# serial_add_ctrl

==> serial_add_ctrl/registers.png <==
(6 px per µm)
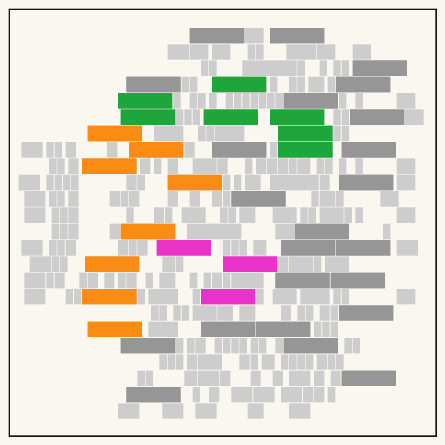

===== src/rtl/serial_add_ctrl.sv =====
// Bit-serial add/subtract around one shared full-adder cell; result WIDTH+1 cycles after start.
// start is only honoured in IDLE or DONE; requests while busy are dropped, not queued.
module serial_fa (
  input  logic a,
  input  logic b,
  input  logic ci,
  output logic s,
  output logic co
);
  assign s  = a ^ b ^ ci;
  assign co = (a & b) | (ci & (a ^ b));
endmodule

module serial_add_ctrl #(
  parameter int WIDTH = 8
) (
  input  logic             clk,
  input  logic             rst,
  input  logic             start,
  input  logic [WIDTH-1:0] a,
  input  logic [WIDTH-1:0] b,
  input  logic             cin,
  input  logic             sub,
  output logic             busy,
  output logic             done,
  output logic [WIDTH-1:0] sum,
  output logic             cout,
  output logic             ovf
);
  localparam int CW = $clog2(WIDTH);

  typedef enum logic [1:0] {S_IDLE, S_RUN, S_DONE} state_t;

  state_t           state;
  logic [WIDTH-1:0] op_a;
  logic [WIDTH-1:0] op_b;
  logic [WIDTH-1:0] part;
  logic             carry;
  logic             carry_msb;
  logic [CW-1:0]    cnt;
  logic             fa_s;
  logic             fa_co;

  serial_fa u_fa (
    .a  (op_a[0]),
    .b  (op_b[0]),
    .ci (carry),
    .s  (fa_s),
    .co (fa_co)
  );

  always_ff @(posedge clk or posedge rst) begin
    if (rst) begin
      state     <= S_IDLE;
      op_a      <= '0;
      op_b      <= '0;
      part      <= '0;
      carry     <= 1'b0;
      carry_msb <= 1'b0;
      cnt       <= '0;
      busy      <= 1'b0;
      done      <= 1'b0;
      sum       <= '0;
      cout      <= 1'b0;
      ovf       <= 1'b0;
    end else begin
      case (state)
        S_IDLE, S_DONE: begin
          done <= 1'b0;
          if (start) begin
            // Subtraction is a + ~b + 1: invert B once at capture, force carry-in.
            op_a  <= a;
            op_b  <= sub ? ~b : b;
            carry <= sub ? 1'b1 : cin;
            cnt   <= '0;
            busy  <= 1'b1;
            state <= S_RUN;
          end else begin
            busy  <= 1'b0;
            state <= S_IDLE;
          end
        end
        S_RUN: begin
          part  <= {fa_s, part[WIDTH-1:1]};
          op_a  <= {1'b0, op_a[WIDTH-1:1]};
          op_b  <= {1'b0, op_b[WIDTH-1:1]};
          carry <= fa_co;
          cnt   <= cnt + 1'b1;
          if (cnt == CW'(WIDTH - 2))
            carry_msb <= fa_co;
          // Overflow compares the carry into the MSB with the carry out of it.
          if (cnt == CW'(WIDTH - 1)) begin
            sum   <= {fa_s, part[WIDTH-1:1]};
            cout  <= fa_co;
            ovf   <= fa_co ^ carry_msb;
            busy  <= 1'b0;
            done  <= 1'b1;
            state <= S_DONE;
          end
        end
        default: begin
          busy  <= 1'b0;
          done  <= 1'b0;
          state <= S_IDLE;
        end
      endcase
    end
  end
endmodule


===== config.mk =====
export PLATFORM = sky130hd
export DESIGN_NAME = serial_add_ctrl
export DESIGN_NICKNAME = d
export VERILOG_FILES = /design/src/rtl/serial_add_ctrl.sv
export SDC_FILE = /design/constraint.sdc
export NUM_CORES = 1
export LEC_CHECK = 0
export ABC_AREA = 1
export CAP_MARGIN = 15
export CORE_UTILIZATION = 41
export DETAILED_ROUTE_END_ITERATION = 8
export GPL_TIMING_DRIVEN = 0
export HOLD_SLACK_MARGIN = 0.12
export PLACE_DENSITY = 0.77
export SLEW_MARGIN = 0
export SYNTH_ARGS = -nofsm -noshare
export SYNTH_HDL_FRONTEND = slang
export SYNTH_SLANG_ARGS = --single-unit

===== constraint.sdc =====
create_clock -name clk -period 1.33 [get_ports clk]
set_clock_uncertainty 0.05 [all_clocks]
set_input_delay 0.1995 -clock clk [delete_from_list [all_inputs] [get_ports clk]]
set_output_delay 0.1995 -clock clk [all_outputs]
set_load 0.02 [all_outputs]

# pa_ifu_sram_ctrl_256x41

===== src/rtl/pa_ifu_sram_ctrl_256x41.sv =====
// Initiator-side controller for the 256x41 IFU SRAM: full-array clear after reset or on
// request, otherwise one write or one read per cycle with one-cycle read return.
module pa_ifu_sram_ctrl_256x41 #(
  parameter int ADDR_WIDTH = 8,
  parameter int DATA_WIDTH = 41,
  parameter logic [DATA_WIDTH-1:0] INIT_VAL = '0
) (
  input  logic                  forever_cpuclk,
  input  logic                  cpurst_b,
  input  logic                  inv_req,
  output logic                  inv_busy,
  output logic                  inv_done,
  input  logic                  wr_req,
  input  logic [ADDR_WIDTH-1:0] wr_addr,
  input  logic [DATA_WIDTH-1:0] wr_data,
  input  logic [DATA_WIDTH-1:0] wr_mask,
  output logic                  wr_gnt,
  input  logic                  rd_req,
  input  logic [ADDR_WIDTH-1:0] rd_addr,
  output logic                  rd_gnt,
  output logic                  rd_vld,
  output logic [DATA_WIDTH-1:0] rd_data,
  output logic [ADDR_WIDTH-1:0] sram_a,
  output logic                  sram_cen,
  output logic                  sram_gwen,
  output logic [DATA_WIDTH-1:0] sram_wen,
  output logic [DATA_WIDTH-1:0] sram_d,
  input  logic [DATA_WIDTH-1:0] sram_q
);

  typedef enum logic [1:0] {START, INIT, IDLE, INV} state_t;

  localparam logic [ADDR_WIDTH-1:0] CNT_ONE = 1;

  state_t                  state, next_state;
  logic [ADDR_WIDTH-1:0]   cnt, cnt_next;
  logic                    sweep_last;

  // State, sweep counter, read-return valid and clear-complete pulse
  always_ff @(posedge forever_cpuclk or negedge cpurst_b) begin
    if (!cpurst_b) begin
      state    <= START;
      cnt      <= '0;
      rd_vld   <= 1'b0;
      inv_done <= 1'b0;
    end else begin
      state    <= next_state;
      cnt      <= cnt_next;
      rd_vld   <= rd_gnt;
      inv_done <= sweep_last;
    end
  end

  // Next state, grants and SRAM controls; the SRAM is idle unless a case drives it
  always_comb begin
    next_state = state;
    cnt_next   = cnt;
    sweep_last = 1'b0;
    inv_busy   = 1'b1;
    wr_gnt     = 1'b0;
    rd_gnt     = 1'b0;
    sram_cen   = 1'b1;
    sram_gwen  = 1'b1;
    sram_wen   = '1;
    sram_a     = '0;
    sram_d     = '0;
    case (state)
      START: begin
        next_state = INIT;
      end
      INIT, INV: begin
        sram_cen  = 1'b0;
        sram_gwen = 1'b0;
        sram_wen  = '0;
        sram_a    = cnt;
        sram_d    = INIT_VAL;
        cnt_next  = cnt + CNT_ONE;
        if (cnt == '1) begin
          sweep_last = 1'b1;
          next_state = IDLE;
        end
      end
      IDLE: begin
        inv_busy = 1'b0;
        if (inv_req) begin
          next_state = INV;
        end else if (wr_req) begin
          wr_gnt    = 1'b1;
          sram_cen  = 1'b0;
          sram_gwen = 1'b0;
          sram_wen  = ~wr_mask;
          sram_a    = wr_addr;
          sram_d    = wr_data;
        end else if (rd_req) begin
          rd_gnt   = 1'b1;
          sram_cen = 1'b0;
          sram_a   = rd_addr;
        end
      end
      default: begin
        next_state = START;
      end
    endcase
  end

  // Read data is forced to zero outside the valid cycle
  assign rd_data = rd_vld ? sram_q : '0;

endmodule


===== config.mk =====
export PLATFORM = sky130hd
export DESIGN_NAME = pa_ifu_sram_ctrl_256x41
export DESIGN_NICKNAME = d
export VERILOG_FILES = /design/src/rtl/pa_ifu_sram_ctrl_256x41.sv
export SDC_FILE = /design/constraint.sdc
export NUM_CORES = 1
export LEC_CHECK = 0
export ABC_AREA = 1
export CAP_MARGIN = 20
export CORE_AREA = 4 4 108 110
export DETAILED_ROUTE_END_ITERATION = 10
export DIE_AREA = 0 0 112 114
export PLACE_DENSITY = 0.6
export SLEW_MARGIN = 25
export SYNTH_ARGS = -nofsm -noshare
export SYNTH_HDL_FRONTEND = slang
export SYNTH_SLANG_ARGS = --single-unit

===== constraint.sdc =====
create_clock -name forever_cpuclk -period 1.3 [get_ports forever_cpuclk]
set_input_delay 0.13 -clock forever_cpuclk [delete_from_list [all_inputs] [get_ports forever_cpuclk]]
set_output_delay 0.13 -clock forever_cpuclk [all_outputs]
set_load 0.01 [all_outputs]

# dmem_arbiter

### src/rtl/dmem_arbiter.sv
// Two-requester arbiter in front of a single-port 16-bit data memory.
// Round-robin or fixed-priority grant, one access per cycle, registered responses.
module dmem_arbiter #(
  parameter int FIXED_PRIO = 0,
  parameter int MEM_WORDS  = 1024
) (
  input  logic        clk,
  input  logic        rst_n,
  input  logic        m0_req,
  input  logic        m0_we,
  input  logic [15:0] m0_addr,
  input  logic [15:0] m0_wdata,
  output logic        m0_gnt,
  output logic        m0_rvalid,
  output logic [15:0] m0_rdata,
  output logic        m0_err,
  input  logic        m1_req,
  input  logic        m1_we,
  input  logic [15:0] m1_addr,
  input  logic [15:0] m1_wdata,
  output logic        m1_gnt,
  output logic        m1_rvalid,
  output logic [15:0] m1_rdata,
  output logic        m1_err,
  output logic [15:0] mem_addr,
  output logic [15:0] mem_wdata,
  output logic        mem_we,
  input  logic [15:0] mem_rdata
);

  logic        last_winner;
  logic [7:0]  wait0, wait1;
  logic [15:0] addr_q, wdata_q;
  logic        g0, g1, any_gnt;
  logic        win_we, bad;
  logic [15:0] win_addr, win_wdata, rsp;
  logic        starve0, starve1;

  assign starve0 = wait0 >= 8'd4;
  assign starve1 = wait1 >= 8'd4;

  // Starvation guard outranks both policies; a tie falls back to the policy.
  always_comb begin
    g0 = 1'b0;
    g1 = 1'b0;
    if (rst_n) begin
      if (m0_req && m1_req) begin
        if (starve0 != starve1) begin
          g0 = starve0;
          g1 = starve1;
        end else if (FIXED_PRIO != 0) begin
          g0 = 1'b1;
        end else if (last_winner) begin
          g0 = 1'b1;
        end else begin
          g1 = 1'b1;
        end
      end else begin
        g0 = m0_req;
        g1 = m1_req;
      end
    end
  end

  assign m0_gnt    = g0;
  assign m1_gnt    = g1;
  assign any_gnt   = g0 | g1;
  assign win_addr  = g1 ? m1_addr  : m0_addr;
  assign win_wdata = g1 ? m1_wdata : m0_wdata;
  assign win_we    = g1 ? m1_we    : m0_we;
  assign bad       = win_addr[0] || ({17'd0, win_addr[15:1]} >= 32'(MEM_WORDS));
  assign rsp       = (bad || win_we) ? 16'h0000 : mem_rdata;

  // Idle cycles keep presenting the last winner's address and data.
  assign mem_addr  = any_gnt ? win_addr  : addr_q;
  assign mem_wdata = any_gnt ? win_wdata : wdata_q;
  assign mem_we    = any_gnt & win_we & ~bad;

  always_ff @(posedge clk or negedge rst_n) begin
    if (!rst_n) begin
      last_winner <= 1'b1;
      wait0       <= 8'd0;
      wait1       <= 8'd0;
      addr_q      <= 16'h0000;
      wdata_q     <= 16'h0000;
      m0_rvalid   <= 1'b0;
      m1_rvalid   <= 1'b0;
      m0_rdata    <= 16'h0000;
      m1_rdata    <= 16'h0000;
      m0_err      <= 1'b0;
      m1_err      <= 1'b0;
    end else begin
      m0_rvalid <= g0;
      m1_rvalid <= g1;
      if (any_gnt) begin
        last_winner <= g1;
        addr_q      <= win_addr;
        wdata_q     <= win_wdata;
      end
      if (g0) begin
        m0_rdata <= rsp;
        m0_err   <= bad;
      end
      if (g1) begin
        m1_rdata <= rsp;
        m1_err   <= bad;
      end
      wait0 <= (!m0_req || g0) ? 8'd0 : ((wait0 == 8'd255) ? wait0 : wait0 + 8'd1);
      wait1 <= (!m1_req || g1) ? 8'd0 : ((wait1 == 8'd255) ? wait1 : wait1 + 8'd1);
    end
  end

endmodule

### config.mk
export PLATFORM = sky130hd
export DESIGN_NAME = dmem_arbiter
export DESIGN_NICKNAME = d
export VERILOG_FILES = /design/src/rtl/dmem_arbiter.sv
export SDC_FILE = /design/constraint.sdc
export NUM_CORES = 1
export LEC_CHECK = 0
export CAP_MARGIN = 15
export CORE_ASPECT_RATIO = 0.6
export CORE_MARGIN = 2
export CORE_UTILIZATION = 44
export DETAILED_ROUTE_END_ITERATION = 8
export HOLD_SLACK_MARGIN = 0.06
export PLACE_DENSITY = 0.9
export SLEW_MARGIN = 10
export SYNTH_ARGS = -nofsm -noshare
export SYNTH_HDL_FRONTEND = slang
export SYNTH_SLANG_ARGS = --single-unit
export TNS_END_PERCENT = 5
### constraint.sdc
create_clock -name clk -period 2.7 [get_ports clk]
set_input_delay 0.405 -clock clk [delete_from_list [all_inputs] [get_ports clk]]
set_output_delay 0.405 -clock clk [all_outputs]
set_load 0.01 [all_outputs]
# mem_access_stage

**src/rtl/mem_access_stage.sv**
```systemverilog
// MEM stage + MEM/WB register: issues loads/stores over req/ack, stalls upstream while BUSY, aborts after TIMEOUT.
// Optional MEM_ALIGN_CHECK_EN: misaligned memory ops are squashed and flagged on align_err.
module mem_access_stage #(
   parameter int TIMEOUT = 16,
   parameter int CNT_W   = 5
) (
   input  logic        clk,
   input  logic        reset,
   input  logic        in_valid,
   input  logic        MemWrite,
   input  logic        MemToReg,
   input  logic        RegWrite,
   input  logic        FlagWrite,
   input  logic [4:0]  Rd,
   input  logic [63:0] alu_result,
   input  logic [63:0] Db,
   output logic        stall,
   output logic        mem_req,
   output logic        mem_we,
   output logic [63:0] mem_addr,
   output logic [63:0] mem_wdata,
   input  logic [63:0] mem_rdata,
   input  logic        mem_ack,
   output logic        wb_valid,
   output logic        RegWrite_wb,
   output logic        FlagWrite_wb,
   output logic [4:0]  Rd_wb,
   output logic [63:0] wb_data,
`ifdef MEM_ALIGN_CHECK_EN
   output logic        align_err,
`endif
   output logic        mem_err
);

   typedef enum logic {S_IDLE, S_BUSY} state_t;

   state_t      r_state, w_state_nxt;
   logic [CNT_W-1:0] r_cnt, w_cnt_nxt;

   logic        r_mem_req, w_mem_req_nxt;
   logic        r_mem_we, w_mem_we_nxt;
   logic [63:0] r_mem_addr, w_mem_addr_nxt;
   logic [63:0] r_mem_wdata, w_mem_wdata_nxt;

   logic        r_is_load, w_is_load_nxt;
   logic        r_rw, w_rw_nxt;
   logic        r_fw, w_fw_nxt;
   logic [4:0]  r_rd, w_rd_nxt;

   logic        r_wb_valid, w_wb_valid_nxt;
   logic        r_rw_wb, w_rw_wb_nxt;
   logic        r_fw_wb, w_fw_wb_nxt;
   logic [4:0]  r_rd_wb, w_rd_wb_nxt;
   logic [63:0] r_wb_data, w_wb_data_nxt;
   logic        r_mem_err, w_mem_err_nxt;

   logic        w_accept;
   logic        w_is_mem;
   logic        w_misaligned;
   logic        w_timeout;

`ifdef MEM_ALIGN_CHECK_EN
   logic        r_align_err, w_align_err_nxt;
   assign w_misaligned = |alu_result[2:0];
   assign align_err    = r_align_err;
`else
   assign w_misaligned = 1'b0;
`endif

   assign stall     = (r_state == S_BUSY);
   assign w_accept  = in_valid & ~stall;
   assign w_is_mem  = MemWrite | MemToReg;
   assign w_timeout = (r_cnt == CNT_W'(TIMEOUT - 1));

   always_ff @(posedge clk or posedge reset) begin
      if (reset) r_state <= S_IDLE;
      else       r_state <= w_state_nxt;
   end

   always_comb begin
      w_state_nxt     = r_state;
      w_cnt_nxt       = r_cnt;
      w_mem_req_nxt   = r_mem_req;
      w_mem_we_nxt    = r_mem_we;
      w_mem_addr_nxt  = r_mem_addr;
      w_mem_wdata_nxt = r_mem_wdata;
      w_is_load_nxt   = r_is_load;
      w_rw_nxt        = r_rw;
      w_fw_nxt        = r_fw;
      w_rd_nxt        = r_rd;
      w_wb_valid_nxt  = 1'b0;
      w_rw_wb_nxt     = r_rw_wb;
      w_fw_wb_nxt     = r_fw_wb;
      w_rd_wb_nxt     = r_rd_wb;
      w_wb_data_nxt   = r_wb_data;
      w_mem_err_nxt   = r_mem_err;
`ifdef MEM_ALIGN_CHECK_EN
      w_align_err_nxt = r_align_err;
`endif

      case (r_state)
         S_IDLE: begin
            if (w_accept) begin
               if (!w_is_mem) begin
                  w_wb_valid_nxt = 1'b1;
                  w_rw_wb_nxt    = RegWrite;
                  w_fw_wb_nxt    = FlagWrite;
                  w_rd_wb_nxt    = Rd;
                  w_wb_data_nxt  = alu_result;
               end else if (w_misaligned) begin
                  // Squashed op still retires so the pipeline sees a slot, but with no side effects
                  w_wb_valid_nxt  = 1'b1;
                  w_rw_wb_nxt     = 1'b0;
                  w_fw_wb_nxt     = 1'b0;
`ifdef MEM_ALIGN_CHECK_EN
                  w_align_err_nxt = 1'b1;
`endif
               end else begin
                  w_state_nxt     = S_BUSY;
                  w_cnt_nxt       = '0;
                  w_mem_req_nxt   = 1'b1;
                  w_mem_we_nxt    = MemWrite;
                  w_mem_addr_nxt  = alu_result;
                  w_mem_wdata_nxt = Db;
                  w_is_load_nxt   = MemToReg & ~MemWrite;
                  w_rw_nxt        = RegWrite;
                  w_fw_nxt        = FlagWrite;
                  w_rd_nxt        = Rd;
               end
            end
         end
         S_BUSY: begin
            // Ack takes priority over the timeout on the final wait cycle
            if (mem_ack) begin
               w_state_nxt    = S_IDLE;
               w_mem_req_nxt  = 1'b0;
               w_wb_valid_nxt = 1'b1;
               w_fw_wb_nxt    = r_fw;
               w_rd_wb_nxt    = r_rd;
               if (r_is_load) begin
                  w_rw_wb_nxt   = r_rw;
                  w_wb_data_nxt = mem_rdata;
               end else begin
                  w_rw_wb_nxt   = 1'b0;
                  w_wb_data_nxt = r_mem_addr;
               end
            end else if (w_timeout) begin
               w_state_nxt    = S_IDLE;
               w_mem_req_nxt  = 1'b0;
               w_mem_err_nxt  = 1'b1;
               w_wb_valid_nxt = 1'b1;
               w_rw_wb_nxt    = 1'b0;
               w_fw_wb_nxt    = 1'b0;
            end else begin
               w_cnt_nxt = r_cnt + 1'b1;
            end
         end
         default: w_state_nxt = S_IDLE;
      endcase
   end

   always_ff @(posedge clk or posedge reset) begin
      if (reset) begin
         r_cnt       <= '0;
         r_mem_req   <= 1'b0;
         r_mem_we    <= 1'b0;
         r_mem_addr  <= '0;
         r_mem_wdata <= '0;
         r_is_load   <= 1'b0;
         r_rw        <= 1'b0;
         r_fw        <= 1'b0;
         r_rd        <= '0;
         r_wb_valid  <= 1'b0;
         r_rw_wb     <= 1'b0;
         r_fw_wb     <= 1'b0;
         r_rd_wb     <= '0;
         r_wb_data   <= '0;
         r_mem_err   <= 1'b0;
`ifdef MEM_ALIGN_CHECK_EN
         r_align_err <= 1'b0;
`endif
      end else begin
         r_cnt       <= w_cnt_nxt;
         r_mem_req   <= w_mem_req_nxt;
         r_mem_we    <= w_mem_we_nxt;
         r_mem_addr  <= w_mem_addr_nxt;
         r_mem_wdata <= w_mem_wdata_nxt;
         r_is_load   <= w_is_load_nxt;
         r_rw        <= w_rw_nxt;
         r_fw        <= w_fw_nxt;
         r_rd        <= w_rd_nxt;
         r_wb_valid  <= w_wb_valid_nxt;
         r_rw_wb     <= w_rw_wb_nxt;
         r_fw_wb     <= w_fw_wb_nxt;
         r_rd_wb     <= w_rd_wb_nxt;
         r_wb_data   <= w_wb_data_nxt;
         r_mem_err   <= w_mem_err_nxt;
`ifdef MEM_ALIGN_CHECK_EN
         r_align_err <= w_align_err_nxt;
`endif
      end
   end

   assign mem_req      = r_mem_req;
   assign mem_we       = r_mem_we;
   assign mem_addr     = r_mem_addr;
   assign mem_wdata    = r_mem_wdata;
   assign wb_valid     = r_wb_valid;
   assign RegWrite_wb  = r_rw_wb;
   assign FlagWrite_wb = r_fw_wb;
   assign Rd_wb        = r_rd_wb;
   assign wb_data      = r_wb_data;
   assign mem_err      = r_mem_err;

endmodule

```
**config.mk**
```make
export PLATFORM = sky130hd
export DESIGN_NAME = mem_access_stage
export DESIGN_NICKNAME = d
export VERILOG_FILES = /design/src/rtl/mem_access_stage.sv
export SDC_FILE = /design/constraint.sdc
export NUM_CORES = 1
export LEC_CHECK = 0
export ABC_AREA = 0
export ABC_CLOCK_PERIOD_IN_PS = 18350
export CAP_MARGIN = 20
export CORE_AREA = 2 2 159 161
export CTS_BUF_LIST = sky130_fd_sc_hd__clkbuf_4 sky130_fd_sc_hd__clkbuf_8
export DETAILED_ROUTE_END_ITERATION = 10
export DIE_AREA = 0 0 161 163
export GPL_TIMING_DRIVEN = 0
export PLACE_DENSITY = 0.73
export SETUP_SLACK_MARGIN = 0.1
export SYNTH_ARGS = -nofsm -noshare
export SYNTH_HDL_FRONTEND = slang
export SYNTH_SLANG_ARGS = --single-unit
export TNS_END_PERCENT = 5
```
**constraint.sdc**
```tcl
create_clock -name clk -period 18.35 [get_ports clk]
set_input_delay 3.67 -clock clk [delete_from_list [all_inputs] [get_ports clk]]
set_output_delay 3.67 -clock clk [all_outputs]
set_load 0.005 [all_outputs]
```

==> gallery <==
Clock nets.
Plate I
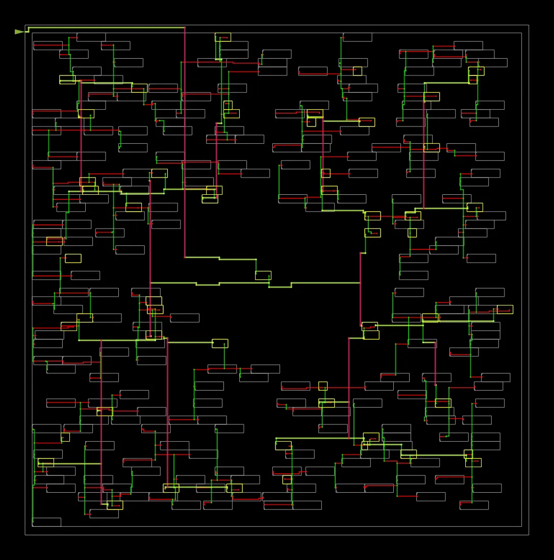
Plate II
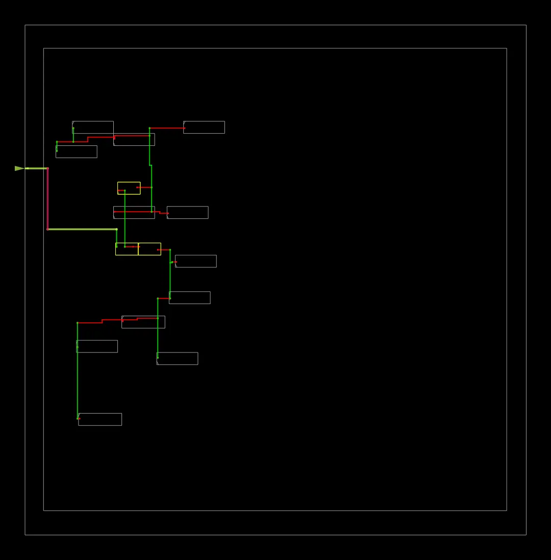
Plate III
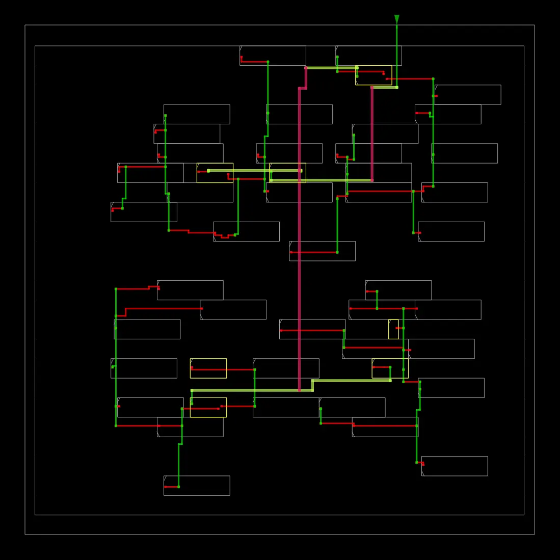
Plate IV
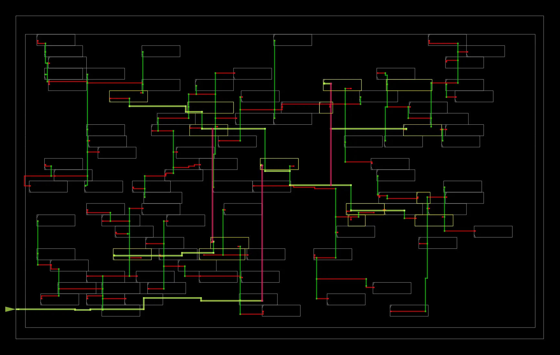
dmem_arbiter is Plate IV.
serial_add_ctrl is Plate III.
mem_access_stage is Plate I.
pa_ifu_sram_ctrl_256x41 is Plate II.
The one with the fewest clock buffers is Plate II.
The one with the most sequential cells is Plate I.

==> dmem_arbiter/port_nets.png <==
(4 px per µm)
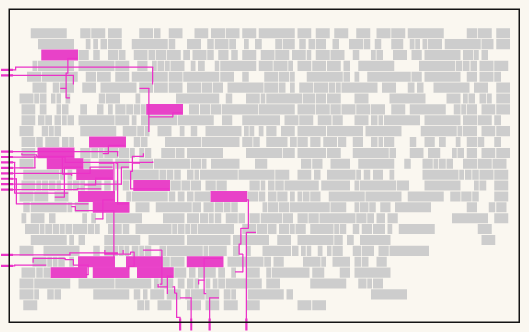
Magenta is m0_rdata, direction output, end cells 16, buffers 16, wire 613 µm.

==> dmem_arbiter/registers.png <==
(4 px per µm)
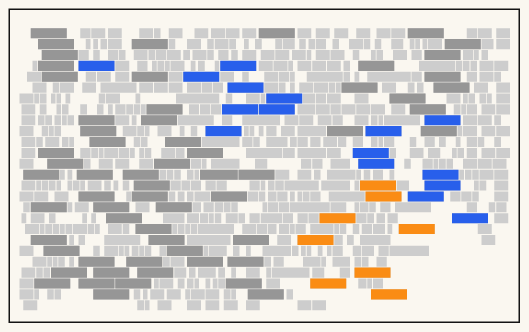
Orange is wait0, flops 8. Blue is addr_q, flops 16.
Another 61 sequential cells are not coloured.

==> CHANGELOG.md, dmem_arbiter <==
### Implementation results

* Status: finished, violations left
* Violated checks: negative setup slack
* #FFs+latches synth at 85
* Num rows at 26
* Die Size at 0.00990 mm²
* Post-layout instance area at 0.00646 mm²
* Endpoints failing setup at 33
* Top cells excl fill/tap: clkdlybuf4s50_1 (120), dfrtp_1 (84), nand2_1 (69), buf_4 (64), o21ai_1 (37)
* NumNets Final at 711
* Adder share at 1.25%
* Comb gate area at 0.00174 mm²
* Core Density at Floorplan at 46.1%
* Aoi share at 14.5%
* Dominant comb cell: simple AND/OR/NAND/NOR gates
* GPL Wtd Cong at 0.994
* Area-dominant class: sequential cells
* Startpoint class of the critical path: flop
* XOR Share, Synth at 0.875%
* Core Footprint at 0.00869 mm²
* Num CTS Buffers at 9
* Slew headroom at 70.7%
* Area growth syn-to-layout at 61.3%
* I/O Buffers at 156
* Fin cells at 737
* Clock-cell share at 5.33%
* Initial antenna violation count at 1
* Met3 routed WL at 1070 µm
* Critical path's slowest cell: or4_4
* Gr ovfl total at 0
* Multi-input gates at 274
* Post-synth tally of flip-flops with integrated enable at 0
* Setup slack after layout at -0.228 ns
* Fraction of layout cells with a size suffix above 1 at 23.0%
* CTS tree: done
* Post-DP Area at 0.00601 mm²
* Unrepaired setup endpoints after global routing: true
[dmem_arbiter: path summary, 6_finish.rpt]
check	endpoint	slack, ns	depth (start not counted)
min in group clk	addr_q[14]	0.47	2
hold reg to reg	addr_q[14]	0.47	2
max in group asynchronous	last_winner	1.80	4
setup / recovery	mem_we	-0.23	8
hold / removal	wait0[4]	0.25	3
setup reg to reg	m0_rdata[0]	0.08	10
[dmem_arbiter: what timing repair did]
action                                  4_1_cts  5_1_grt
hold buffers                                  0        0
endpoints found under the setup margin       35       35
resized                                     128       38
pin swaps                                     2       30
setup buffers                                 2       20
cloned                                        0        1
hold endpoints to repair                      0        0
[dmem_arbiter: state kept, by name (all words and copies together), names as in the netlist]
register,count
addr_q,16
m0_rdata,16
m1_rdata,16
wdata_q,16
wait0,8
wait1,8
last_winner,1
m0_err,1
m0_rvalid,1
m1_err,1
m1_rvalid,1
[dmem_arbiter: power by group]
part           switching, mW  internal, mW  leakage, nW
Combinational          0.331         0.370         1.58
Sequential            0.0364          1.36         1.12
Clock                  0.520         0.912        0.168
Total                  0.887          2.64         2.87
[dmem_arbiter: tightest hold or removal path, cell delays in order]
cell   delay (ns)
buf_4        0.10
buf_4        0.16
buf_4        0.32
==> mem_access_stage/registers.png <==
(2 px per µm)
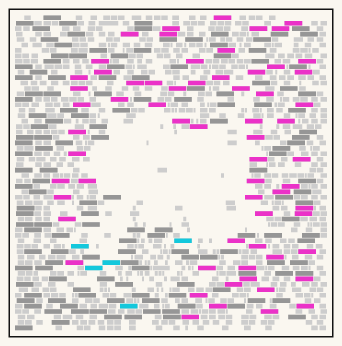
Magenta is mem_addr, flops 64, where widely spread. Cyan is r_rd, flops 5.
Register Area: 0.00543 mm²
final core utilization: 58.1%
Seq area share: 37.9%
seq pwr: 0.692 mW

==> mem_access_stage/port_nets.png <==
(2 px per µm)
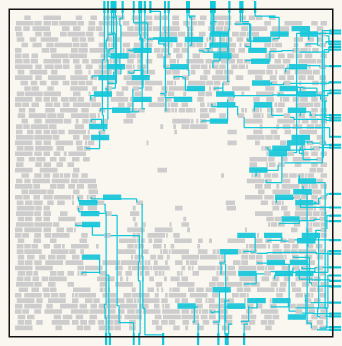
Cyan is wb_data, direction output, end cells 64, buffers 64, wire 3060 µm.
I/O Buffers: 407
io pins: 409

==> CHANGELOG.md, mem_access_stage <==
### Implementation results

* Synth Net Count at 865
* F_max at 192 MHz
* Min Tclk post-route at 5.20 ns
* Status: complete, no violations
* Crit end category: flop
* Post-DP Area at 0.0136 mm²
* Reg2reg path depth at 6
* TAP cells at 330
* Critical Path End: mem_addr[20]
* Aoi share at 8.65%
* Num rows at 58
* P_clk at 0.422 mW
* Hold_buf cts at 0
* Crit. path cell count at 6
* Crit path DRT at 18.73 ns
* Synth Area in Simple Gates at 4.26%
* CTS max path bufs at 3
* Clock-cell share at 4.88%
-- mem_access_stage: registers in the layout, summed over array words and instances (netlist names), 5 cells and up --
| name | flops |
|---|---|
| r_cnt | 5 |
| mem_wdata | 64 |
| mem_addr | 64 |
| wb_data | 64 |
| r_rd | 5 |
| Rd_wb | 5 |
-- mem_access_stage: per-layer routing --
metal | vias up | wire [µm] | share of wire [%]
met2 | 346 | 14800 | 50
met4 | 0 | 803 | 2.7
met5 | - | 0 | 0
met3 | 52 | 2660 | 8.9
met1 | 3587 | 11500 | 39
li1 | 3318 | - | -
-- mem_access_stage: synthesized netlist by cell type (3+ instances only) --
master | number | share of area (%)
a21oi_1 | 8 | 0.44
clkbuf_1 | 13 | 0.54
nand3_1 | 3 | 0.16
dfrtp_1 | 217 | 60
buf_2 | 33 | 1.8
nor2_1 | 69 | 2.8
o21ai_0 | 6 | 0.33
ha_1 | 3 | 0.41
mux2i_1 | 65 | 7.1
mux2_2 | 127 | 16
nand2_1 | 6 | 0.25
o22ai_1 | 6 | 0.41
a221o_1 | 64 | 7.0
inv_1 | 9 | 0.37
mux2_1 | 10 | 1.2
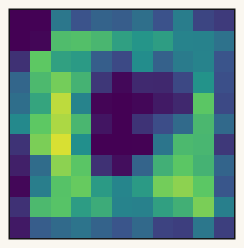
(pa_ifu_sram_ctrl_256x41/density.png)
(2 px per µm) 11 x 11 tiles, from dark purple (low) to yellow (high), 0 to 100% covered.
The emptiest ninth of the die: centre. The fullest tile reaches 94%. The densest ninth of the die: middle left. 8.3% of the tiles are over 75% full.

==> pa_ifu_sram_ctrl_256x41/gate_families.png <==
(4 px per µm)
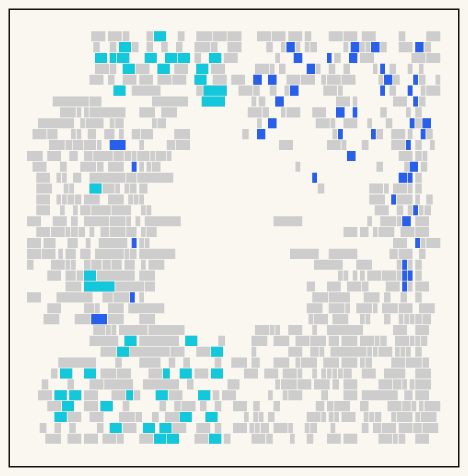
Blue is NOR gates, cells 46. Cyan is inverting AOI/OAI gates, cells 44.
Top cell excl fill/tap: clkdlybuf4s50_1
combinational share of cell area: 25.3%

==> CHANGELOG.md, pa_ifu_sram_ctrl_256x41 <==
### Implementation results

* Status: finished, violations left
* Violated checks: negative setup slack
* Critical path's slowest cell: dfrtp_2
* Endpoints failing setup at 133
* Max H-tree Level at 1
* Num CTS Buffers at 3
* Aoi share at 12.8%
* TritonRoute pass-1 iters at 4
* Crit share post-route at 125%
* Startpoint class of the critical path: flop
* Synth Area in Simple Gates at 38.2%
* Total power at 2.20 mW
* Flop count at 12
* Dominant comb cell: simple AND/OR/NAND/NOR gates
* Inverters at 97
* Register Area at 303 µm²
* Worst Path Arrival at 1.49 ns
* Final core utilization at 49.2%
* Fraction of layout cells with a size suffix above 1 at 48.6%
* Setup slack after layout at -0.322 ns
* Vias in the first global route at 2870
* Post CTS Setup Buffer Count at 8
* Seq pwr at 0.541 mW
* Final HPWL DP at 8620 µm
* Post-synth tally of flip-flops with integrated enable at 0
* TAP cells at 140
* Switch share at 33.1%
* Sequential area share after synthesis at 17.3%
* Drt drc at 0
* Clock root cell: clkbuf_8
* #FFs+latches synth at 12
* Post-cts sizing count at 556
* Sequential Power Share at 24.6%
* DR iter-0 viols at 84
## pa_ifu_sram_ctrl_256x41: worst max path at each step
stage / start / endpoint / slack [ns] / depth (start not counted)
finish: state[1] / sram_wen[14] / -0.32 / 6
global route: state[1] / sram_wen[3] / -0.36 / 6
CTS: state[0] / rd_gnt / -0.35 / 6
detailed placement: inv_req / sram_wen[0] / -0.68 / 6
global placement: inv_req / sram_wen[2] / -0.62 / 6
floorplan: state[0] / sram_d[10] / 0.12 / 6
## pa_ifu_sram_ctrl_256x41: registers in the layout, summed over array words and instances (netlist names)
register and count:
state 2, cnt 8, rd_vld 1, inv_done 1
## pa_ifu_sram_ctrl_256x41: layout by cell type (no fill, tap or decap), types with 3 or more instances in the layout
master and instances:
inv_2 15, buf_2 93, o21ai_2 25, a21oi_2 13, buf_4 19, clkdlybuf4s50_1 142
nand2_2 25, nor2_2 20, clkbuf_16 5, xor2_1 4, buf_12 10, nand3_1 11
dfrtp_1 10, nand2_1 55, nand2_4 14, buf_6 45, inv_1 79, clkbuf_8 3
nor2_1 24, clkbuf_2 11, buf_8 3
==> serial_add_ctrl/gate_families.png <==
(6 px per µm)
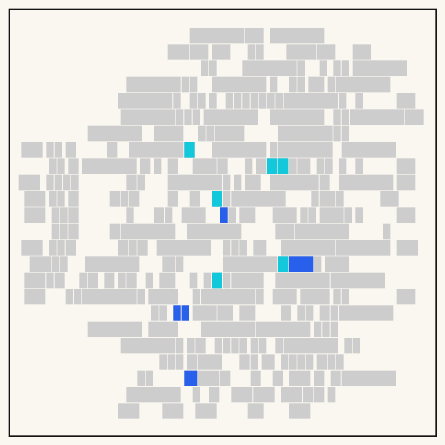
Cyan is inverting AOI/OAI gates, cells 6, where centre. Blue is NOR gates, cells 5.

## Picture notes: serial_add_ctrl/registers.png
Orange is op_b, flops 8, where middle left. Magenta is cnt, flops 3. Green is part, flops 7, where top centre.
Another 23 sequential cells are not coloured.

==> CHANGELOG.md, serial_add_ctrl <==
### Implementation results

* Synth Area in Simple Gates at 33.6%
* Power density cells at 2170 mW/mm²
* # clk buffers at 7
* Final count of hold timing violations at 0
* Vias per cell at 4.77
* Inverters at 24
* GR Util met2 at 25.4%
* Dominant cell area share at 52.7%
* Async SR Flop Fraction at 100%
* Violated checks: negative setup slack
* Global Route Usage Sum at 16.2%
* WL met1 at 1760 µm
* Multi-input gates at 166
* Crit end category: flop
* Clock-cell share at 3.48%
* Max VDD drop at 700 µV
* Critical path's slowest cell: dfrtp_1
* Comb gate area at 791 µm²
* Drt drc at 0
* Setup slack after layout at -0.00694 ns
* Worst-margin pin slew at 0.838 ns
* Total power at 5.40 mW
* Startpoint class of the critical path: flop
* Die Size at 0.00503 mm²
* Largest net degree at the start of global routing at 42
* Post-Synthesis Cells at 240
* Min Tclk post-route at 1.34 ns
* Critical path, cell by cell: ha_2 > ha_4 > inv_4 > nor2_4 > buf_4 > buf_4
* Top cells excl fill/tap: nand2_1 (108), dfrtp_1 (41), nand3_1 (38), inv_1 (19), clkdlybuf4s50_1 (19)
* Flop count at 41
* Hold Crit Start: start
* Status: finished, violations left
* Reg2reg end: state[1]
* Endpoints failing setup at 1
* Total wire length at 3770 µm
* XOR Share, Synth at 0.450%
[serial_add_ctrl: report_power, final]
part | leakage, nW | internal (mW) | switching, mW
clock | 0.0443 | 0.411 | 0.393
combinational | 0.782 | 1.03 | 1.42
sequential | 0.517 | 1.81 | 0.331
[serial_add_ctrl: worst max-delay path by stage]
stage,to,cells past startpoint,slack [ns],startpoint
floorplan,cout,7,0.04,cnt[1]
global placement,op_b[5],2,-0.71,rst
detailed placement,sum[7],7,-0.06,cnt[1]
CTS,sum[7],7,0.006,cnt[0]
global route,sum[4],7,-0.03,cnt[1]
finish,state[1],6,-0.007,cnt[0]
[serial_add_ctrl: stage by stage]
stage / worst slack, ns / cell area (µm²) / utilization [%]
floorplan: 0.0399 / 1950 / -
global placement: -0.711 / 2320 / 52.3
detailed placement: -0.0615 / 2320 / 52.3
CTS: 0.00632 / 2410 / 54.1
global route: -0.0289 / 2480 / 55.9
finish: -0.00694 / 2480 / 55.9
[serial_add_ctrl: registers in the layout, summed over array words and instances, names as in the netlist]
register   count
op_a           8
cnt            3
carry_msb      1
cout           1
state          2
part           7
carry          1
ovf            1
sum            8
busy           1
op_b           8

# cpu31_ctrl_flat

==> cpu31_ctrl_flat/density.png <==
(4 px per µm) 6 x 6 tiles, from dark purple (low) to yellow (high), 0 to 100% covered.
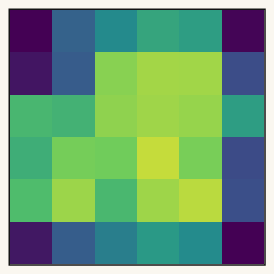

`src/rtl/cpu31_pkg.sv`:
```
// rtl/cpu31_pkg.sv - shared constants, encodings and types for the cpu31 control unit
// Ports: none (package).

package cpu31_pkg;

  localparam int ALUC_W = 5;

  // ALU opcodes
  localparam logic [ALUC_W-1:0] ALU_ADDU = 5'b00000;
  localparam logic [ALUC_W-1:0] ALU_ADD  = 5'b00001;
  localparam logic [ALUC_W-1:0] ALU_SUB  = 5'b00010;
  localparam logic [ALUC_W-1:0] ALU_SUBU = 5'b00011;
  localparam logic [ALUC_W-1:0] ALU_AND  = 5'b00100;
  localparam logic [ALUC_W-1:0] ALU_OR   = 5'b00101;
  localparam logic [ALUC_W-1:0] ALU_XOR  = 5'b00110;
  localparam logic [ALUC_W-1:0] ALU_NOR  = 5'b00111;
  localparam logic [ALUC_W-1:0] ALU_SLL  = 5'b01000;
  localparam logic [ALUC_W-1:0] ALU_SRL  = 5'b01001;
  localparam logic [ALUC_W-1:0] ALU_SRA  = 5'b01010;
  localparam logic [ALUC_W-1:0] ALU_SLLV = 5'b01011;
  localparam logic [ALUC_W-1:0] ALU_LUI  = 5'b01101;
  localparam logic [ALUC_W-1:0] ALU_SRLV = 5'b01110;
  localparam logic [ALUC_W-1:0] ALU_SRAV = 5'b01111;
  localparam logic [ALUC_W-1:0] ALU_MEM  = 5'b10001;
  localparam logic [ALUC_W-1:0] ALU_SLT  = 5'b10010;
  localparam logic [ALUC_W-1:0] ALU_SLTU = 5'b10011;

  // Primary opcodes
  localparam logic [5:0] OP_RTYPE = 6'h00;
  localparam logic [5:0] OP_J     = 6'h02;
  localparam logic [5:0] OP_JAL   = 6'h03;
  localparam logic [5:0] OP_BEQ   = 6'h04;
  localparam logic [5:0] OP_BNE   = 6'h05;
  localparam logic [5:0] OP_ADDI  = 6'h08;
  localparam logic [5:0] OP_ADDIU = 6'h09;
  localparam logic [5:0] OP_SLTI  = 6'h0A;
  localparam logic [5:0] OP_SLTIU = 6'h0B;
  localparam logic [5:0] OP_ANDI  = 6'h0C;
  localparam logic [5:0] OP_ORI   = 6'h0D;
  localparam logic [5:0] OP_XORI  = 6'h0E;
  localparam logic [5:0] OP_LUI   = 6'h0F;
  localparam logic [5:0] OP_LW    = 6'h23;
  localparam logic [5:0] OP_SW    = 6'h2B;

  // R-type function codes
  localparam logic [5:0] F_SLL  = 6'h00;
  localparam logic [5:0] F_SRL  = 6'h02;
  localparam logic [5:0] F_SRA  = 6'h03;
  localparam logic [5:0] F_SLLV = 6'h04;
  localparam logic [5:0] F_SRLV = 6'h06;
  localparam logic [5:0] F_SRAV = 6'h07;
  localparam logic [5:0] F_JR   = 6'h08;
  localparam logic [5:0] F_ADD  = 6'h20;
  localparam logic [5:0] F_ADDU = 6'h21;
  localparam logic [5:0] F_SUB  = 6'h22;
  localparam logic [5:0] F_SUBU = 6'h23;
  localparam logic [5:0] F_AND  = 6'h24;
  localparam logic [5:0] F_OR   = 6'h25;
  localparam logic [5:0] F_XOR  = 6'h26;
  localparam logic [5:0] F_NOR  = 6'h27;
  localparam logic [5:0] F_SLT  = 6'h2A;
  localparam logic [5:0] F_SLTU = 6'h2B;

  // Datapath select codes
  localparam logic [1:0] PC_INC = 2'd0;
  localparam logic [1:0] PC_BR  = 2'd1;
  localparam logic [1:0] PC_JMP = 2'd2;
  localparam logic [1:0] PC_RS  = 2'd3;

  localparam logic [1:0] RD_RT  = 2'd0;
  localparam logic [1:0] RD_RD  = 2'd1;
  localparam logic [1:0] RD_RA  = 2'd2;

  localparam logic [1:0] WB_ALU = 2'd0;
  localparam logic [1:0] WB_MEM = 2'd1;
  localparam logic [1:0] WB_PC  = 2'd2;

  typedef enum logic [2:0] {S_IF, S_ID, S_EX, S_MEM, S_WB, S_HALT} state_t;

  typedef enum logic [2:0] {C_ALU, C_LW, C_SW, C_BEQ, C_BNE, C_J, C_JAL, C_JR} iclass_t;

  // Only the signed add/sub opcodes may raise an overflow trap.
  function automatic logic can_trap(input logic [ALUC_W-1:0] op);
    return (op == ALU_ADD) || (op == ALU_SUB);
  endfunction

endpackage

```
`src/rtl/cpu31_if.sv`:
```
// rtl/cpu31_if.sv - control/datapath/memory signal bundle for the cpu31 control unit
// Ports: none; modport master = control unit, modport slave = datapath/memory side.

interface cpu31_if;
  logic [31:0]                   instr;
  logic                          alu_zero;
  logic                          alu_overflow;
  logic                          mem_ack;
  logic                          mem_req;
  logic                          mem_we;
  logic                          iord;
  logic                          ir_we;
  logic                          pc_we;
  logic [1:0]                    pc_sel;
  logic [cpu31_pkg::ALUC_W-1:0]  aluc;
  logic                          a_sel;
  logic                          b_sel;
  logic                          ext_sign;
  logic                          aluo_we;
  logic                          rf_we;
  logic [1:0]                    rf_dst;
  logic [1:0]                    wb_sel;
  logic                          ovf_trap;
  logic                          halted;

  modport master (
    input  instr, alu_zero, alu_overflow, mem_ack,
    output mem_req, mem_we, iord, ir_we, pc_we, pc_sel, aluc, a_sel, b_sel,
           ext_sign, aluo_we, rf_we, rf_dst, wb_sel, ovf_trap, halted
  );

  modport slave (
    output instr, alu_zero, alu_overflow, mem_ack,
    input  mem_req, mem_we, iord, ir_we, pc_we, pc_sel, aluc, a_sel, b_sel,
           ext_sign, aluo_we, rf_we, rf_dst, wb_sel, ovf_trap, halted
  );
endinterface

```
`src/rtl/cpu31_decode.sv`:
```
// rtl/cpu31_decode.sv - combinational opcode/funct decoder
// Ports: opcode, funct in; iclass, aluc, a_sel, b_sel, ext_sign, rf_dst, illegal out.

module cpu31_decode
  import cpu31_pkg::*;
(
  input  logic [5:0]        opcode,
  input  logic [5:0]        funct,
  output iclass_t           iclass,
  output logic [ALUC_W-1:0] aluc,
  output logic              a_sel,
  output logic              b_sel,
  output logic              ext_sign,
  output logic [1:0]        rf_dst,
  output logic              illegal
);

  always_comb begin
    iclass   = C_ALU;
    aluc     = ALU_ADDU;
    a_sel    = 1'b0;
    b_sel    = 1'b0;
    ext_sign = 1'b1;
    rf_dst   = RD_RT;
    illegal  = 1'b0;

    case (opcode)
      OP_RTYPE: begin
        rf_dst = RD_RD;
        case (funct)
          F_ADD:  aluc = ALU_ADD;
          F_ADDU: aluc = ALU_ADDU;
          F_SUB:  aluc = ALU_SUB;
          F_SUBU: aluc = ALU_SUBU;
          F_AND:  aluc = ALU_AND;
          F_OR:   aluc = ALU_OR;
          F_XOR:  aluc = ALU_XOR;
          F_NOR:  aluc = ALU_NOR;
          F_SLT:  aluc = ALU_SLT;
          F_SLTU: aluc = ALU_SLTU;
          // Constant shifts feed shamt on operand A; the ALU shifts by all of A.
          F_SLL:  begin aluc = ALU_SLL; a_sel = 1'b1; end
          F_SRL:  begin aluc = ALU_SRL; a_sel = 1'b1; end
          F_SRA:  begin aluc = ALU_SRA; a_sel = 1'b1; end
          F_SLLV: aluc = ALU_SLLV;
          F_SRLV: aluc = ALU_SRLV;
          F_SRAV: aluc = ALU_SRAV;
          F_JR:   iclass = C_JR;
          default: illegal = 1'b1;
        endcase
      end
      OP_J:     iclass = C_J;
      OP_JAL:   begin iclass = C_JAL; rf_dst = RD_RA; end
      // SUBU compare so a branch can never raise overflow.
      OP_BEQ:   begin iclass = C_BEQ; aluc = ALU_SUBU; end
      OP_BNE:   begin iclass = C_BNE; aluc = ALU_SUBU; end
      OP_ADDI:  begin aluc = ALU_ADD;  b_sel = 1'b1; end
      OP_ADDIU: begin aluc = ALU_ADDU; b_sel = 1'b1; end
      OP_SLTI:  begin aluc = ALU_SLT;  b_sel = 1'b1; end
      OP_SLTIU: begin aluc = ALU_SLTU; b_sel = 1'b1; end
      OP_ANDI:  begin aluc = ALU_AND;  b_sel = 1'b1; ext_sign = 1'b0; end
      OP_ORI:   begin aluc = ALU_OR;   b_sel = 1'b1; ext_sign = 1'b0; end
      OP_XORI:  begin aluc = ALU_XOR;  b_sel = 1'b1; ext_sign = 1'b0; end
      OP_LUI:   begin aluc = ALU_LUI;  b_sel = 1'b1; end
      OP_LW:    begin iclass = C_LW; aluc = ALU_MEM; b_sel = 1'b1; end
      OP_SW:    begin iclass = C_SW; aluc = ALU_MEM; b_sel = 1'b1; end
      default:  illegal = 1'b1;
    endcase
  end

endmodule

```
`src/rtl/cpu31_ctrl.sv`:
```
// rtl/cpu31_ctrl.sv - multicycle IF/ID/EX/MEM/WB sequencer with overflow trap and halt
// Ports: clk, rst (sync, active-high); bus (cpu31_if.master): instr, alu_zero,
//        alu_overflow, mem_ack in; memory, PC/IR, ALU select and writeback strobes out.

module cpu31_ctrl
  import cpu31_pkg::*;
(
  input  logic      clk,
  input  logic      rst,
  cpu31_if.master   bus
);

  state_t            state, state_nx;
  logic              ovf_q, ovf_nx;

  iclass_t           d_iclass;
  logic [ALUC_W-1:0] d_aluc;
  logic              d_a_sel;
  logic              d_b_sel;
  logic              d_ext_sign;
  logic [1:0]        d_rf_dst;
  logic              d_illegal;
  logic              br_take;

  cpu31_decode u_decode (
    .opcode   (bus.instr[31:26]),
    .funct    (bus.instr[5:0]),
    .iclass   (d_iclass),
    .aluc     (d_aluc),
    .a_sel    (d_a_sel),
    .b_sel    (d_b_sel),
    .ext_sign (d_ext_sign),
    .rf_dst   (d_rf_dst),
    .illegal  (d_illegal)
  );

  assign br_take = bus.alu_zero ^ (d_iclass == C_BNE);

  always_ff @(posedge clk) begin
    if (rst) begin
      state <= S_IF;
      ovf_q <= 1'b0;
    end else begin
      state <= state_nx;
      ovf_q <= ovf_nx;
    end
  end

  always_comb begin
    state_nx     = state;
    ovf_nx       = ovf_q;
    bus.mem_req  = 1'b0;
    bus.mem_we   = 1'b0;
    bus.iord     = 1'b0;
    bus.ir_we    = 1'b0;
    bus.pc_we    = 1'b0;
    bus.pc_sel   = PC_INC;
    bus.aluc     = '0;
    bus.a_sel    = 1'b0;
    bus.b_sel    = 1'b0;
    bus.ext_sign = 1'b0;
    bus.aluo_we  = 1'b0;
    bus.rf_we    = 1'b0;
    bus.rf_dst   = RD_RT;
    bus.wb_sel   = WB_ALU;
    bus.ovf_trap = 1'b0;
    bus.halted   = 1'b0;

    case (state)
      S_IF: begin
        bus.mem_req = 1'b1;
        if (bus.mem_ack) begin
          bus.ir_we = 1'b1;
          bus.pc_we = 1'b1;
          state_nx  = S_ID;
        end
      end
      S_ID: begin
        if (d_illegal) begin
          state_nx = S_HALT;
        end else begin
          case (d_iclass)
            C_J: begin
              bus.pc_we  = 1'b1;
              bus.pc_sel = PC_JMP;
              state_nx   = S_IF;
            end
            C_JAL: begin
              bus.pc_we  = 1'b1;
              bus.pc_sel = PC_JMP;
              bus.rf_we  = 1'b1;
              bus.wb_sel = WB_PC;
              bus.rf_dst = RD_RA;
              state_nx   = S_IF;
            end
            C_JR: begin
              bus.pc_we  = 1'b1;
              bus.pc_sel = PC_RS;
              state_nx   = S_IF;
            end
            default: state_nx = S_EX;
          endcase
        end
      end
      S_EX: begin
        bus.aluc     = d_aluc;
        bus.a_sel    = d_a_sel;
        bus.b_sel    = d_b_sel;
        bus.ext_sign = d_ext_sign;
        bus.aluo_we  = 1'b1;
        ovf_nx       = bus.alu_overflow & can_trap(d_aluc);
        case (d_iclass)
          C_BEQ, C_BNE: begin
            bus.pc_we  = br_take;
            bus.pc_sel = br_take ? PC_BR : PC_INC;
            state_nx   = S_IF;
          end
          C_LW, C_SW: state_nx = S_MEM;
          default:    state_nx = S_WB;
        endcase
      end
      S_MEM: begin
        bus.mem_req = 1'b1;
        bus.iord    = 1'b1;
        bus.mem_we  = (d_iclass == C_SW);
        if (bus.mem_ack) state_nx = (d_iclass == C_SW) ? S_IF : S_WB;
      end
      S_WB: begin
        bus.rf_dst   = d_rf_dst;
        bus.wb_sel   = (d_iclass == C_LW) ? WB_MEM : WB_ALU;
        bus.rf_we    = ~ovf_q;
        bus.ovf_trap = ovf_q;
        state_nx     = S_IF;
      end
      S_HALT: begin
        bus.halted = 1'b1;
      end
      default: state_nx = S_IF;
    endcase

    if (state_nx == S_IF) ovf_nx = 1'b0;

    // The state register only reloads at the next edge, so the outputs are
    // forced quiet for the whole reset cycle, including any pending mem_ack.
    if (rst) begin
      bus.mem_req  = 1'b0;
      bus.mem_we   = 1'b0;
      bus.iord     = 1'b0;
      bus.ir_we    = 1'b0;
      bus.pc_we    = 1'b0;
      bus.pc_sel   = PC_INC;
      bus.aluc     = '0;
      bus.a_sel    = 1'b0;
      bus.b_sel    = 1'b0;
      bus.ext_sign = 1'b0;
      bus.aluo_we  = 1'b0;
      bus.rf_we    = 1'b0;
      bus.rf_dst   = RD_RT;
      bus.wb_sel   = WB_ALU;
      bus.ovf_trap = 1'b0;
      bus.halted   = 1'b0;
    end
  end

endmodule

```
`src/flat_wrapper.sv`:
```
// flat-port wrapper written by rule: the top's interface ports become plain ports
module cpu31_ctrl_flat import cpu31_pkg::*;
  (clk, rst, bus_instr, bus_alu_zero, bus_alu_overflow, bus_mem_ack, bus_mem_req, bus_mem_we, bus_iord, bus_ir_we, bus_pc_we, bus_pc_sel, bus_aluc, bus_a_sel, bus_b_sel, bus_ext_sign, bus_aluo_we, bus_rf_we, bus_rf_dst, bus_wb_sel, bus_ovf_trap, bus_halted);
  cpu31_if bus_i ();
  input  logic clk;
  input  logic rst;
  input wire logic [$bits(bus_i.instr)-1:0] bus_instr;
  input wire logic [$bits(bus_i.alu_zero)-1:0] bus_alu_zero;
  input wire logic [$bits(bus_i.alu_overflow)-1:0] bus_alu_overflow;
  input wire logic [$bits(bus_i.mem_ack)-1:0] bus_mem_ack;
  output wire logic [$bits(bus_i.mem_req)-1:0] bus_mem_req;
  output wire logic [$bits(bus_i.mem_we)-1:0] bus_mem_we;
  output wire logic [$bits(bus_i.iord)-1:0] bus_iord;
  output wire logic [$bits(bus_i.ir_we)-1:0] bus_ir_we;
  output wire logic [$bits(bus_i.pc_we)-1:0] bus_pc_we;
  output wire logic [$bits(bus_i.pc_sel)-1:0] bus_pc_sel;
  output wire logic [$bits(bus_i.aluc)-1:0] bus_aluc;
  output wire logic [$bits(bus_i.a_sel)-1:0] bus_a_sel;
  output wire logic [$bits(bus_i.b_sel)-1:0] bus_b_sel;
  output wire logic [$bits(bus_i.ext_sign)-1:0] bus_ext_sign;
  output wire logic [$bits(bus_i.aluo_we)-1:0] bus_aluo_we;
  output wire logic [$bits(bus_i.rf_we)-1:0] bus_rf_we;
  output wire logic [$bits(bus_i.rf_dst)-1:0] bus_rf_dst;
  output wire logic [$bits(bus_i.wb_sel)-1:0] bus_wb_sel;
  output wire logic [$bits(bus_i.ovf_trap)-1:0] bus_ovf_trap;
  output wire logic [$bits(bus_i.halted)-1:0] bus_halted;
  assign bus_i.instr = bus_instr;
  assign bus_i.alu_zero = bus_alu_zero;
  assign bus_i.alu_overflow = bus_alu_overflow;
  assign bus_i.mem_ack = bus_mem_ack;
  assign bus_mem_req = bus_i.mem_req;
  assign bus_mem_we = bus_i.mem_we;
  assign bus_iord = bus_i.iord;
  assign bus_ir_we = bus_i.ir_we;
  assign bus_pc_we = bus_i.pc_we;
  assign bus_pc_sel = bus_i.pc_sel;
  assign bus_aluc = bus_i.aluc;
  assign bus_a_sel = bus_i.a_sel;
  assign bus_b_sel = bus_i.b_sel;
  assign bus_ext_sign = bus_i.ext_sign;
  assign bus_aluo_we = bus_i.aluo_we;
  assign bus_rf_we = bus_i.rf_we;
  assign bus_rf_dst = bus_i.rf_dst;
  assign bus_wb_sel = bus_i.wb_sel;
  assign bus_ovf_trap = bus_i.ovf_trap;
  assign bus_halted = bus_i.halted;
  cpu31_ctrl u_core (.clk(clk), .rst(rst), .bus(bus_i));
endmodule
```
`config.mk`:
```
export PLATFORM = sky130hd
export DESIGN_NAME = cpu31_ctrl_flat
export DESIGN_NICKNAME = d
export VERILOG_FILES = /design/src/rtl/cpu31_pkg.sv /design/src/rtl/cpu31_if.sv /design/src/rtl/cpu31_decode.sv /design/src/rtl/cpu31_ctrl.sv /design/src/flat_wrapper.sv
export SDC_FILE = /design/constraint.sdc
export NUM_CORES = 1
export LEC_CHECK = 0
export CAP_MARGIN = 20
export CORE_UTILIZATION = 30
export CTS_CLUSTER_DIAMETER = 50
export DETAILED_ROUTE_END_ITERATION = 7
export PLACE_DENSITY = 0.66
export SETUP_SLACK_MARGIN = 0.02
export SKIP_LAST_GASP = 1
export SLEW_MARGIN = 40
export SYNTH_ARGS = -nofsm -noshare
export SYNTH_HDL_FRONTEND = slang
export SYNTH_HIERARCHICAL = 1
export SYNTH_SLANG_ARGS = --single-unit
```
`constraint.sdc`:
```
create_clock -name clk -period 3.55 [get_ports clk]
set_clock_uncertainty 0.2 [all_clocks]
set_input_delay 0.71 -clock clk [delete_from_list [all_inputs] [get_ports clk]]
set_output_delay 0.71 -clock clk [all_outputs]
set_load 0.02 [all_outputs]
```
# if_stage

`src/rtl/if_stage.sv`:
```
// Instruction-fetch stage: owns the PC, drives a request/ready instruction memory,
// and holds the IF/ID pipeline register with redirect, stall and flush handling.
module if_stage #(
    parameter logic [31:0] RESET_PC = 32'h0000_0000
) (
    input  logic        clk,
    input  logic        rst_n,
    input  logic        stall,
    input  logic        flush,
    input  logic        pc_jump,
    input  logic [31:0] jump_target,
    output logic        imem_req,
    output logic [31:0] imem_addr,
    input  logic        imem_ready,
    input  logic [31:0] imem_rdata,
    output logic        id_valid,
    output logic [31:0] id_instr,
    output logic [5:0]  id_opcode,
    output logic [5:0]  id_func,
    output logic [31:0] id_pc_plus4
);

    typedef enum logic [1:0] {S_IDLE, S_REQ, S_HELD, S_DROP} state_e;

    state_e      state_q, state_d;
    logic [31:0] pc_q, pc_d;
    logic [31:0] tgt_q, tgt_d;
    logic [31:0] buf_q, buf_d;
    logic [31:0] instr_q, instr_d;
    logic [31:0] plus4_q, plus4_d;
    logic        valid_q, valid_d;
    logic [31:0] pc_inc;
    logic [31:0] jmp_addr;

    assign pc_inc   = pc_q + 32'd4;
    assign jmp_addr = jump_target & 32'hFFFF_FFFC;

    always_comb begin
        state_d = state_q;
        pc_d    = pc_q;
        tgt_d   = tgt_q;
        buf_d   = buf_q;
        instr_d = instr_q;
        plus4_d = plus4_q;
        valid_d = valid_q;
        unique case (state_q)
            S_IDLE: begin
                state_d = S_REQ;
                if (pc_jump) pc_d = jmp_addr;
            end
            S_REQ: begin
                if (pc_jump) begin
                    // The redirect waits in tgt_q while a stale response is
                    // outstanding, so imem_addr stays stable for the memory.
                    if (imem_ready) begin
                        pc_d = jmp_addr;
                    end else begin
                        tgt_d   = jmp_addr;
                        state_d = S_DROP;
                    end
                end else if (imem_ready) begin
                    pc_d = pc_inc;
                    if (stall && !flush) begin
                        buf_d   = imem_rdata;
                        state_d = S_HELD;
                    end else begin
                        instr_d = imem_rdata;
                        valid_d = 1'b1;
                        plus4_d = pc_inc;
                    end
                end else if (!stall || flush) begin
                    instr_d = '0;
                    valid_d = 1'b0;
                end
            end
            S_HELD: begin
                if (pc_jump) begin
                    pc_d    = jmp_addr;
                    state_d = S_REQ;
                end else if (!stall || flush) begin
                    instr_d = buf_q;
                    valid_d = 1'b1;
                    plus4_d = pc_q;
                    state_d = S_REQ;
                end
            end
            S_DROP: begin
                if (pc_jump) tgt_d = jmp_addr;
                if (imem_ready) begin
                    pc_d    = tgt_d;
                    state_d = S_REQ;
                end
            end
            default: state_d = S_IDLE;
        endcase
        if (pc_jump || flush) begin
            instr_d = '0;
            valid_d = 1'b0;
        end
    end

    always_ff @(posedge clk or negedge rst_n) begin
        if (!rst_n) begin
            state_q <= S_IDLE;
            pc_q    <= RESET_PC & 32'hFFFF_FFFC;
            tgt_q   <= '0;
            buf_q   <= '0;
            instr_q <= '0;
            plus4_q <= '0;
            valid_q <= 1'b0;
        end else begin
            state_q <= state_d;
            pc_q    <= pc_d;
            tgt_q   <= tgt_d;
            buf_q   <= buf_d;
            instr_q <= instr_d;
            plus4_q <= plus4_d;
            valid_q <= valid_d;
        end
    end

    assign imem_req    = (state_q == S_REQ) || (state_q == S_DROP);
    assign imem_addr   = pc_q & 32'hFFFF_FFFC;
    assign id_valid    = valid_q;
    assign id_instr    = instr_q;
    assign id_pc_plus4 = plus4_q;
    assign id_opcode   = instr_q[31:26];
    assign id_func     = instr_q[5:0];

endmodule

```
`config.mk`:
```
export PLATFORM = sky130hd
export DESIGN_NAME = if_stage
export DESIGN_NICKNAME = d
export VERILOG_FILES = /design/src/rtl/if_stage.sv
export SDC_FILE = /design/constraint.sdc
export NUM_CORES = 1
export LEC_CHECK = 0
export ABC_AREA = 1
export CELL_PAD_IN_SITES_DETAIL_PLACEMENT = 1
export CELL_PAD_IN_SITES_GLOBAL_PLACEMENT = 1
export CORE_MARGIN = 10
export CORE_UTILIZATION = 40
export CTS_BUF_LIST = sky130_fd_sc_hd__clkbuf_16
export DETAILED_ROUTE_END_ITERATION = 10
export GPL_TIMING_DRIVEN = 0
export HOLD_SLACK_MARGIN = 0.02
export PLACE_DENSITY_LB_ADDON = 0.1
export SETUP_SLACK_MARGIN = 0.02
export SLEW_MARGIN = 5
export SYNTH_ARGS = -nofsm -noshare
export SYNTH_HDL_FRONTEND = slang
export SYNTH_SLANG_ARGS = --single-unit
```
`constraint.sdc`:
```
create_clock -name clk -period 2.31 [get_ports clk]
set_input_delay 0.462 -clock clk [delete_from_list [all_inputs] [get_ports clk]]
set_output_delay 0.462 -clock clk [all_outputs]
set_load 0.02 [all_outputs]
```
# wb_master_single

File: src/rtl/wb_pkg.sv
// Shared types for the Wishbone single-transaction master and its benches.
package wb_pkg;

    typedef enum logic [1:0] {
        OP_READ  = 2'd0,
        OP_WRITE = 2'd1,
        OP_RMW   = 2'd2
    } wb_op_t;

    typedef enum logic [2:0] {
        ST_IDLE = 3'd0,
        ST_RD   = 3'd1,
        ST_MOD  = 3'd2,
        ST_WR   = 3'd3,
        ST_RESP = 3'd4
    } wb_master_state_t;

    typedef enum logic {
        RETURN_ACK = 1'b0,
        RETURN_ERR = 1'b1
    } ret_t;

endpackage

File: src/rtl/wb_timeout_counter.sv
// Per-phase wait counter; expires once TIMEOUT_CYCLES stalled strobe cycles have elapsed.
module wb_timeout_counter #(
    parameter int TIMEOUT_CYCLES = 16
) (
    input  logic clk_i,
    input  logic rst_i,
    input  logic clear_i,
    input  logic enable_i,
    output logic expired_o
);
    localparam int CW = $clog2(TIMEOUT_CYCLES + 1);
    localparam logic [CW-1:0] LIMIT = CW'(TIMEOUT_CYCLES);

    logic [CW-1:0] cnt_q;

    always_ff @(posedge clk_i) begin
        if (rst_i || clear_i) begin
            cnt_q <= '0;
        end else if (enable_i && (cnt_q != LIMIT)) begin
            cnt_q <= cnt_q + 1'b1;
        end
    end

    assign expired_o = (cnt_q == LIMIT);

endmodule

File: src/rtl/wb_master_single.sv
// Wishbone B4 classic master: one read, write or locked read-modify-write per command.
// Optional per-phase timeout is enabled with `define WB_MASTER_TIMEOUT_EN.
module wb_master_single
    import wb_pkg::*;
#(
    parameter int ADDR_WIDTH     = 16,
    parameter int DATA_WIDTH     = 32,
    parameter int GRANULE        = 8,
    parameter int SEL_WIDTH      = DATA_WIDTH / GRANULE,
    parameter int TIMEOUT_CYCLES = 16
) (
    input  logic                  clk_i,
    input  logic                  rst_i,
    input  logic                  cmd_valid_i,
    output logic                  cmd_ready_o,
    input  logic [1:0]            cmd_op_i,
    input  logic [ADDR_WIDTH-1:0] cmd_adr_i,
    input  logic [SEL_WIDTH-1:0]  cmd_sel_i,
    input  logic [DATA_WIDTH-1:0] cmd_dat_i,
    input  logic [DATA_WIDTH-1:0] cmd_mask_i,
    output logic                  rsp_valid_o,
    output logic [DATA_WIDTH-1:0] rsp_dat_o,
    output logic                  rsp_err_o,
    output logic                  rsp_timeout_o,
    output logic [ADDR_WIDTH-1:0] adr_o,
    output logic [DATA_WIDTH-1:0] dat_o,
    input  logic [DATA_WIDTH-1:0] dat_i,
    output logic [SEL_WIDTH-1:0]  sel_o,
    output logic                  we_o,
    output logic                  cyc_o,
    output logic                  stb_o,
    input  logic                  ack_i,
    input  logic                  err_i
);
    if (TIMEOUT_CYCLES < 1) begin : g_bad_timeout
        $error("TIMEOUT_CYCLES must be at least 1");
    end

    wb_master_state_t      state_q;
    wb_op_t                op_q;
    logic [DATA_WIDTH-1:0] wdat_q;
    logic [DATA_WIDTH-1:0] mask_q;
    logic                  tmo_expired;

`ifdef WB_MASTER_TIMEOUT_EN
    // Entries into RD/WR only happen from IDLE or MOD, so clearing there restarts each phase.
    wb_timeout_counter #(
        .TIMEOUT_CYCLES(TIMEOUT_CYCLES)
    ) u_timeout (
        .clk_i    (clk_i),
        .rst_i    (rst_i),
        .clear_i  ((state_q == ST_IDLE) || (state_q == ST_MOD)),
        .enable_i (stb_o && !ack_i && !err_i),
        .expired_o(tmo_expired)
    );
`else
    assign tmo_expired = 1'b0;
`endif

    always_ff @(posedge clk_i) begin
        if (rst_i) begin
            state_q       <= ST_IDLE;
            op_q          <= OP_READ;
            wdat_q        <= '0;
            mask_q        <= '0;
            cmd_ready_o   <= 1'b1;
            rsp_valid_o   <= 1'b0;
            rsp_dat_o     <= '0;
            rsp_err_o     <= 1'b0;
            rsp_timeout_o <= 1'b0;
            adr_o         <= '0;
            dat_o         <= '0;
            sel_o         <= '0;
            we_o          <= 1'b0;
            cyc_o         <= 1'b0;
            stb_o         <= 1'b0;
        end else begin
            rsp_valid_o <= 1'b0;
            case (state_q)
                ST_IDLE: begin
                    if (cmd_valid_i) begin
                        op_q        <= wb_op_t'(cmd_op_i);
                        wdat_q      <= cmd_dat_i;
                        mask_q      <= cmd_mask_i;
                        adr_o       <= cmd_adr_i;
                        sel_o       <= cmd_sel_i;
                        cmd_ready_o <= 1'b0;
                        cyc_o       <= 1'b1;
                        stb_o       <= 1'b1;
                        if (wb_op_t'(cmd_op_i) == OP_WRITE) begin
                            we_o    <= 1'b1;
                            dat_o   <= cmd_dat_i;
                            state_q <= ST_WR;
                        end else begin
                            we_o    <= 1'b0;
                            state_q <= ST_RD;
                        end
                    end
                end
                ST_RD: begin
                    if (err_i || (!ack_i && tmo_expired)) begin
                        cyc_o         <= 1'b0;
                        stb_o         <= 1'b0;
                        rsp_valid_o   <= 1'b1;
                        rsp_err_o     <= 1'b1;
                        rsp_timeout_o <= !err_i;
                        state_q       <= ST_RESP;
                    end else if (ack_i) begin
                        rsp_dat_o <= dat_i;
                        stb_o     <= 1'b0;
                        if (op_q == OP_RMW) begin
                            state_q <= ST_MOD;
                        end else begin
                            cyc_o         <= 1'b0;
                            rsp_valid_o   <= 1'b1;
                            rsp_err_o     <= 1'b0;
                            rsp_timeout_o <= 1'b0;
                            state_q       <= ST_RESP;
                        end
                    end
                end
                ST_MOD: begin
                    // cyc_o stays high here so the read and write phases form one locked cycle.
                    dat_o   <= (rsp_dat_o & ~mask_q) | (wdat_q & mask_q);
                    stb_o   <= 1'b1;
                    we_o    <= 1'b1;
                    state_q <= ST_WR;
                end
                ST_WR: begin
                    if (err_i || ack_i || tmo_expired) begin
                        cyc_o         <= 1'b0;
                        stb_o         <= 1'b0;
                        we_o          <= 1'b0;
                        rsp_valid_o   <= 1'b1;
                        rsp_err_o     <= err_i || !ack_i;
                        rsp_timeout_o <= !err_i && !ack_i;
                        state_q       <= ST_RESP;
                    end
                end
                ST_RESP: begin
                    we_o        <= 1'b0;
                    cmd_ready_o <= 1'b1;
                    state_q     <= ST_IDLE;
                end
                default: begin
                    cyc_o       <= 1'b0;
                    stb_o       <= 1'b0;
                    we_o        <= 1'b0;
                    cmd_ready_o <= 1'b1;
                    state_q     <= ST_IDLE;
                end
            endcase
        end
    end

endmodule

File: config.mk
export PLATFORM = sky130hd
export DESIGN_NAME = wb_master_single
export DESIGN_NICKNAME = d
export VERILOG_FILES = /design/src/rtl/wb_pkg.sv /design/src/rtl/wb_timeout_counter.sv /design/src/rtl/wb_master_single.sv
export SDC_FILE = /design/constraint.sdc
export NUM_CORES = 1
export LEC_CHECK = 0
export ABC_AREA = 1
export CAP_MARGIN = 5
export CORE_ASPECT_RATIO = 1.25
export CORE_MARGIN = 5
export CORE_UTILIZATION = 46
export CTS_CLUSTER_DIAMETER = 200
export CTS_CLUSTER_SIZE = 12
export DETAILED_ROUTE_END_ITERATION = 16
export PLACE_DENSITY = 0.8
export SLEW_MARGIN = 20
export SYNTH_ARGS = -nofsm -noshare
export SYNTH_HDL_FRONTEND = slang
export SYNTH_SLANG_ARGS = --single-unit
File: constraint.sdc
create_clock -name clk_i -period 1.9 [get_ports clk_i]
set_clock_uncertainty 0.1 [all_clocks]
set_input_delay 0.38 -clock clk_i [delete_from_list [all_inputs] [get_ports clk_i]]
set_output_delay 0.38 -clock clk_i [all_outputs]
set_load 0.01 [all_outputs]
==> cpu31_ctrl_flat/final_clocks.png <==
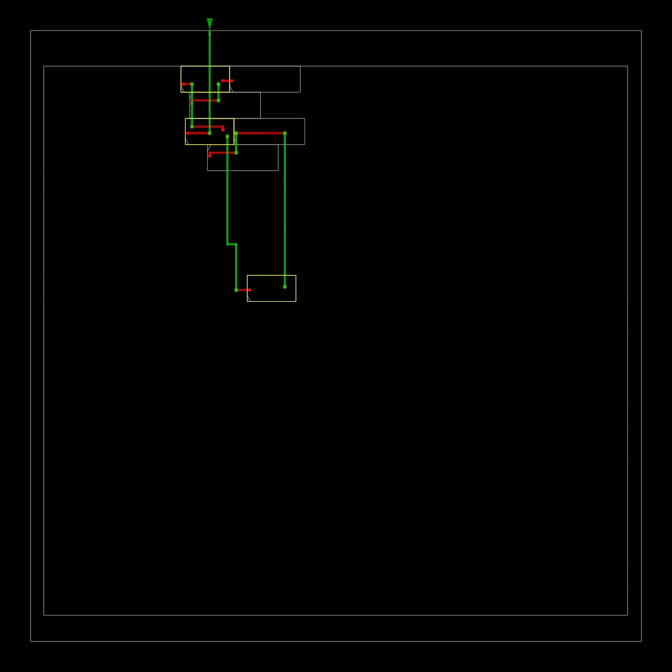
Num CTS Buffers: 3
flop count: 4

==> cpu31_ctrl_flat/drive_strength.png <==
(8 px per µm)
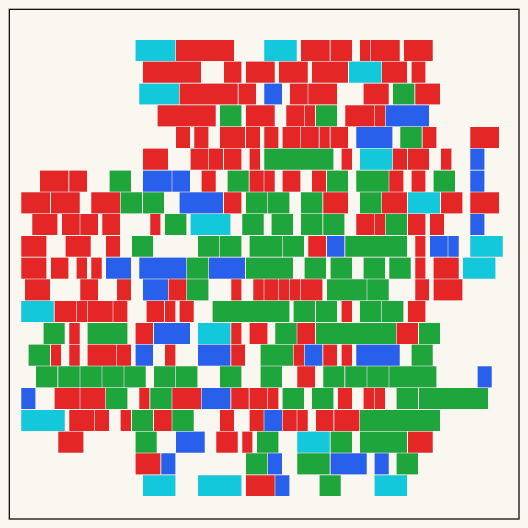
Red is drive 1 or less, cells 145, share 53%. Blue is drive 2, cells 31, share 11%. Cyan is drive 6 and up, cells 16, share 5.9%. Green is drive 3 to 4, cells 80, share 29%.
post-layout instance area: 0.00225 mm²
setup slack after layout: 0.0167 ns
Non-clk bufs: 108
Area growth syn-to-layout: 98.0%

Notes on cpu31_ctrl_flat/density.png above:
The densest ninth of the die: centre. The emptiest ninth of the die: upper left. 8.3% of the tiles are nearly empty. The fullest tile reaches 91%. 36% of the tiles are over 75% full.
Core Density at Floorplan: 32.8%
Core Footprint: 0.00347 mm²
final core utilization: 64.9%

==> CHANGELOG.md, cpu31_ctrl_flat <==
### Implementation results

* Status: complete, no violations
* Drt drc at 0
* Post-DP Area at 0.00196 mm²
* Final count of hold timing violations at 0
* Num rows at 21
* Routed via count at 1640
* CP startpoint: bus_instr[2]
* Die Ht at 63.5 µm
* Max cap viols at 0
* WL met1 at 1880 µm
* Worst R2R Start: u_core/state[2]
* Crit end category: output pin
* Reg2reg path depth at 4
* Post CTS Setup Buffer Count at 9
* Total wire length at 4360 µm
* Most flop-heavy register: u_core/state
* Met2 wire length at 2230 µm
* Io pins at 60
* Crit-path max cell delay at 0.39 ns
* Fraction of layout cells with a size suffix above 1 at 46.7%
* P_clk at 0.0938 mW
* Min Tclk post-route at 3.53 ns
* OpenROAD warning count at 48
cpu31_ctrl_flat: worst reg2reg max path, stage by stage (launching register included):
cell	delay [ns]
dfxtp_1	0.45
or3b_1	0.58
o21ai_1	0.23
o211ai_1	0.20
a311oi_2	0.26
cpu31_ctrl_flat: cell type report:
cell class	count	area [µm²]	area share (%)
inverters	8	30.0	1.33
repair buffers	108	892	39.7
clock buffers	3	41.3	1.84
well taps	46	57.6	2.56
multi-input cells	149	1150	51.1
flip-flops and latches	4	80.1	3.56
cpu31_ctrl_flat: logic make-up after synthesis:
group	Yosys count	synth area share, %
XOR/XNOR	6	4.63
AND/OR/NAND/NOR	94	49.5
flip-flops	4	7.05
AND-OR/OR-AND	48	28.5
buffers and inverters	24	9.47
multiplexers	1	0.881
cpu31_ctrl_flat: cell usage after synthesis, types with 4 or more instances:
library cell   n  share of area [%]
nor2_1        17                5.6
nand2_1       16                5.3
a21oi_1       13                5.7
and2_1        11                6.1
nand2b_1      10                5.5
buf_2          8                3.5
inv_1          8                2.6
o21ai_0        8                3.5
clkbuf_1       7                2.3
nor3_1         7                3.1
dfxtp_1        4                7.0
o22ai_1        4                2.2
xor2_1         4                3.1
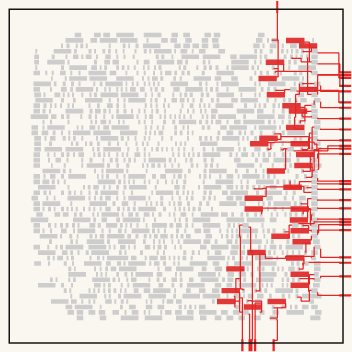
(if_stage/port_nets.png)
(2 px per µm)
Red is id_instr, direction output, end cells 32, buffers 38, wire 1230 µm.

==> if_stage/drive_strength.png <==
(3 px per µm)
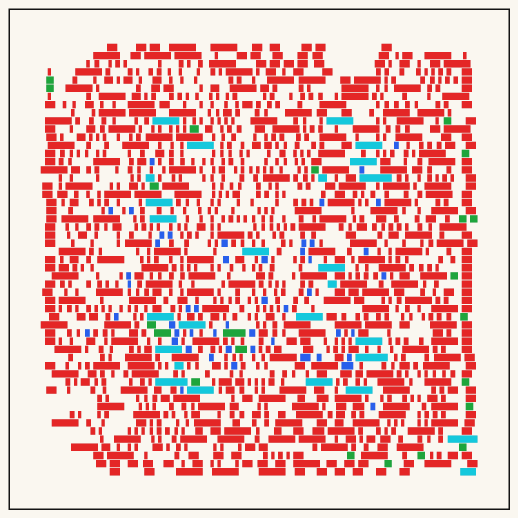
Blue is drive 2, cells 49, share 3.7%. Cyan is drive 6 and up, cells 26, share 2.0%. Red is drive 1 or less, cells 1232, share 93%. Green is drive 3 to 4, cells 22, share 1.7%.
Area growth syn-to-layout: 32.2%
Non-clk bufs: 256
post-layout instance area: 0.0113 mm²

==> CHANGELOG.md, if_stage <==
### Implementation results

* I/O Buffers at 174
* Die Ht at 166 µm
* Max FO, Critical Path at 7
* Hold Crit Start: pc_q[0]
* Sequential area share after synthesis at 47.7%
* Adder share at 0.146%
* Reg2reg end: id_instr[24]
* Hold worst-path end: id_pc_plus4[0]
* Status: complete, no violations
* Max H-tree Level at 4
* NumNets Final at 1387
* Largest net degree at the start of global routing at 100
* Total power at 14.9 mW
* Post-synth top area cell: dfrtp_1
* Area-dominant class: sequential cells
* Final count of hold timing violations at 0
if_stage: metal layers:
layer,wire length [µm],vias up
li1,-,4066
met1,14500,4370
met2,15800,253
met3,1530,45
met4,588,0
met5,0,-
if_stage: state kept, by name, indices dropped and copies added (netlist names):
name and count:
buf_q 32, id_instr 32, state_q 2, id_valid 1
pc_q 32, id_pc_plus4 32, tgt_q 32
if_stage: stage by stage:
step | std cells | cell area [µm²]
2_1_floorplan | 1121 | 8550
3_3_place_gp | 1570 | 10600
3_5_place_dp | 1571 | 10700
4_1_cts | 1604 | 11300
5_1_grt | 1604 | 11300
6_report | 1605 | 11300
if_stage: repair_timing:
item | CTS | global route
endpoints found under the hold margin | 56 | 0
hold buffers | 1 | 0
setup endpoints to repair | 0 | 13
gates resized | 0 | 11
if_stage: power by group through the flow:
stage	clock (mW)	combinational (mW)	sequential (mW)
after global placement	0	6.60	5.02
final	3.00	6.85	5.06
after global routing	3.16	7.55	5.18
after detailed placement	0	6.79	5.07
after floorplan	0	3.34	5.39
after CTS	3.03	6.87	5.03
==> wb_master_single/final_clocks.png <==
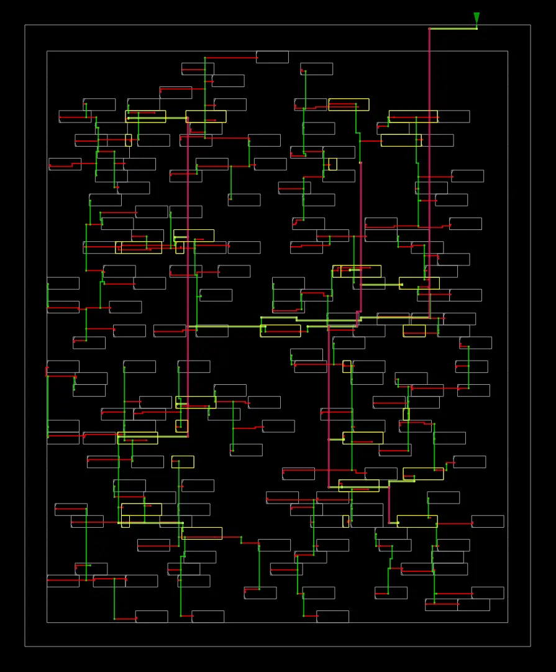
# clk buffers: 23
flop count: 160

==> CHANGELOG.md, wb_master_single <==
### Implementation results

* Unique cell types at 21
* Clock root cell: clkbuf_16
* Vias per cell at 5.07
* DR iter-0 viols at 538
* WL/cell at 15.0 µm
* Startpoint class of the critical path: flop
* Logic power comb at 2.61 mW
* Yosys cell count at 892
* CTS tree: done
* Num rows at 48
* Routed Antenna Nets at 0
* Sequential Power Share at 41.6%
* Die Size at 0.0164 mm²
* Setup slack after layout at 0.0349 ns
* Area growth syn-to-layout at 43.5%
* GPL Wtd Cong at 0.812
* Endpoints failing setup at 0
* Cell Area, Synth at 0.00641 mm²
* Crit-path max cell delay at 0.59 ns
* N_diodes at 0
* Area-dominant class: sequential cells
* Post-Synthesis Cells at 892
* Hold Crit Start: rst_i
* Combinational power share at 26.6%
* Num CTS Buffers at 17
* I/O Buffers at 213
* Status: complete, no violations
* Combinational share of cell area at 29.5%
* Inverters at 61
* Slew headroom at 56.3%
* Worst-path clk slew at 0.06 ns
* Sequential area share after synthesis at 50.0%
* Pre-CTS setup slack at -0.0722 ns
* Worst path top cell family by delay: buffers and inverters
* Biggest consumer: sequential cells
* Psw at 2.95 mW
* Hold worst-path end: rsp_dat_o[30]
* Post-cts sizing count at 1
* Max H-tree Level at 4
* Top cell excl fill/tap: clkdlybuf4s50_1
* Cells after DPL at 1239
* Max FO, Critical Path at 3
* Worst-margin pin slew at 0.655 ns
wb_master_single: tightest hold or removal path: stages:
cell and delay [ns]:
buf_2 0.09, inv_2 0.10, o21ai_0 0.09, a21oi_1 0.04
wb_master_single: cell usage after synthesis, drive strengths merged:
cell type  count
nand2        201
dfxtp        160
o21ai        130
a21oi        109
nor2         109
inv           61
nand3         61
clkbuf        30
buf           29
a31oi          1
nand3b         1
wb_master_single: through the flow:
| step | instance area (µm²) | TNS, ns |
|---|---|---|
| floorplan | 6410 | 0 |
| global placement | 8660 | -0.755 |
| detailed placement | 8660 | -1.56 |
| CTS | 9190 | 0 |
| global route | 9200 | 0 |
| finish | 9200 | 0 |
wb_master_single: routing by layer:
| layer | track usage, % | wire (µm) | up-vias |
|---|---|---|---|
| li1 | - | - | 3266 |
| met1 | 28.6 | 8030 | 2925 |
| met2 | 38.5 | 9030 | 214 |
| met3 | 6.30 | 1530 | 31 |
| met4 | 9.15 | 464 | 0 |
| met5 | 0 | 0 | - |
wb_master_single: sequential cells by signal, indices dropped and copies added (netlist names), 2 cells and up:
name,flops
mask_q,32
state_q,3
wdat_q,32
rsp_dat_o,32
op_q,2
sel_o,4
adr_o,16
dat_o,32

# d_reg_pipe

==> d_reg_pipe/gate_families.png <==
(4 px per µm)
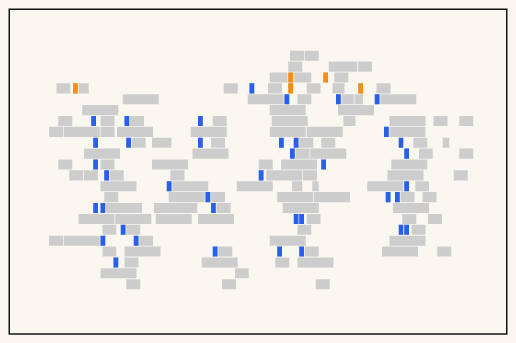

--- config.mk ---
export PLATFORM = sky130hd
export DESIGN_NAME = d_reg_pipe
export DESIGN_NICKNAME = d
export VERILOG_FILES = /design/src/rtl/d_reg_pipe.sv
export SDC_FILE = /design/constraint.sdc
export NUM_CORES = 1
export LEC_CHECK = 0
export ABC_CLOCK_PERIOD_IN_PS = 3600
export CORE_ASPECT_RATIO = 0.6
export CORE_MARGIN = 8
export CORE_UTILIZATION = 25
export DETAILED_ROUTE_END_ITERATION = 12
export PLACE_DENSITY = 0.41
export SYNTH_ARGS = -nofsm -noshare
export SYNTH_HDL_FRONTEND = slang
export SYNTH_SLANG_ARGS = --single-unit
export TNS_END_PERCENT = 30
--- constraint.sdc ---
create_clock -name clk -period 3.6 [get_ports clk]
set_input_delay 0.54 -clock clk [delete_from_list [all_inputs] [get_ports clk]]
set_output_delay 0.54 -clock clk [all_outputs]
set_load 0.005 [all_outputs]
--- src/rtl/d_reg_pipe.sv ---
// Stallable, flushable register pipeline with per-stage valid bits and an occupancy count.
// Optional macro D_REG_PIPE_DATA_GATE_EN: stages that receive an invalid slot load RST_VAL instead of data.
module d_reg_pipe #(
  parameter int              WIDTH   = 8,
  parameter int              DEPTH   = 4,
  parameter logic [WIDTH-1:0] RST_VAL = '0
) (
  input  logic                       clk,
  input  logic                       rst,
  input  logic [WIDTH-1:0]           d,
  input  logic                       d_valid,
  input  logic                       en,
  input  logic                       flush,
  output logic [WIDTH-1:0]           q,
  output logic                       q_valid,
  output logic [$clog2(DEPTH+1)-1:0] occupancy
);

  localparam int OCC_W = $clog2(DEPTH+1);

  logic [WIDTH-1:0] data_r     [DEPTH];
  logic [WIDTH-1:0] data_nxt_s [DEPTH];
  logic [DEPTH-1:0] valid_r;
  logic [DEPTH-1:0] valid_nxt_s;
  logic [OCC_W-1:0] occ_r;
  logic [OCC_W-1:0] occ_nxt_s;

  // Next-state: flush clears everything, en shifts, otherwise hold.
  always_comb begin
    data_nxt_s  = data_r;
    valid_nxt_s = valid_r;
    occ_nxt_s   = occ_r;
    if (flush) begin
      for (int i = 0; i < DEPTH; i++) begin
        data_nxt_s[i] = RST_VAL;
      end
      valid_nxt_s = '0;
      occ_nxt_s   = '0;
    end else if (en) begin
      valid_nxt_s[0] = d_valid;
      for (int i = 1; i < DEPTH; i++) begin
        valid_nxt_s[i] = valid_r[i-1];
      end
`ifdef D_REG_PIPE_DATA_GATE_EN
      data_nxt_s[0] = d_valid ? d : RST_VAL;
      for (int i = 1; i < DEPTH; i++) begin
        data_nxt_s[i] = valid_r[i-1] ? data_r[i-1] : RST_VAL;
      end
`else
      data_nxt_s[0] = d;
      for (int i = 1; i < DEPTH; i++) begin
        data_nxt_s[i] = data_r[i-1];
      end
`endif
      // One slot enters and one leaves per edge, so the count stays within 0..DEPTH.
      occ_nxt_s = occ_r + OCC_W'(d_valid) - OCC_W'(valid_r[DEPTH-1]);
    end else begin
      occ_nxt_s = occ_r;
    end
  end

  // Pipeline state registers with asynchronous reset.
  always_ff @(posedge clk or posedge rst) begin
    if (rst) begin
      for (int i = 0; i < DEPTH; i++) begin
        data_r[i] <= RST_VAL;
      end
      valid_r <= '0;
      occ_r   <= '0;
    end else begin
      for (int i = 0; i < DEPTH; i++) begin
        data_r[i] <= data_nxt_s[i];
      end
      valid_r <= valid_nxt_s;
      occ_r   <= occ_nxt_s;
    end
  end

  assign q         = data_r[DEPTH-1];
  assign q_valid   = valid_r[DEPTH-1];
  assign occupancy = occ_r;

endmodule

# wdma_mwr_engine

`src/rtl/wdma_pkg.sv`:
```
// Shared types and TLP field constants for the memory-write DMA engine.
package wdma_pkg;

  // IDLE idle | WAIT wait for payload | HDR0/HDR1 header beats | DATA payload | DONE burst finished
  typedef enum logic [2:0] {IDLE, WAIT, HDR0, HDR1, DATA, DONE} state_e;

  localparam int ADDR_W  = 40;
  localparam int DW_W    = 32;
  localparam int LEN_W   = 10;
  localparam int FMT_W   = 2;
  localparam int TYPE_W  = 5;
  localparam int REQID_W = 16;
  localparam int TAG_W   = 8;
  localparam int BE_W    = 4;

  localparam logic [FMT_W-1:0]  FMT_MWR32 = 2'b10;
  localparam logic [FMT_W-1:0]  FMT_MWR64 = 2'b11;
  localparam logic [TYPE_W-1:0] TYPE_MWR  = 5'b00000;
  localparam logic [BE_W-1:0]   BE_ALL    = 4'hF;

endpackage

```
`src/rtl/wdma_tlp_hdr.sv`:
```
// Combinational MWr header builder: produces DW0..DW3 for a 3DW or 4DW request.
module wdma_tlp_hdr
  import wdma_pkg::*;
(
  input  logic [ADDR_W-1:0]  addr_i,
  input  logic [LEN_W-1:0]   len_i,
  input  logic [REQID_W-1:0] req_id_i,
  input  logic               sel64_i,
  output logic [DW_W-1:0]    dw0_o,
  output logic [DW_W-1:0]    dw1_o,
  output logic [DW_W-1:0]    dw2_o,
  output logic [DW_W-1:0]    dw3_o,
  output logic               is64_o
);

  logic [FMT_W-1:0] fmt;

  always_comb begin
    fmt    = sel64_i ? FMT_MWR64 : FMT_MWR32;
    // R | fmt | type | R | TC | R | TD | EP | attr | R | length
    dw0_o  = {1'b0, fmt, TYPE_MWR, 1'b0, 3'b000, 4'b0000, 1'b0, 1'b0, 2'b00, 2'b00, len_i};
    dw1_o  = {req_id_i, {TAG_W{1'b0}}, BE_ALL, BE_ALL};
    dw2_o  = sel64_i ? {24'h0, addr_i[39:32]} : {addr_i[31:2], 2'b00};
    dw3_o  = sel64_i ? addr_i[31:0] : '0;
    is64_o = sel64_i;
  end

endmodule

```
`src/rtl/wdma_mwr_engine.sv`:
```
// Memory-write TLP engine: streams FIFO payload as a burst of MWr TLPs.
// Define WDMA_ADDR64_EN to emit 4DW headers for addresses above 4 GB.
module wdma_mwr_engine
  import wdma_pkg::*;
(
  input  logic               clk,
  input  logic               rst,
  input  logic               wdma_rst_i,
  input  logic               wdma_start_i,
  input  logic [ADDR_W-1:0]  wdma_addr_i,
  input  logic [LEN_W-1:0]   mwr_len_i,
  input  logic [15:0]        mwr_count_i,
  input  logic [REQID_W-1:0] req_id_i,
  input  logic [63:0]        fifo_dout_i,
  input  logic [10:0]        fifo_count_i,
  output logic               fifo_rd_o,
  output logic [63:0]        tx_data_o,
  output logic               tx_sof_o,
  output logic               tx_eof_o,
  output logic               tx_valid_o,
  output logic               tx_rem_o,
  input  logic               tx_ready_i,
  output logic               wdma_done_o,
  output logic               wdma_busy_o,
  output logic [15:0]        tlp_cnt_o
);

  state_e              state_q, state_d;
  logic [ADDR_W-1:0]   addr_q, addr_d;
  logic [LEN_W-1:0]    len_q, len_d;
  logic [15:0]         count_q, count_d;
  logic [REQID_W-1:0]  req_id_q, req_id_d;
  logic [15:0]         tlp_cnt_q, tlp_cnt_d;
  logic [DW_W-1:0]     hold_q, hold_d;
  logic [9:0]          beat_q, beat_d;
  logic                abort_q, abort_d;

  logic [9:0]          pairs, pairs_m1;
  logic [ADDR_W-1:0]   addr_inc;
  logic                sel64, is64, last_beat;
  logic [DW_W-1:0]     dw0, dw1, dw2, dw3;

  assign pairs    = (len_q == '0) ? 10'd512 : {1'b0, len_q[9:1]};
  assign pairs_m1 = pairs - 10'd1;
  assign addr_inc = (len_q == '0) ? 40'd4096 : {28'd0, len_q, 2'b00};

`ifdef WDMA_ADDR64_EN
  assign sel64 = |addr_q[39:32];
`else
  assign sel64 = 1'b0;
`endif

  wdma_tlp_hdr u_hdr (
    .addr_i   (addr_q),
    .len_i    (len_q),
    .req_id_i (req_id_q),
    .sel64_i  (sel64),
    .dw0_o    (dw0),
    .dw1_o    (dw1),
    .dw2_o    (dw2),
    .dw3_o    (dw3),
    .is64_o   (is64)
  );

  always_ff @(posedge clk) begin
    if (rst) begin
      state_q   <= IDLE;
      addr_q    <= '0;
      len_q     <= '0;
      count_q   <= '0;
      req_id_q  <= '0;
      tlp_cnt_q <= '0;
      hold_q    <= '0;
      beat_q    <= '0;
      abort_q   <= 1'b0;
    end else begin
      state_q   <= state_d;
      addr_q    <= addr_d;
      len_q     <= len_d;
      count_q   <= count_d;
      req_id_q  <= req_id_d;
      tlp_cnt_q <= tlp_cnt_d;
      hold_q    <= hold_d;
      beat_q    <= beat_d;
      abort_q   <= abort_d;
    end
  end

  always_comb begin
    state_d    = state_q;
    addr_d     = addr_q;
    len_d      = len_q;
    count_d    = count_q;
    req_id_d   = req_id_q;
    tlp_cnt_d  = tlp_cnt_q;
    hold_d     = hold_q;
    beat_d     = beat_q;
    abort_d    = abort_q;
    tx_valid_o = 1'b0;
    tx_sof_o   = 1'b0;
    tx_eof_o   = 1'b0;
    tx_rem_o   = 1'b0;
    tx_data_o  = '0;
    fifo_rd_o  = 1'b0;
    last_beat  = (beat_q == pairs_m1);

    if (wdma_rst_i) tlp_cnt_d = '0;
    // A soft restart during a TLP is deferred until its EOF has gone out.
    if (wdma_rst_i && (state_q inside {HDR0, HDR1, DATA})) abort_d = 1'b1;

    case (state_q)
      IDLE: begin
        abort_d = 1'b0;
        if (wdma_start_i && !wdma_rst_i) begin
          addr_d    = wdma_addr_i & ~40'h3;
          len_d     = mwr_len_i & 10'h3FE;
          count_d   = mwr_count_i;
          req_id_d  = req_id_i;
          tlp_cnt_d = '0;
          state_d   = (mwr_count_i == '0) ? DONE : WAIT;
        end
      end
      WAIT: begin
        if (wdma_rst_i) state_d = IDLE;
        else if (fifo_count_i >= {1'b0, pairs}) state_d = HDR0;
      end
      HDR0: begin
        tx_valid_o = 1'b1;
        tx_sof_o   = 1'b1;
        tx_rem_o   = 1'b1;
        tx_data_o  = {dw0, dw1};
        if (tx_ready_i) begin
          fifo_rd_o = !is64;
          state_d   = HDR1;
        end
      end
      HDR1: begin
        tx_valid_o = 1'b1;
        tx_rem_o   = 1'b1;
        tx_data_o  = is64 ? {dw2, dw3} : {dw2, fifo_dout_i[63:32]};
        if (tx_ready_i) begin
          beat_d  = '0;
          state_d = DATA;
          if (is64) begin
            fifo_rd_o = 1'b1;
          end else begin
            hold_d    = fifo_dout_i[31:0];
            fifo_rd_o = (pairs_m1 != '0);
          end
        end
      end
      DATA: begin
        tx_valid_o = 1'b1;
        tx_eof_o   = last_beat;
        tx_rem_o   = !(last_beat && !is64);
        if (is64)           tx_data_o = fifo_dout_i;
        else if (last_beat) tx_data_o = {hold_q, 32'h0};
        else                tx_data_o = {hold_q, fifo_dout_i[63:32]};
        if (tx_ready_i) begin
          if (!last_beat) begin
            beat_d = beat_q + 10'd1;
            if (is64) begin
              fifo_rd_o = 1'b1;
            end else begin
              hold_d    = fifo_dout_i[31:0];
              fifo_rd_o = ((beat_q + 10'd1) < pairs_m1);
            end
          end else begin
            addr_d = addr_q + addr_inc;
            if (abort_q || wdma_rst_i) begin
              tlp_cnt_d = '0;
              state_d   = IDLE;
            end else begin
              tlp_cnt_d = tlp_cnt_q + 16'd1;
              state_d   = ((tlp_cnt_q + 16'd1) == count_q) ? DONE : WAIT;
            end
          end
        end
      end
      DONE: begin
        if (wdma_rst_i) state_d = IDLE;
      end
      default: state_d = IDLE;
    endcase
  end

  assign wdma_done_o = (state_q == DONE);
  assign wdma_busy_o = (state_q != IDLE) && (state_q != DONE);
  assign tlp_cnt_o   = tlp_cnt_q;

endmodule

```
`config.mk`:
```
export PLATFORM = sky130hd
export DESIGN_NAME = wdma_mwr_engine
export DESIGN_NICKNAME = d
export VERILOG_FILES = /design/src/rtl/wdma_pkg.sv /design/src/rtl/wdma_tlp_hdr.sv /design/src/rtl/wdma_mwr_engine.sv
export SDC_FILE = /design/constraint.sdc
export NUM_CORES = 1
export LEC_CHECK = 0
export ABC_AREA = 1
export CAP_MARGIN = 40
export CORE_UTILIZATION = 30
export CTS_CLUSTER_SIZE = 25
export DETAILED_ROUTE_END_ITERATION = 7
export GPL_TIMING_DRIVEN = 0
export PLACE_DENSITY = 0.62
export SYNTH_ARGS = -nofsm -noshare
export SYNTH_HDL_FRONTEND = slang
export SYNTH_SLANG_ARGS = --single-unit
```
`constraint.sdc`:
```
create_clock -name clk -period 7.08 [get_ports clk]
set_input_delay 1.416 -clock clk [delete_from_list [all_inputs] [get_ports clk]]
set_output_delay 1.416 -clock clk [all_outputs]
set_load 0.02 [all_outputs]
```
# mc_control_unit_flat

--- src/rtl/mc_control_unit_pkg.sv ---
// Shared definitions for the multicycle MIPS controller: FSM states, opcode/funct
// constants, ALUctl encodings and datapath select encodings.
package mc_control_unit_pkg;

  typedef enum logic [3:0] {
    S_FETCH, S_DECODE, S_MEMADR, S_MEMRD, S_MEMWB, S_MEMWR,
    S_RTYPE_EX, S_RTYPE_WB, S_BEQ, S_JUMP, S_IMM_EX, S_IMM_WB
  } state_e;

  // Which ALU operation family the current state needs
  typedef enum logic [2:0] {CLS_NONE, CLS_ADD, CLS_RTYPE, CLS_BEQ, CLS_IMM} alu_cls_e;

  localparam logic [5:0] OP_RTYPE = 6'b000000;
  localparam logic [5:0] OP_J     = 6'b000010;
  localparam logic [5:0] OP_BEQ   = 6'b000100;
  localparam logic [5:0] OP_ADDI  = 6'b001000;
  localparam logic [5:0] OP_SLTI  = 6'b001010;
  localparam logic [5:0] OP_ANDI  = 6'b001100;
  localparam logic [5:0] OP_ORI   = 6'b001101;
  localparam logic [5:0] OP_LW    = 6'b100011;
  localparam logic [5:0] OP_SW    = 6'b101011;

  localparam logic [5:0] FN_ADD = 6'b100000;
  localparam logic [5:0] FN_SUB = 6'b100010;
  localparam logic [5:0] FN_AND = 6'b100100;
  localparam logic [5:0] FN_OR  = 6'b100101;
  localparam logic [5:0] FN_SLT = 6'b101010;

  localparam logic [3:0] ALU_AND = 4'b0000;
  localparam logic [3:0] ALU_OR  = 4'b0001;
  localparam logic [3:0] ALU_ADD = 4'b0010;
  localparam logic [3:0] ALU_SUB = 4'b0110;
  localparam logic [3:0] ALU_SLT = 4'b0111;

  localparam logic [1:0] SRCB_B      = 2'b00;
  localparam logic [1:0] SRCB_FOUR   = 2'b01;
  localparam logic [1:0] SRCB_IMM    = 2'b10;
  localparam logic [1:0] SRCB_IMM_SH = 2'b11;

  localparam logic [1:0] PCSRC_ALU    = 2'b00;
  localparam logic [1:0] PCSRC_ALUOUT = 2'b01;
  localparam logic [1:0] PCSRC_JUMP   = 2'b10;

  typedef struct packed {
    logic [3:0] alu_ctl;
    logic       alu_src_a;
    logic [1:0] alu_src_b;
    logic [1:0] pc_source;
    logic       pc_en;
    logic       i_or_d;
    logic       mem_read;
    logic       mem_write;
    logic       ir_write;
    logic       reg_dst;
    logic       mem_to_reg;
    logic       reg_write;
    logic       illegal_op;
  } ctl_t;

  function automatic alu_cls_e state_alu_cls(input state_e s);
    case (s)
      S_FETCH, S_DECODE, S_MEMADR: return CLS_ADD;
      S_RTYPE_EX:                  return CLS_RTYPE;
      S_BEQ:                       return CLS_BEQ;
      S_IMM_EX:                    return CLS_IMM;
      default:                     return CLS_NONE;
    endcase
  endfunction

endpackage

--- src/rtl/mc_control_unit_if.sv ---
// Controller <-> datapath bundle: instruction fields and ALU flag in, selects and
// strobes out. master = control unit, slave = datapath.
interface mc_control_unit_if;
  logic [5:0] Op;
  logic [5:0] Funct;
  logic       Zero;
  logic       MemReady;
  logic [3:0] ALUctl;
  logic       ALUSrcA;
  logic [1:0] ALUSrcB;
  logic [1:0] PCSource;
  logic       PCEn;
  logic       IorD;
  logic       MemRead;
  logic       MemWrite;
  logic       IRWrite;
  logic       RegDst;
  logic       MemtoReg;
  logic       RegWrite;
  logic       IllegalOp;

  modport master (
    input  Op, Funct, Zero, MemReady,
    output ALUctl, ALUSrcA, ALUSrcB, PCSource, PCEn, IorD, MemRead, MemWrite,
           IRWrite, RegDst, MemtoReg, RegWrite, IllegalOp
  );

  modport slave (
    output Op, Funct, Zero, MemReady,
    input  ALUctl, ALUSrcA, ALUSrcB, PCSource, PCEn, IorD, MemRead, MemWrite,
           IRWrite, RegDst, MemtoReg, RegWrite, IllegalOp
  );
endinterface

--- src/rtl/mc_control_unit_alu_ctl_decode.sv ---
// Combinational ALU control decode: maps the state's ALU class plus Op/Funct to
// ALUctl, and flags whether Funct is a supported R-type function.
module alu_ctl_decode
  import mc_control_unit_pkg::*;
(
  input  alu_cls_e   i_cls,
  input  logic [5:0] i_op,
  input  logic [5:0] i_funct,
  output logic [3:0] o_aluctl,
  output logic       o_funct_legal
);

  logic [3:0] w_funct_ctl;
  logic [3:0] w_imm_ctl;

  // NOTE: every combinational output gets a default first so no path can infer a latch.
  always_comb begin
    w_funct_ctl   = ALU_AND;
    o_funct_legal = 1'b1;
    case (i_funct)
      FN_ADD:  w_funct_ctl = ALU_ADD;
      FN_SUB:  w_funct_ctl = ALU_SUB;
      FN_AND:  w_funct_ctl = ALU_AND;
      FN_OR:   w_funct_ctl = ALU_OR;
      FN_SLT:  w_funct_ctl = ALU_SLT;
      default: o_funct_legal = 1'b0;
    endcase
  end

  always_comb begin
    w_imm_ctl = ALU_AND;
    case (i_op)
      OP_ADDI: w_imm_ctl = ALU_ADD;
      OP_SLTI: w_imm_ctl = ALU_SLT;
      OP_ANDI: w_imm_ctl = ALU_AND;
      OP_ORI:  w_imm_ctl = ALU_OR;
      default: w_imm_ctl = ALU_AND;
    endcase
  end

  always_comb begin
    o_aluctl = ALU_AND;
    case (i_cls)
      CLS_ADD:   o_aluctl = ALU_ADD;
      CLS_RTYPE: o_aluctl = w_funct_ctl;
      CLS_BEQ:   o_aluctl = ALU_SUB;
      CLS_IMM:   o_aluctl = w_imm_ctl;
      default:   o_aluctl = ALU_AND;
    endcase
  end

endmodule

--- src/rtl/mc_control_unit.sv ---
// Multicycle MIPS control FSM with memory-ready stalls and illegal-op detection.
// Define MC_CTL_IMM_EN to decode addi/slti/andi/ori (andi/ori use sign-extended imm).
module mc_control_unit
  import mc_control_unit_pkg::*;
(
  input  logic                clk,
  input  logic                reset_n,
  mc_control_unit_if.master   bus
);

  state_e     r_state;
  state_e     w_next;
  alu_cls_e   w_cls;
  logic [3:0] w_aluctl;
  logic       w_funct_legal;
  ctl_t       w_ctl;

  assign w_cls = state_alu_cls(r_state);

  alu_ctl_decode u_alu_ctl_decode (
    .i_cls         (w_cls),
    .i_op          (bus.Op),
    .i_funct       (bus.Funct),
    .o_aluctl      (w_aluctl),
    .o_funct_legal (w_funct_legal)
  );

  // NOTE: state registers use non-blocking assignment so all flops update together.
  always_ff @(posedge clk or negedge reset_n) begin
    if (!reset_n) r_state <= S_FETCH;
    else          r_state <= w_next;
  end

  always_comb begin
    w_next        = r_state;
    w_ctl         = '0;
    w_ctl.alu_ctl = w_aluctl;
    case (r_state)
      S_FETCH: begin
        w_ctl.mem_read  = 1'b1;
        w_ctl.alu_src_b = SRCB_FOUR;
        w_ctl.pc_source = PCSRC_ALU;
        w_ctl.ir_write  = bus.MemReady;
        w_ctl.pc_en     = bus.MemReady;
        if (bus.MemReady) w_next = S_DECODE;
      end
      S_DECODE: begin
        w_ctl.alu_src_b = SRCB_IMM_SH;
        case (bus.Op)
          OP_LW, OP_SW: w_next = S_MEMADR;
          OP_BEQ:       w_next = S_BEQ;
          OP_J:         w_next = S_JUMP;
          OP_RTYPE: begin
            if (w_funct_legal) w_next = S_RTYPE_EX;
            else begin
              w_ctl.illegal_op = 1'b1;
              w_next           = S_FETCH;
            end
          end
`ifdef MC_CTL_IMM_EN
          OP_ADDI, OP_SLTI, OP_ANDI, OP_ORI: w_next = S_IMM_EX;
`endif
          default: begin
            w_ctl.illegal_op = 1'b1;
            w_next           = S_FETCH;
          end
        endcase
      end
      S_MEMADR: begin
        w_ctl.alu_src_a = 1'b1;
        w_ctl.alu_src_b = SRCB_IMM;
        w_next          = (bus.Op == OP_SW) ? S_MEMWR : S_MEMRD;
      end
      S_MEMRD: begin
        w_ctl.i_or_d   = 1'b1;
        w_ctl.mem_read = 1'b1;
        if (bus.MemReady) w_next = S_MEMWB;
      end
      S_MEMWB: begin
        w_ctl.mem_to_reg = 1'b1;
        w_ctl.reg_write  = 1'b1;
        w_next           = S_FETCH;
      end
      S_MEMWR: begin
        w_ctl.i_or_d    = 1'b1;
        w_ctl.mem_write = 1'b1;
        if (bus.MemReady) w_next = S_FETCH;
      end
      S_RTYPE_EX: begin
        w_ctl.alu_src_a = 1'b1;
        w_ctl.alu_src_b = SRCB_B;
        w_next          = S_RTYPE_WB;
      end
      S_RTYPE_WB: begin
        w_ctl.reg_dst   = 1'b1;
        w_ctl.reg_write = 1'b1;
        w_next          = S_FETCH;
      end
      S_BEQ: begin
        w_ctl.alu_src_a = 1'b1;
        w_ctl.alu_src_b = SRCB_B;
        w_ctl.pc_source = PCSRC_ALUOUT;
        w_ctl.pc_en     = bus.Zero;
        w_next          = S_FETCH;
      end
      S_JUMP: begin
        w_ctl.pc_source = PCSRC_JUMP;
        w_ctl.pc_en     = 1'b1;
        w_next          = S_FETCH;
      end
`ifdef MC_CTL_IMM_EN
      S_IMM_EX: begin
        w_ctl.alu_src_a = 1'b1;
        w_ctl.alu_src_b = SRCB_IMM;
        w_next          = S_IMM_WB;
      end
      S_IMM_WB: begin
        w_ctl.reg_write = 1'b1;
        w_next          = S_FETCH;
      end
`endif
      default: w_next = S_FETCH;
    endcase
    // Reset forces every output low at once so an aborted access writes nothing.
    if (!reset_n) w_ctl = '0;
  end

  assign bus.ALUctl    = w_ctl.alu_ctl;
  assign bus.ALUSrcA   = w_ctl.alu_src_a;
  assign bus.ALUSrcB   = w_ctl.alu_src_b;
  assign bus.PCSource  = w_ctl.pc_source;
  assign bus.PCEn      = w_ctl.pc_en;
  assign bus.IorD      = w_ctl.i_or_d;
  assign bus.MemRead   = w_ctl.mem_read;
  assign bus.MemWrite  = w_ctl.mem_write;
  assign bus.IRWrite   = w_ctl.ir_write;
  assign bus.RegDst    = w_ctl.reg_dst;
  assign bus.MemtoReg  = w_ctl.mem_to_reg;
  assign bus.RegWrite  = w_ctl.reg_write;
  assign bus.IllegalOp = w_ctl.illegal_op;

endmodule

--- src/flat_wrapper.sv ---
// flat-port wrapper written by rule: the top's interface ports become plain ports
module mc_control_unit_flat import mc_control_unit_pkg::*;
  (clk, reset_n, bus_Op, bus_Funct, bus_Zero, bus_MemReady, bus_ALUctl, bus_ALUSrcA, bus_ALUSrcB, bus_PCSource, bus_PCEn, bus_IorD, bus_MemRead, bus_MemWrite, bus_IRWrite, bus_RegDst, bus_MemtoReg, bus_RegWrite, bus_IllegalOp);
  mc_control_unit_if bus_i ();
  input  logic clk;
  input  logic reset_n;
  input wire logic [$bits(bus_i.Op)-1:0] bus_Op;
  input wire logic [$bits(bus_i.Funct)-1:0] bus_Funct;
  input wire logic [$bits(bus_i.Zero)-1:0] bus_Zero;
  input wire logic [$bits(bus_i.MemReady)-1:0] bus_MemReady;
  output wire logic [$bits(bus_i.ALUctl)-1:0] bus_ALUctl;
  output wire logic [$bits(bus_i.ALUSrcA)-1:0] bus_ALUSrcA;
  output wire logic [$bits(bus_i.ALUSrcB)-1:0] bus_ALUSrcB;
  output wire logic [$bits(bus_i.PCSource)-1:0] bus_PCSource;
  output wire logic [$bits(bus_i.PCEn)-1:0] bus_PCEn;
  output wire logic [$bits(bus_i.IorD)-1:0] bus_IorD;
  output wire logic [$bits(bus_i.MemRead)-1:0] bus_MemRead;
  output wire logic [$bits(bus_i.MemWrite)-1:0] bus_MemWrite;
  output wire logic [$bits(bus_i.IRWrite)-1:0] bus_IRWrite;
  output wire logic [$bits(bus_i.RegDst)-1:0] bus_RegDst;
  output wire logic [$bits(bus_i.MemtoReg)-1:0] bus_MemtoReg;
  output wire logic [$bits(bus_i.RegWrite)-1:0] bus_RegWrite;
  output wire logic [$bits(bus_i.IllegalOp)-1:0] bus_IllegalOp;
  assign bus_i.Op = bus_Op;
  assign bus_i.Funct = bus_Funct;
  assign bus_i.Zero = bus_Zero;
  assign bus_i.MemReady = bus_MemReady;
  assign bus_ALUctl = bus_i.ALUctl;
  assign bus_ALUSrcA = bus_i.ALUSrcA;
  assign bus_ALUSrcB = bus_i.ALUSrcB;
  assign bus_PCSource = bus_i.PCSource;
  assign bus_PCEn = bus_i.PCEn;
  assign bus_IorD = bus_i.IorD;
  assign bus_MemRead = bus_i.MemRead;
  assign bus_MemWrite = bus_i.MemWrite;
  assign bus_IRWrite = bus_i.IRWrite;
  assign bus_RegDst = bus_i.RegDst;
  assign bus_MemtoReg = bus_i.MemtoReg;
  assign bus_RegWrite = bus_i.RegWrite;
  assign bus_IllegalOp = bus_i.IllegalOp;
  mc_control_unit u_core (.clk(clk), .reset_n(reset_n), .bus(bus_i));
endmodule
--- config.mk ---
export PLATFORM = sky130hd
export DESIGN_NAME = mc_control_unit_flat
export DESIGN_NICKNAME = d
export VERILOG_FILES = /design/src/rtl/mc_control_unit_pkg.sv /design/src/rtl/mc_control_unit_if.sv /design/src/rtl/mc_control_unit_alu_ctl_decode.sv /design/src/rtl/mc_control_unit.sv /design/src/flat_wrapper.sv
export SDC_FILE = /design/constraint.sdc
export NUM_CORES = 1
export LEC_CHECK = 0
export ABC_CLOCK_PERIOD_IN_PS = 3400
export CORE_ASPECT_RATIO = 1.2
export CORE_MARGIN = 2
export CORE_UTILIZATION = 45
export DETAILED_ROUTE_END_ITERATION = 16
export HOLD_SLACK_MARGIN = 0.12
export PLACE_DENSITY_LB_ADDON = 0.12
export SLEW_MARGIN = 20
export SYNTH_ARGS = -nofsm -noshare
export SYNTH_HDL_FRONTEND = slang
export SYNTH_HIERARCHICAL = 1
export SYNTH_SLANG_ARGS = --single-unit
--- constraint.sdc ---
create_clock -name clk -period 3.4 [get_ports clk]
set_input_delay 0.68 -clock clk [delete_from_list [all_inputs] [get_ports clk]]
set_output_delay 0.68 -clock clk [all_outputs]
set_load 0.02 [all_outputs]
==> d_reg_pipe/registers.png <==
(3 px per µm)
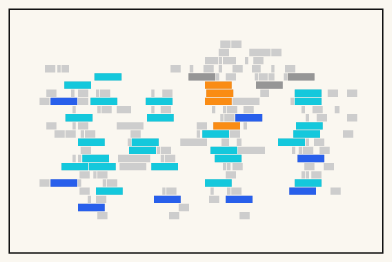
Orange is valid_r, flops 4. Cyan is data_r, flops 24. Blue is q, flops 8.
Another 3 sequential cells are not coloured.

## Picture notes: d_reg_pipe/gate_families.png
Blue is NOR gates, cells 39. Orange is inverters, cells 5.

==> CHANGELOG.md, d_reg_pipe <==
### Implementation results

* Critical path class: in2reg
* Max H-tree Level at 2
* Die Size at 0.0100 mm²
* Max FO, Critical Path at 2
* Chip Area, Yosys at 0.00175 mm²
* Crit share post-route at 54.4%
* Worst-path clk slew at 0.05 ns
* Io pins at 25
* Clock root cell: clkbuf_16
* Pins over their slew limit at 0
* GRT Max-Usage Layer: met2
* Post-synth tally of flip-flops with integrated enable at 0
* CTS tree: done
* F_max at 510 MHz
* Status: complete, no violations
* Met3 routed WL at 183 µm
* Crit path DRT at 3.76 ns
* Total power at 1.04 mW
* Die Ht at 80.8 µm
* Skew-Pair Late Insertion Delay at 0.27 ns
* OpenROAD warning count at 26
* Final core utilization at 31.7%
* Synth top area cells: dfrtp_1 (56%), mux2i_1 (22%), nor2_1 (8.4%)
* Post-cts sizing count at 0
* First-pass GRT wire length at 5180 µm
* Post-DP Area at 0.00196 mm²
* Hold_buf cts at 0
* Static leakage power at 1.07 nW
* Startpoint class of the critical path: input port
* Num rows at 23
* CP bufs+invs at 2
* Routed via count at 997
* Initial antenna violation count at 0
* Power density cells at 489 mW/mm²
## d_reg_pipe: registers in the layout, summed over array words and instances (netlist names)
register,count
q,8
occupancy,3
valid_r,4
data_r,24
## d_reg_pipe: layout make-up
cell class              count  area, µm²
clock buffers               6        139
clock inverters             2       35.0
fillers                   704       4600
inverters                   5       18.8
multi-input cells          84        604
flip-flops and latches     39        976
well taps                  87        109
repair buffers             26        250
## d_reg_pipe: where the power goes
part	switching (mW)	internal (mW)	total, mW
Sequential	0.00817	0.452	0.460
Combinational	0.0409	0.0392	0.0801
Clock	0.158	0.344	0.502
## d_reg_pipe: path summary, 6_finish.rpt
kind                                      to  cells after the start
worst min-delay path                    q[3]                      2
min in group asynchronous         data_r[31]                      3
max in group asynchronous               q[5]                      3
worst max-delay path            occupancy[2]                      7
worst min register to register          q[3]                      2
worst max register to register  occupancy[2]                      8
## d_reg_pipe: tightest hold or removal path, cell delays in order, from the launching register on
cell and delay (ns):
dfrtp_1 0.34, mux2i_1 0.07, nor2_1 0.08
==> mc_control_unit_flat/final_clocks.png <==
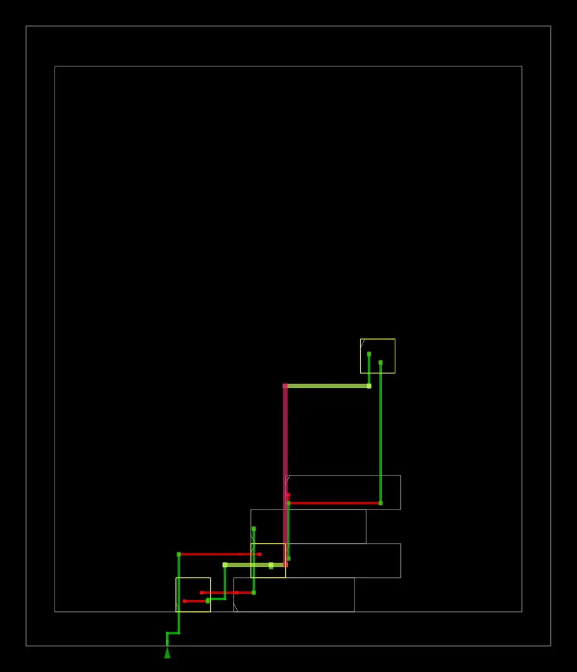
# clk buffers: 3
worst clock skew: 0.00609 ns
Num CTS Buffers: 3
P_clk: 0.0609 mW
Skew-Pair Late Insertion Delay: 0.24 ns

==> CHANGELOG.md, mc_control_unit_flat <==
### Implementation results

* Sequential area share after synthesis at 12.9%
* Chip Area, Yosys at 774 µm²
* Max H-tree Level at 1
* Post-synth top area cell: dfrtp_1
* Synth Net Count at 121
* Setup slack after layout at 0.170 ns
* Endpoints failing setup at 0
* Max VDD drop at 248 µV
* Dominant cell area share at 12.9%
* GPL Wtd Cong at 0.828
* Post-Synthesis Cells at 105
* Min Tclk post-route at 3.23 ns
* Seq pwr at 0.0556 mW
* Async SR Flop Fraction at 100%
* Met1 Use GR at 20.6%
* Top cell excl fill/tap: clkdlybuf4s50_1
* Status: complete, no violations
* Logic power comb at 0.158 mW
* Most flop-heavy register: u_core/r_state
* Worst path most repeated cell: clkdlybuf4s50_1
* Pins over their slew limit at 0
* Hold Crit Start: u_core/r_state[3]
mc_control_unit_flat: cells in the mapped netlist, types with 4 or more instances:
master,n
nor3b_1,4
dfrtp_1,4
nand2b_1,5
nor2_1,15
nor3_1,7
and2_1,5
a21oi_1,7
nand2_1,8
nor2b_1,4
o21ai_0,5
mc_control_unit_flat: worst max-delay path by stage:
stage	startpoint	end	slack, ns	cells after the start
floorplan	bus_Funct[1]	bus_IllegalOp	0.71	6
detailed placement	bus_Funct[2]	bus_IllegalOp	-0.0004	8
finish	bus_Op[0]	bus_ALUctl[1]	0.17	6
CTS	u_core/r_state[3]	bus_ALUctl[2]	0.13	9
global placement	bus_Funct[2]	bus_IllegalOp	0.03	8
global route	bus_Op[0]	bus_ALUctl[1]	0.009	6
mc_control_unit_flat: layout make-up:
type / count / area (µm²) / share of cell area (%)
Clock buffer: 3 / 22.5 / 1.98
Multi-Input combinational cell: 95 / 618 / 54.4
Sequential cell: 4 / 101 / 8.92
Tap cell: 18 / 22.5 / 1.98
Timing Repair Buffer: 39 / 372 / 32.7
mc_control_unit_flat: what timing repair did:
item / in CTS / in global routing
endpoints found under the setup margin: 1 / 3
setup buffers: 0 / 0
resized: 1 / 2
==> wdma_mwr_engine/final_clocks.png <==
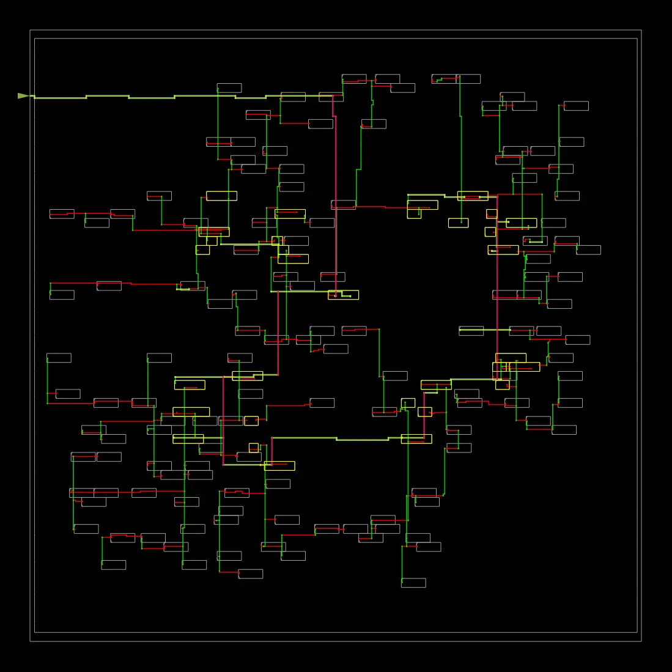
P_clk: 0.941 mW
flop count: 133
Skew-Pair Late Insertion Delay: 0.45 ns
Num CTS Buffers: 17
# clk buffers: 17

==> CHANGELOG.md, wdma_mwr_engine <==
### Implementation results

* Status: complete, no violations
* Fin cells at 2404
* Core Density at Floorplan at 30.7%
* Die Size at 0.0342 mm²
* Post-layout instance area at 0.0135 mm²
* Post-cts sizing count at 0
* Total power at 4.10 mW
* Die Ht at 185 µm
* Met3 Resource Use GR at 3.03%
* Cell Area, Synth at 0.0100 mm²
* NumNets Final at 2144
* Gr ovfl total at 0
* Final HPWL DP at 30800 µm
* Combinational power share at 52.1%
* Static leakage power at 5.99 nW
* Hold worst-path end: count_q[1]
* Routed via count at 11740
* DR iter-0 viols at 1148
* Clock root cell: clkbuf_16
* Top cells excl fill/tap: nand2_1 (502), inv_1 (245), clkdlybuf4s50_1 (234), nor2_1 (188), nand3_1 (177)
* Worst Path Arrival at 3.94 ns
* Max VDD drop at 221 µV
* Final count of hold timing violations at 0
* Io pins at 249
* Critical path class: reg2out
* Max FO, Critical Path at 10
* Setup slack after layout at 1.72 ns
* Power density cells at 303 mW/mm²
* Proportion of power drawn by the clock network at 22.9%
* HP Class: reg2reg
* Worst-path clk slew at 0.08 ns
-- wdma_mwr_engine: synth_stat cells (20+ instances only) --
library cell / count / area (µm²)
ha_1: 32 / 400
a21oi_1: 74 / 370
nand2_1: 502 / 1880
clkbuf_1: 51 / 191
dfxtp_1: 133 / 2660
inv_1: 245 / 920
o21ai_0: 68 / 340
nor2_2: 24 / 150
nand4_1: 23 / 144
nand3_1: 177 / 886
nor2_1: 188 / 706
o22ai_1: 20 / 125
nand3_2: 22 / 220
-- wdma_mwr_engine: final cells by class --
class / count / area (µm²)
fillers: 3549 / 19200
multi-input cells: 1229 / 6040
flip-flops and latches: 133 / 2660
repair buffers: 234 / 2340
inverters: 252 / 946
well taps: 442 / 553
clock buffers: 17 / 425
plain buffers: 82 / 373
clock inverters: 15 / 176
-- wdma_mwr_engine: power by group through the flow --
stage / registers [mW] / clock network (mW) / logic [mW]
after detailed placement: 1.04 / 0 / 2.11
after global placement: 1.04 / 0 / 2.09
after CTS: 1.02 / 0.951 / 2.12
final: 1.02 / 0.941 / 2.14
after global routing: 1.04 / 0.982 / 2.36
after floorplan: 0.996 / 0 / 1.37


==> gallery <==
Sequential cells coloured by netlist name.
image #1
(3 px per µm)
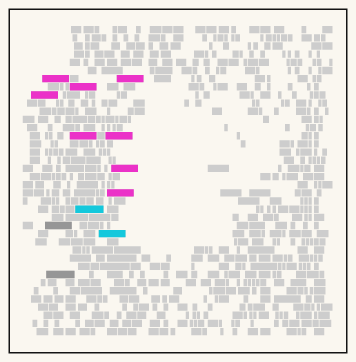
image #2
(2 px per µm)
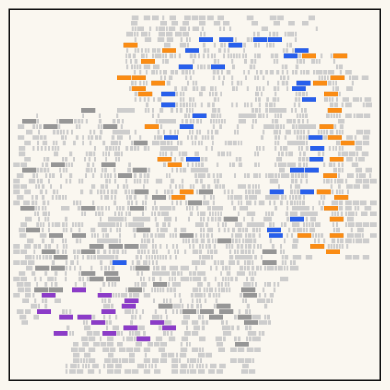
image #3
(3 px per µm)
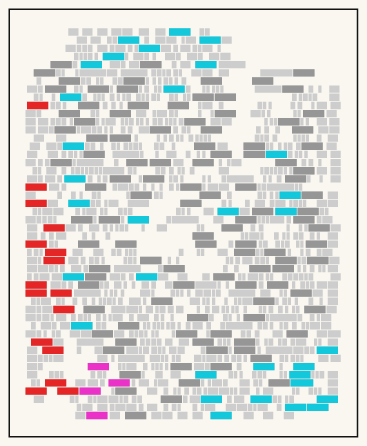
pa_ifu_sram_ctrl_256x41 is image #1.
wdma_mwr_engine is image #2.
wb_master_single is image #3.
- smallest die: image #1
- fewest cells: image #1

Key to image #3:
Magenta is sel_o, flops 4, where lower left. Red is adr_o, flops 16. Cyan is rsp_dat_o, flops 32, where widely spread.
Another 108 sequential cells are not coloured.


## Gallery

Port wiring.
shot_01.png
(3 px per µm)
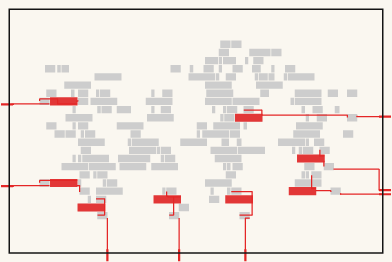
shot_02.png
(2 px per µm)
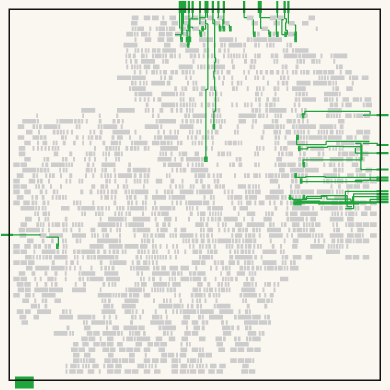
shot_03.png
(3 px per µm)
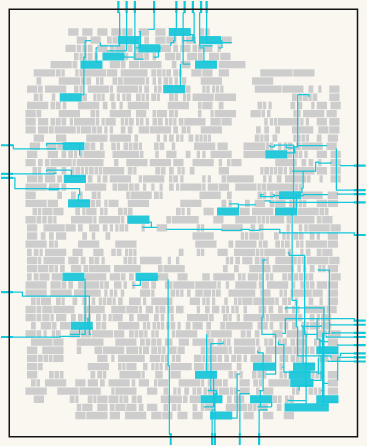
shot_04.png
(3 px per µm)
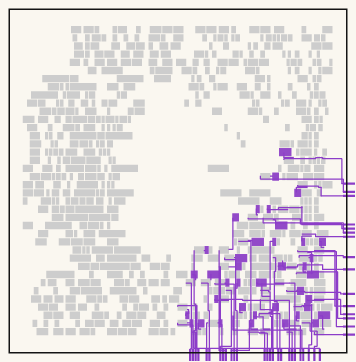
shot_05.png
(8 px per µm)
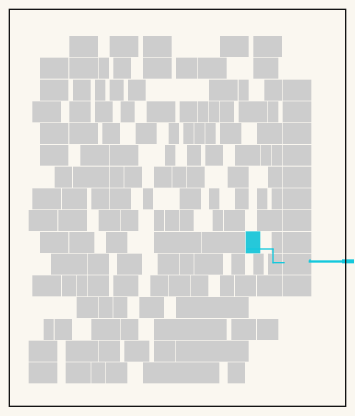
shot_06.png
(6 px per µm)
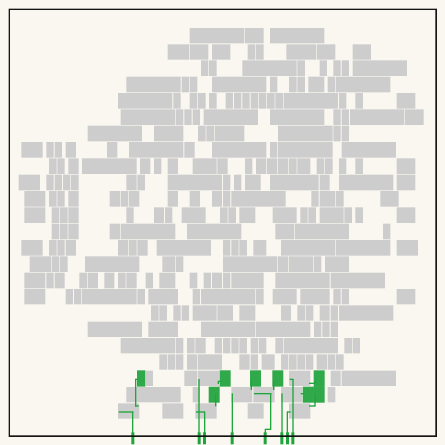
The one with the largest die is shot_02.png.
| from | picture |
|---|---|
| d_reg_pipe | shot_01.png |
| mc_control_unit_flat | shot_05.png |
| wb_master_single | shot_03.png |
| pa_ifu_sram_ctrl_256x41 | shot_04.png |
| wdma_mwr_engine | shot_02.png |
| serial_add_ctrl | shot_06.png |

Key to shot_04.png:
Purple is sram_q, direction input, end cells 41, buffers 41, wire 1220 µm.

Power figures rest on the tool's default switching activity, not on a simulated workload.
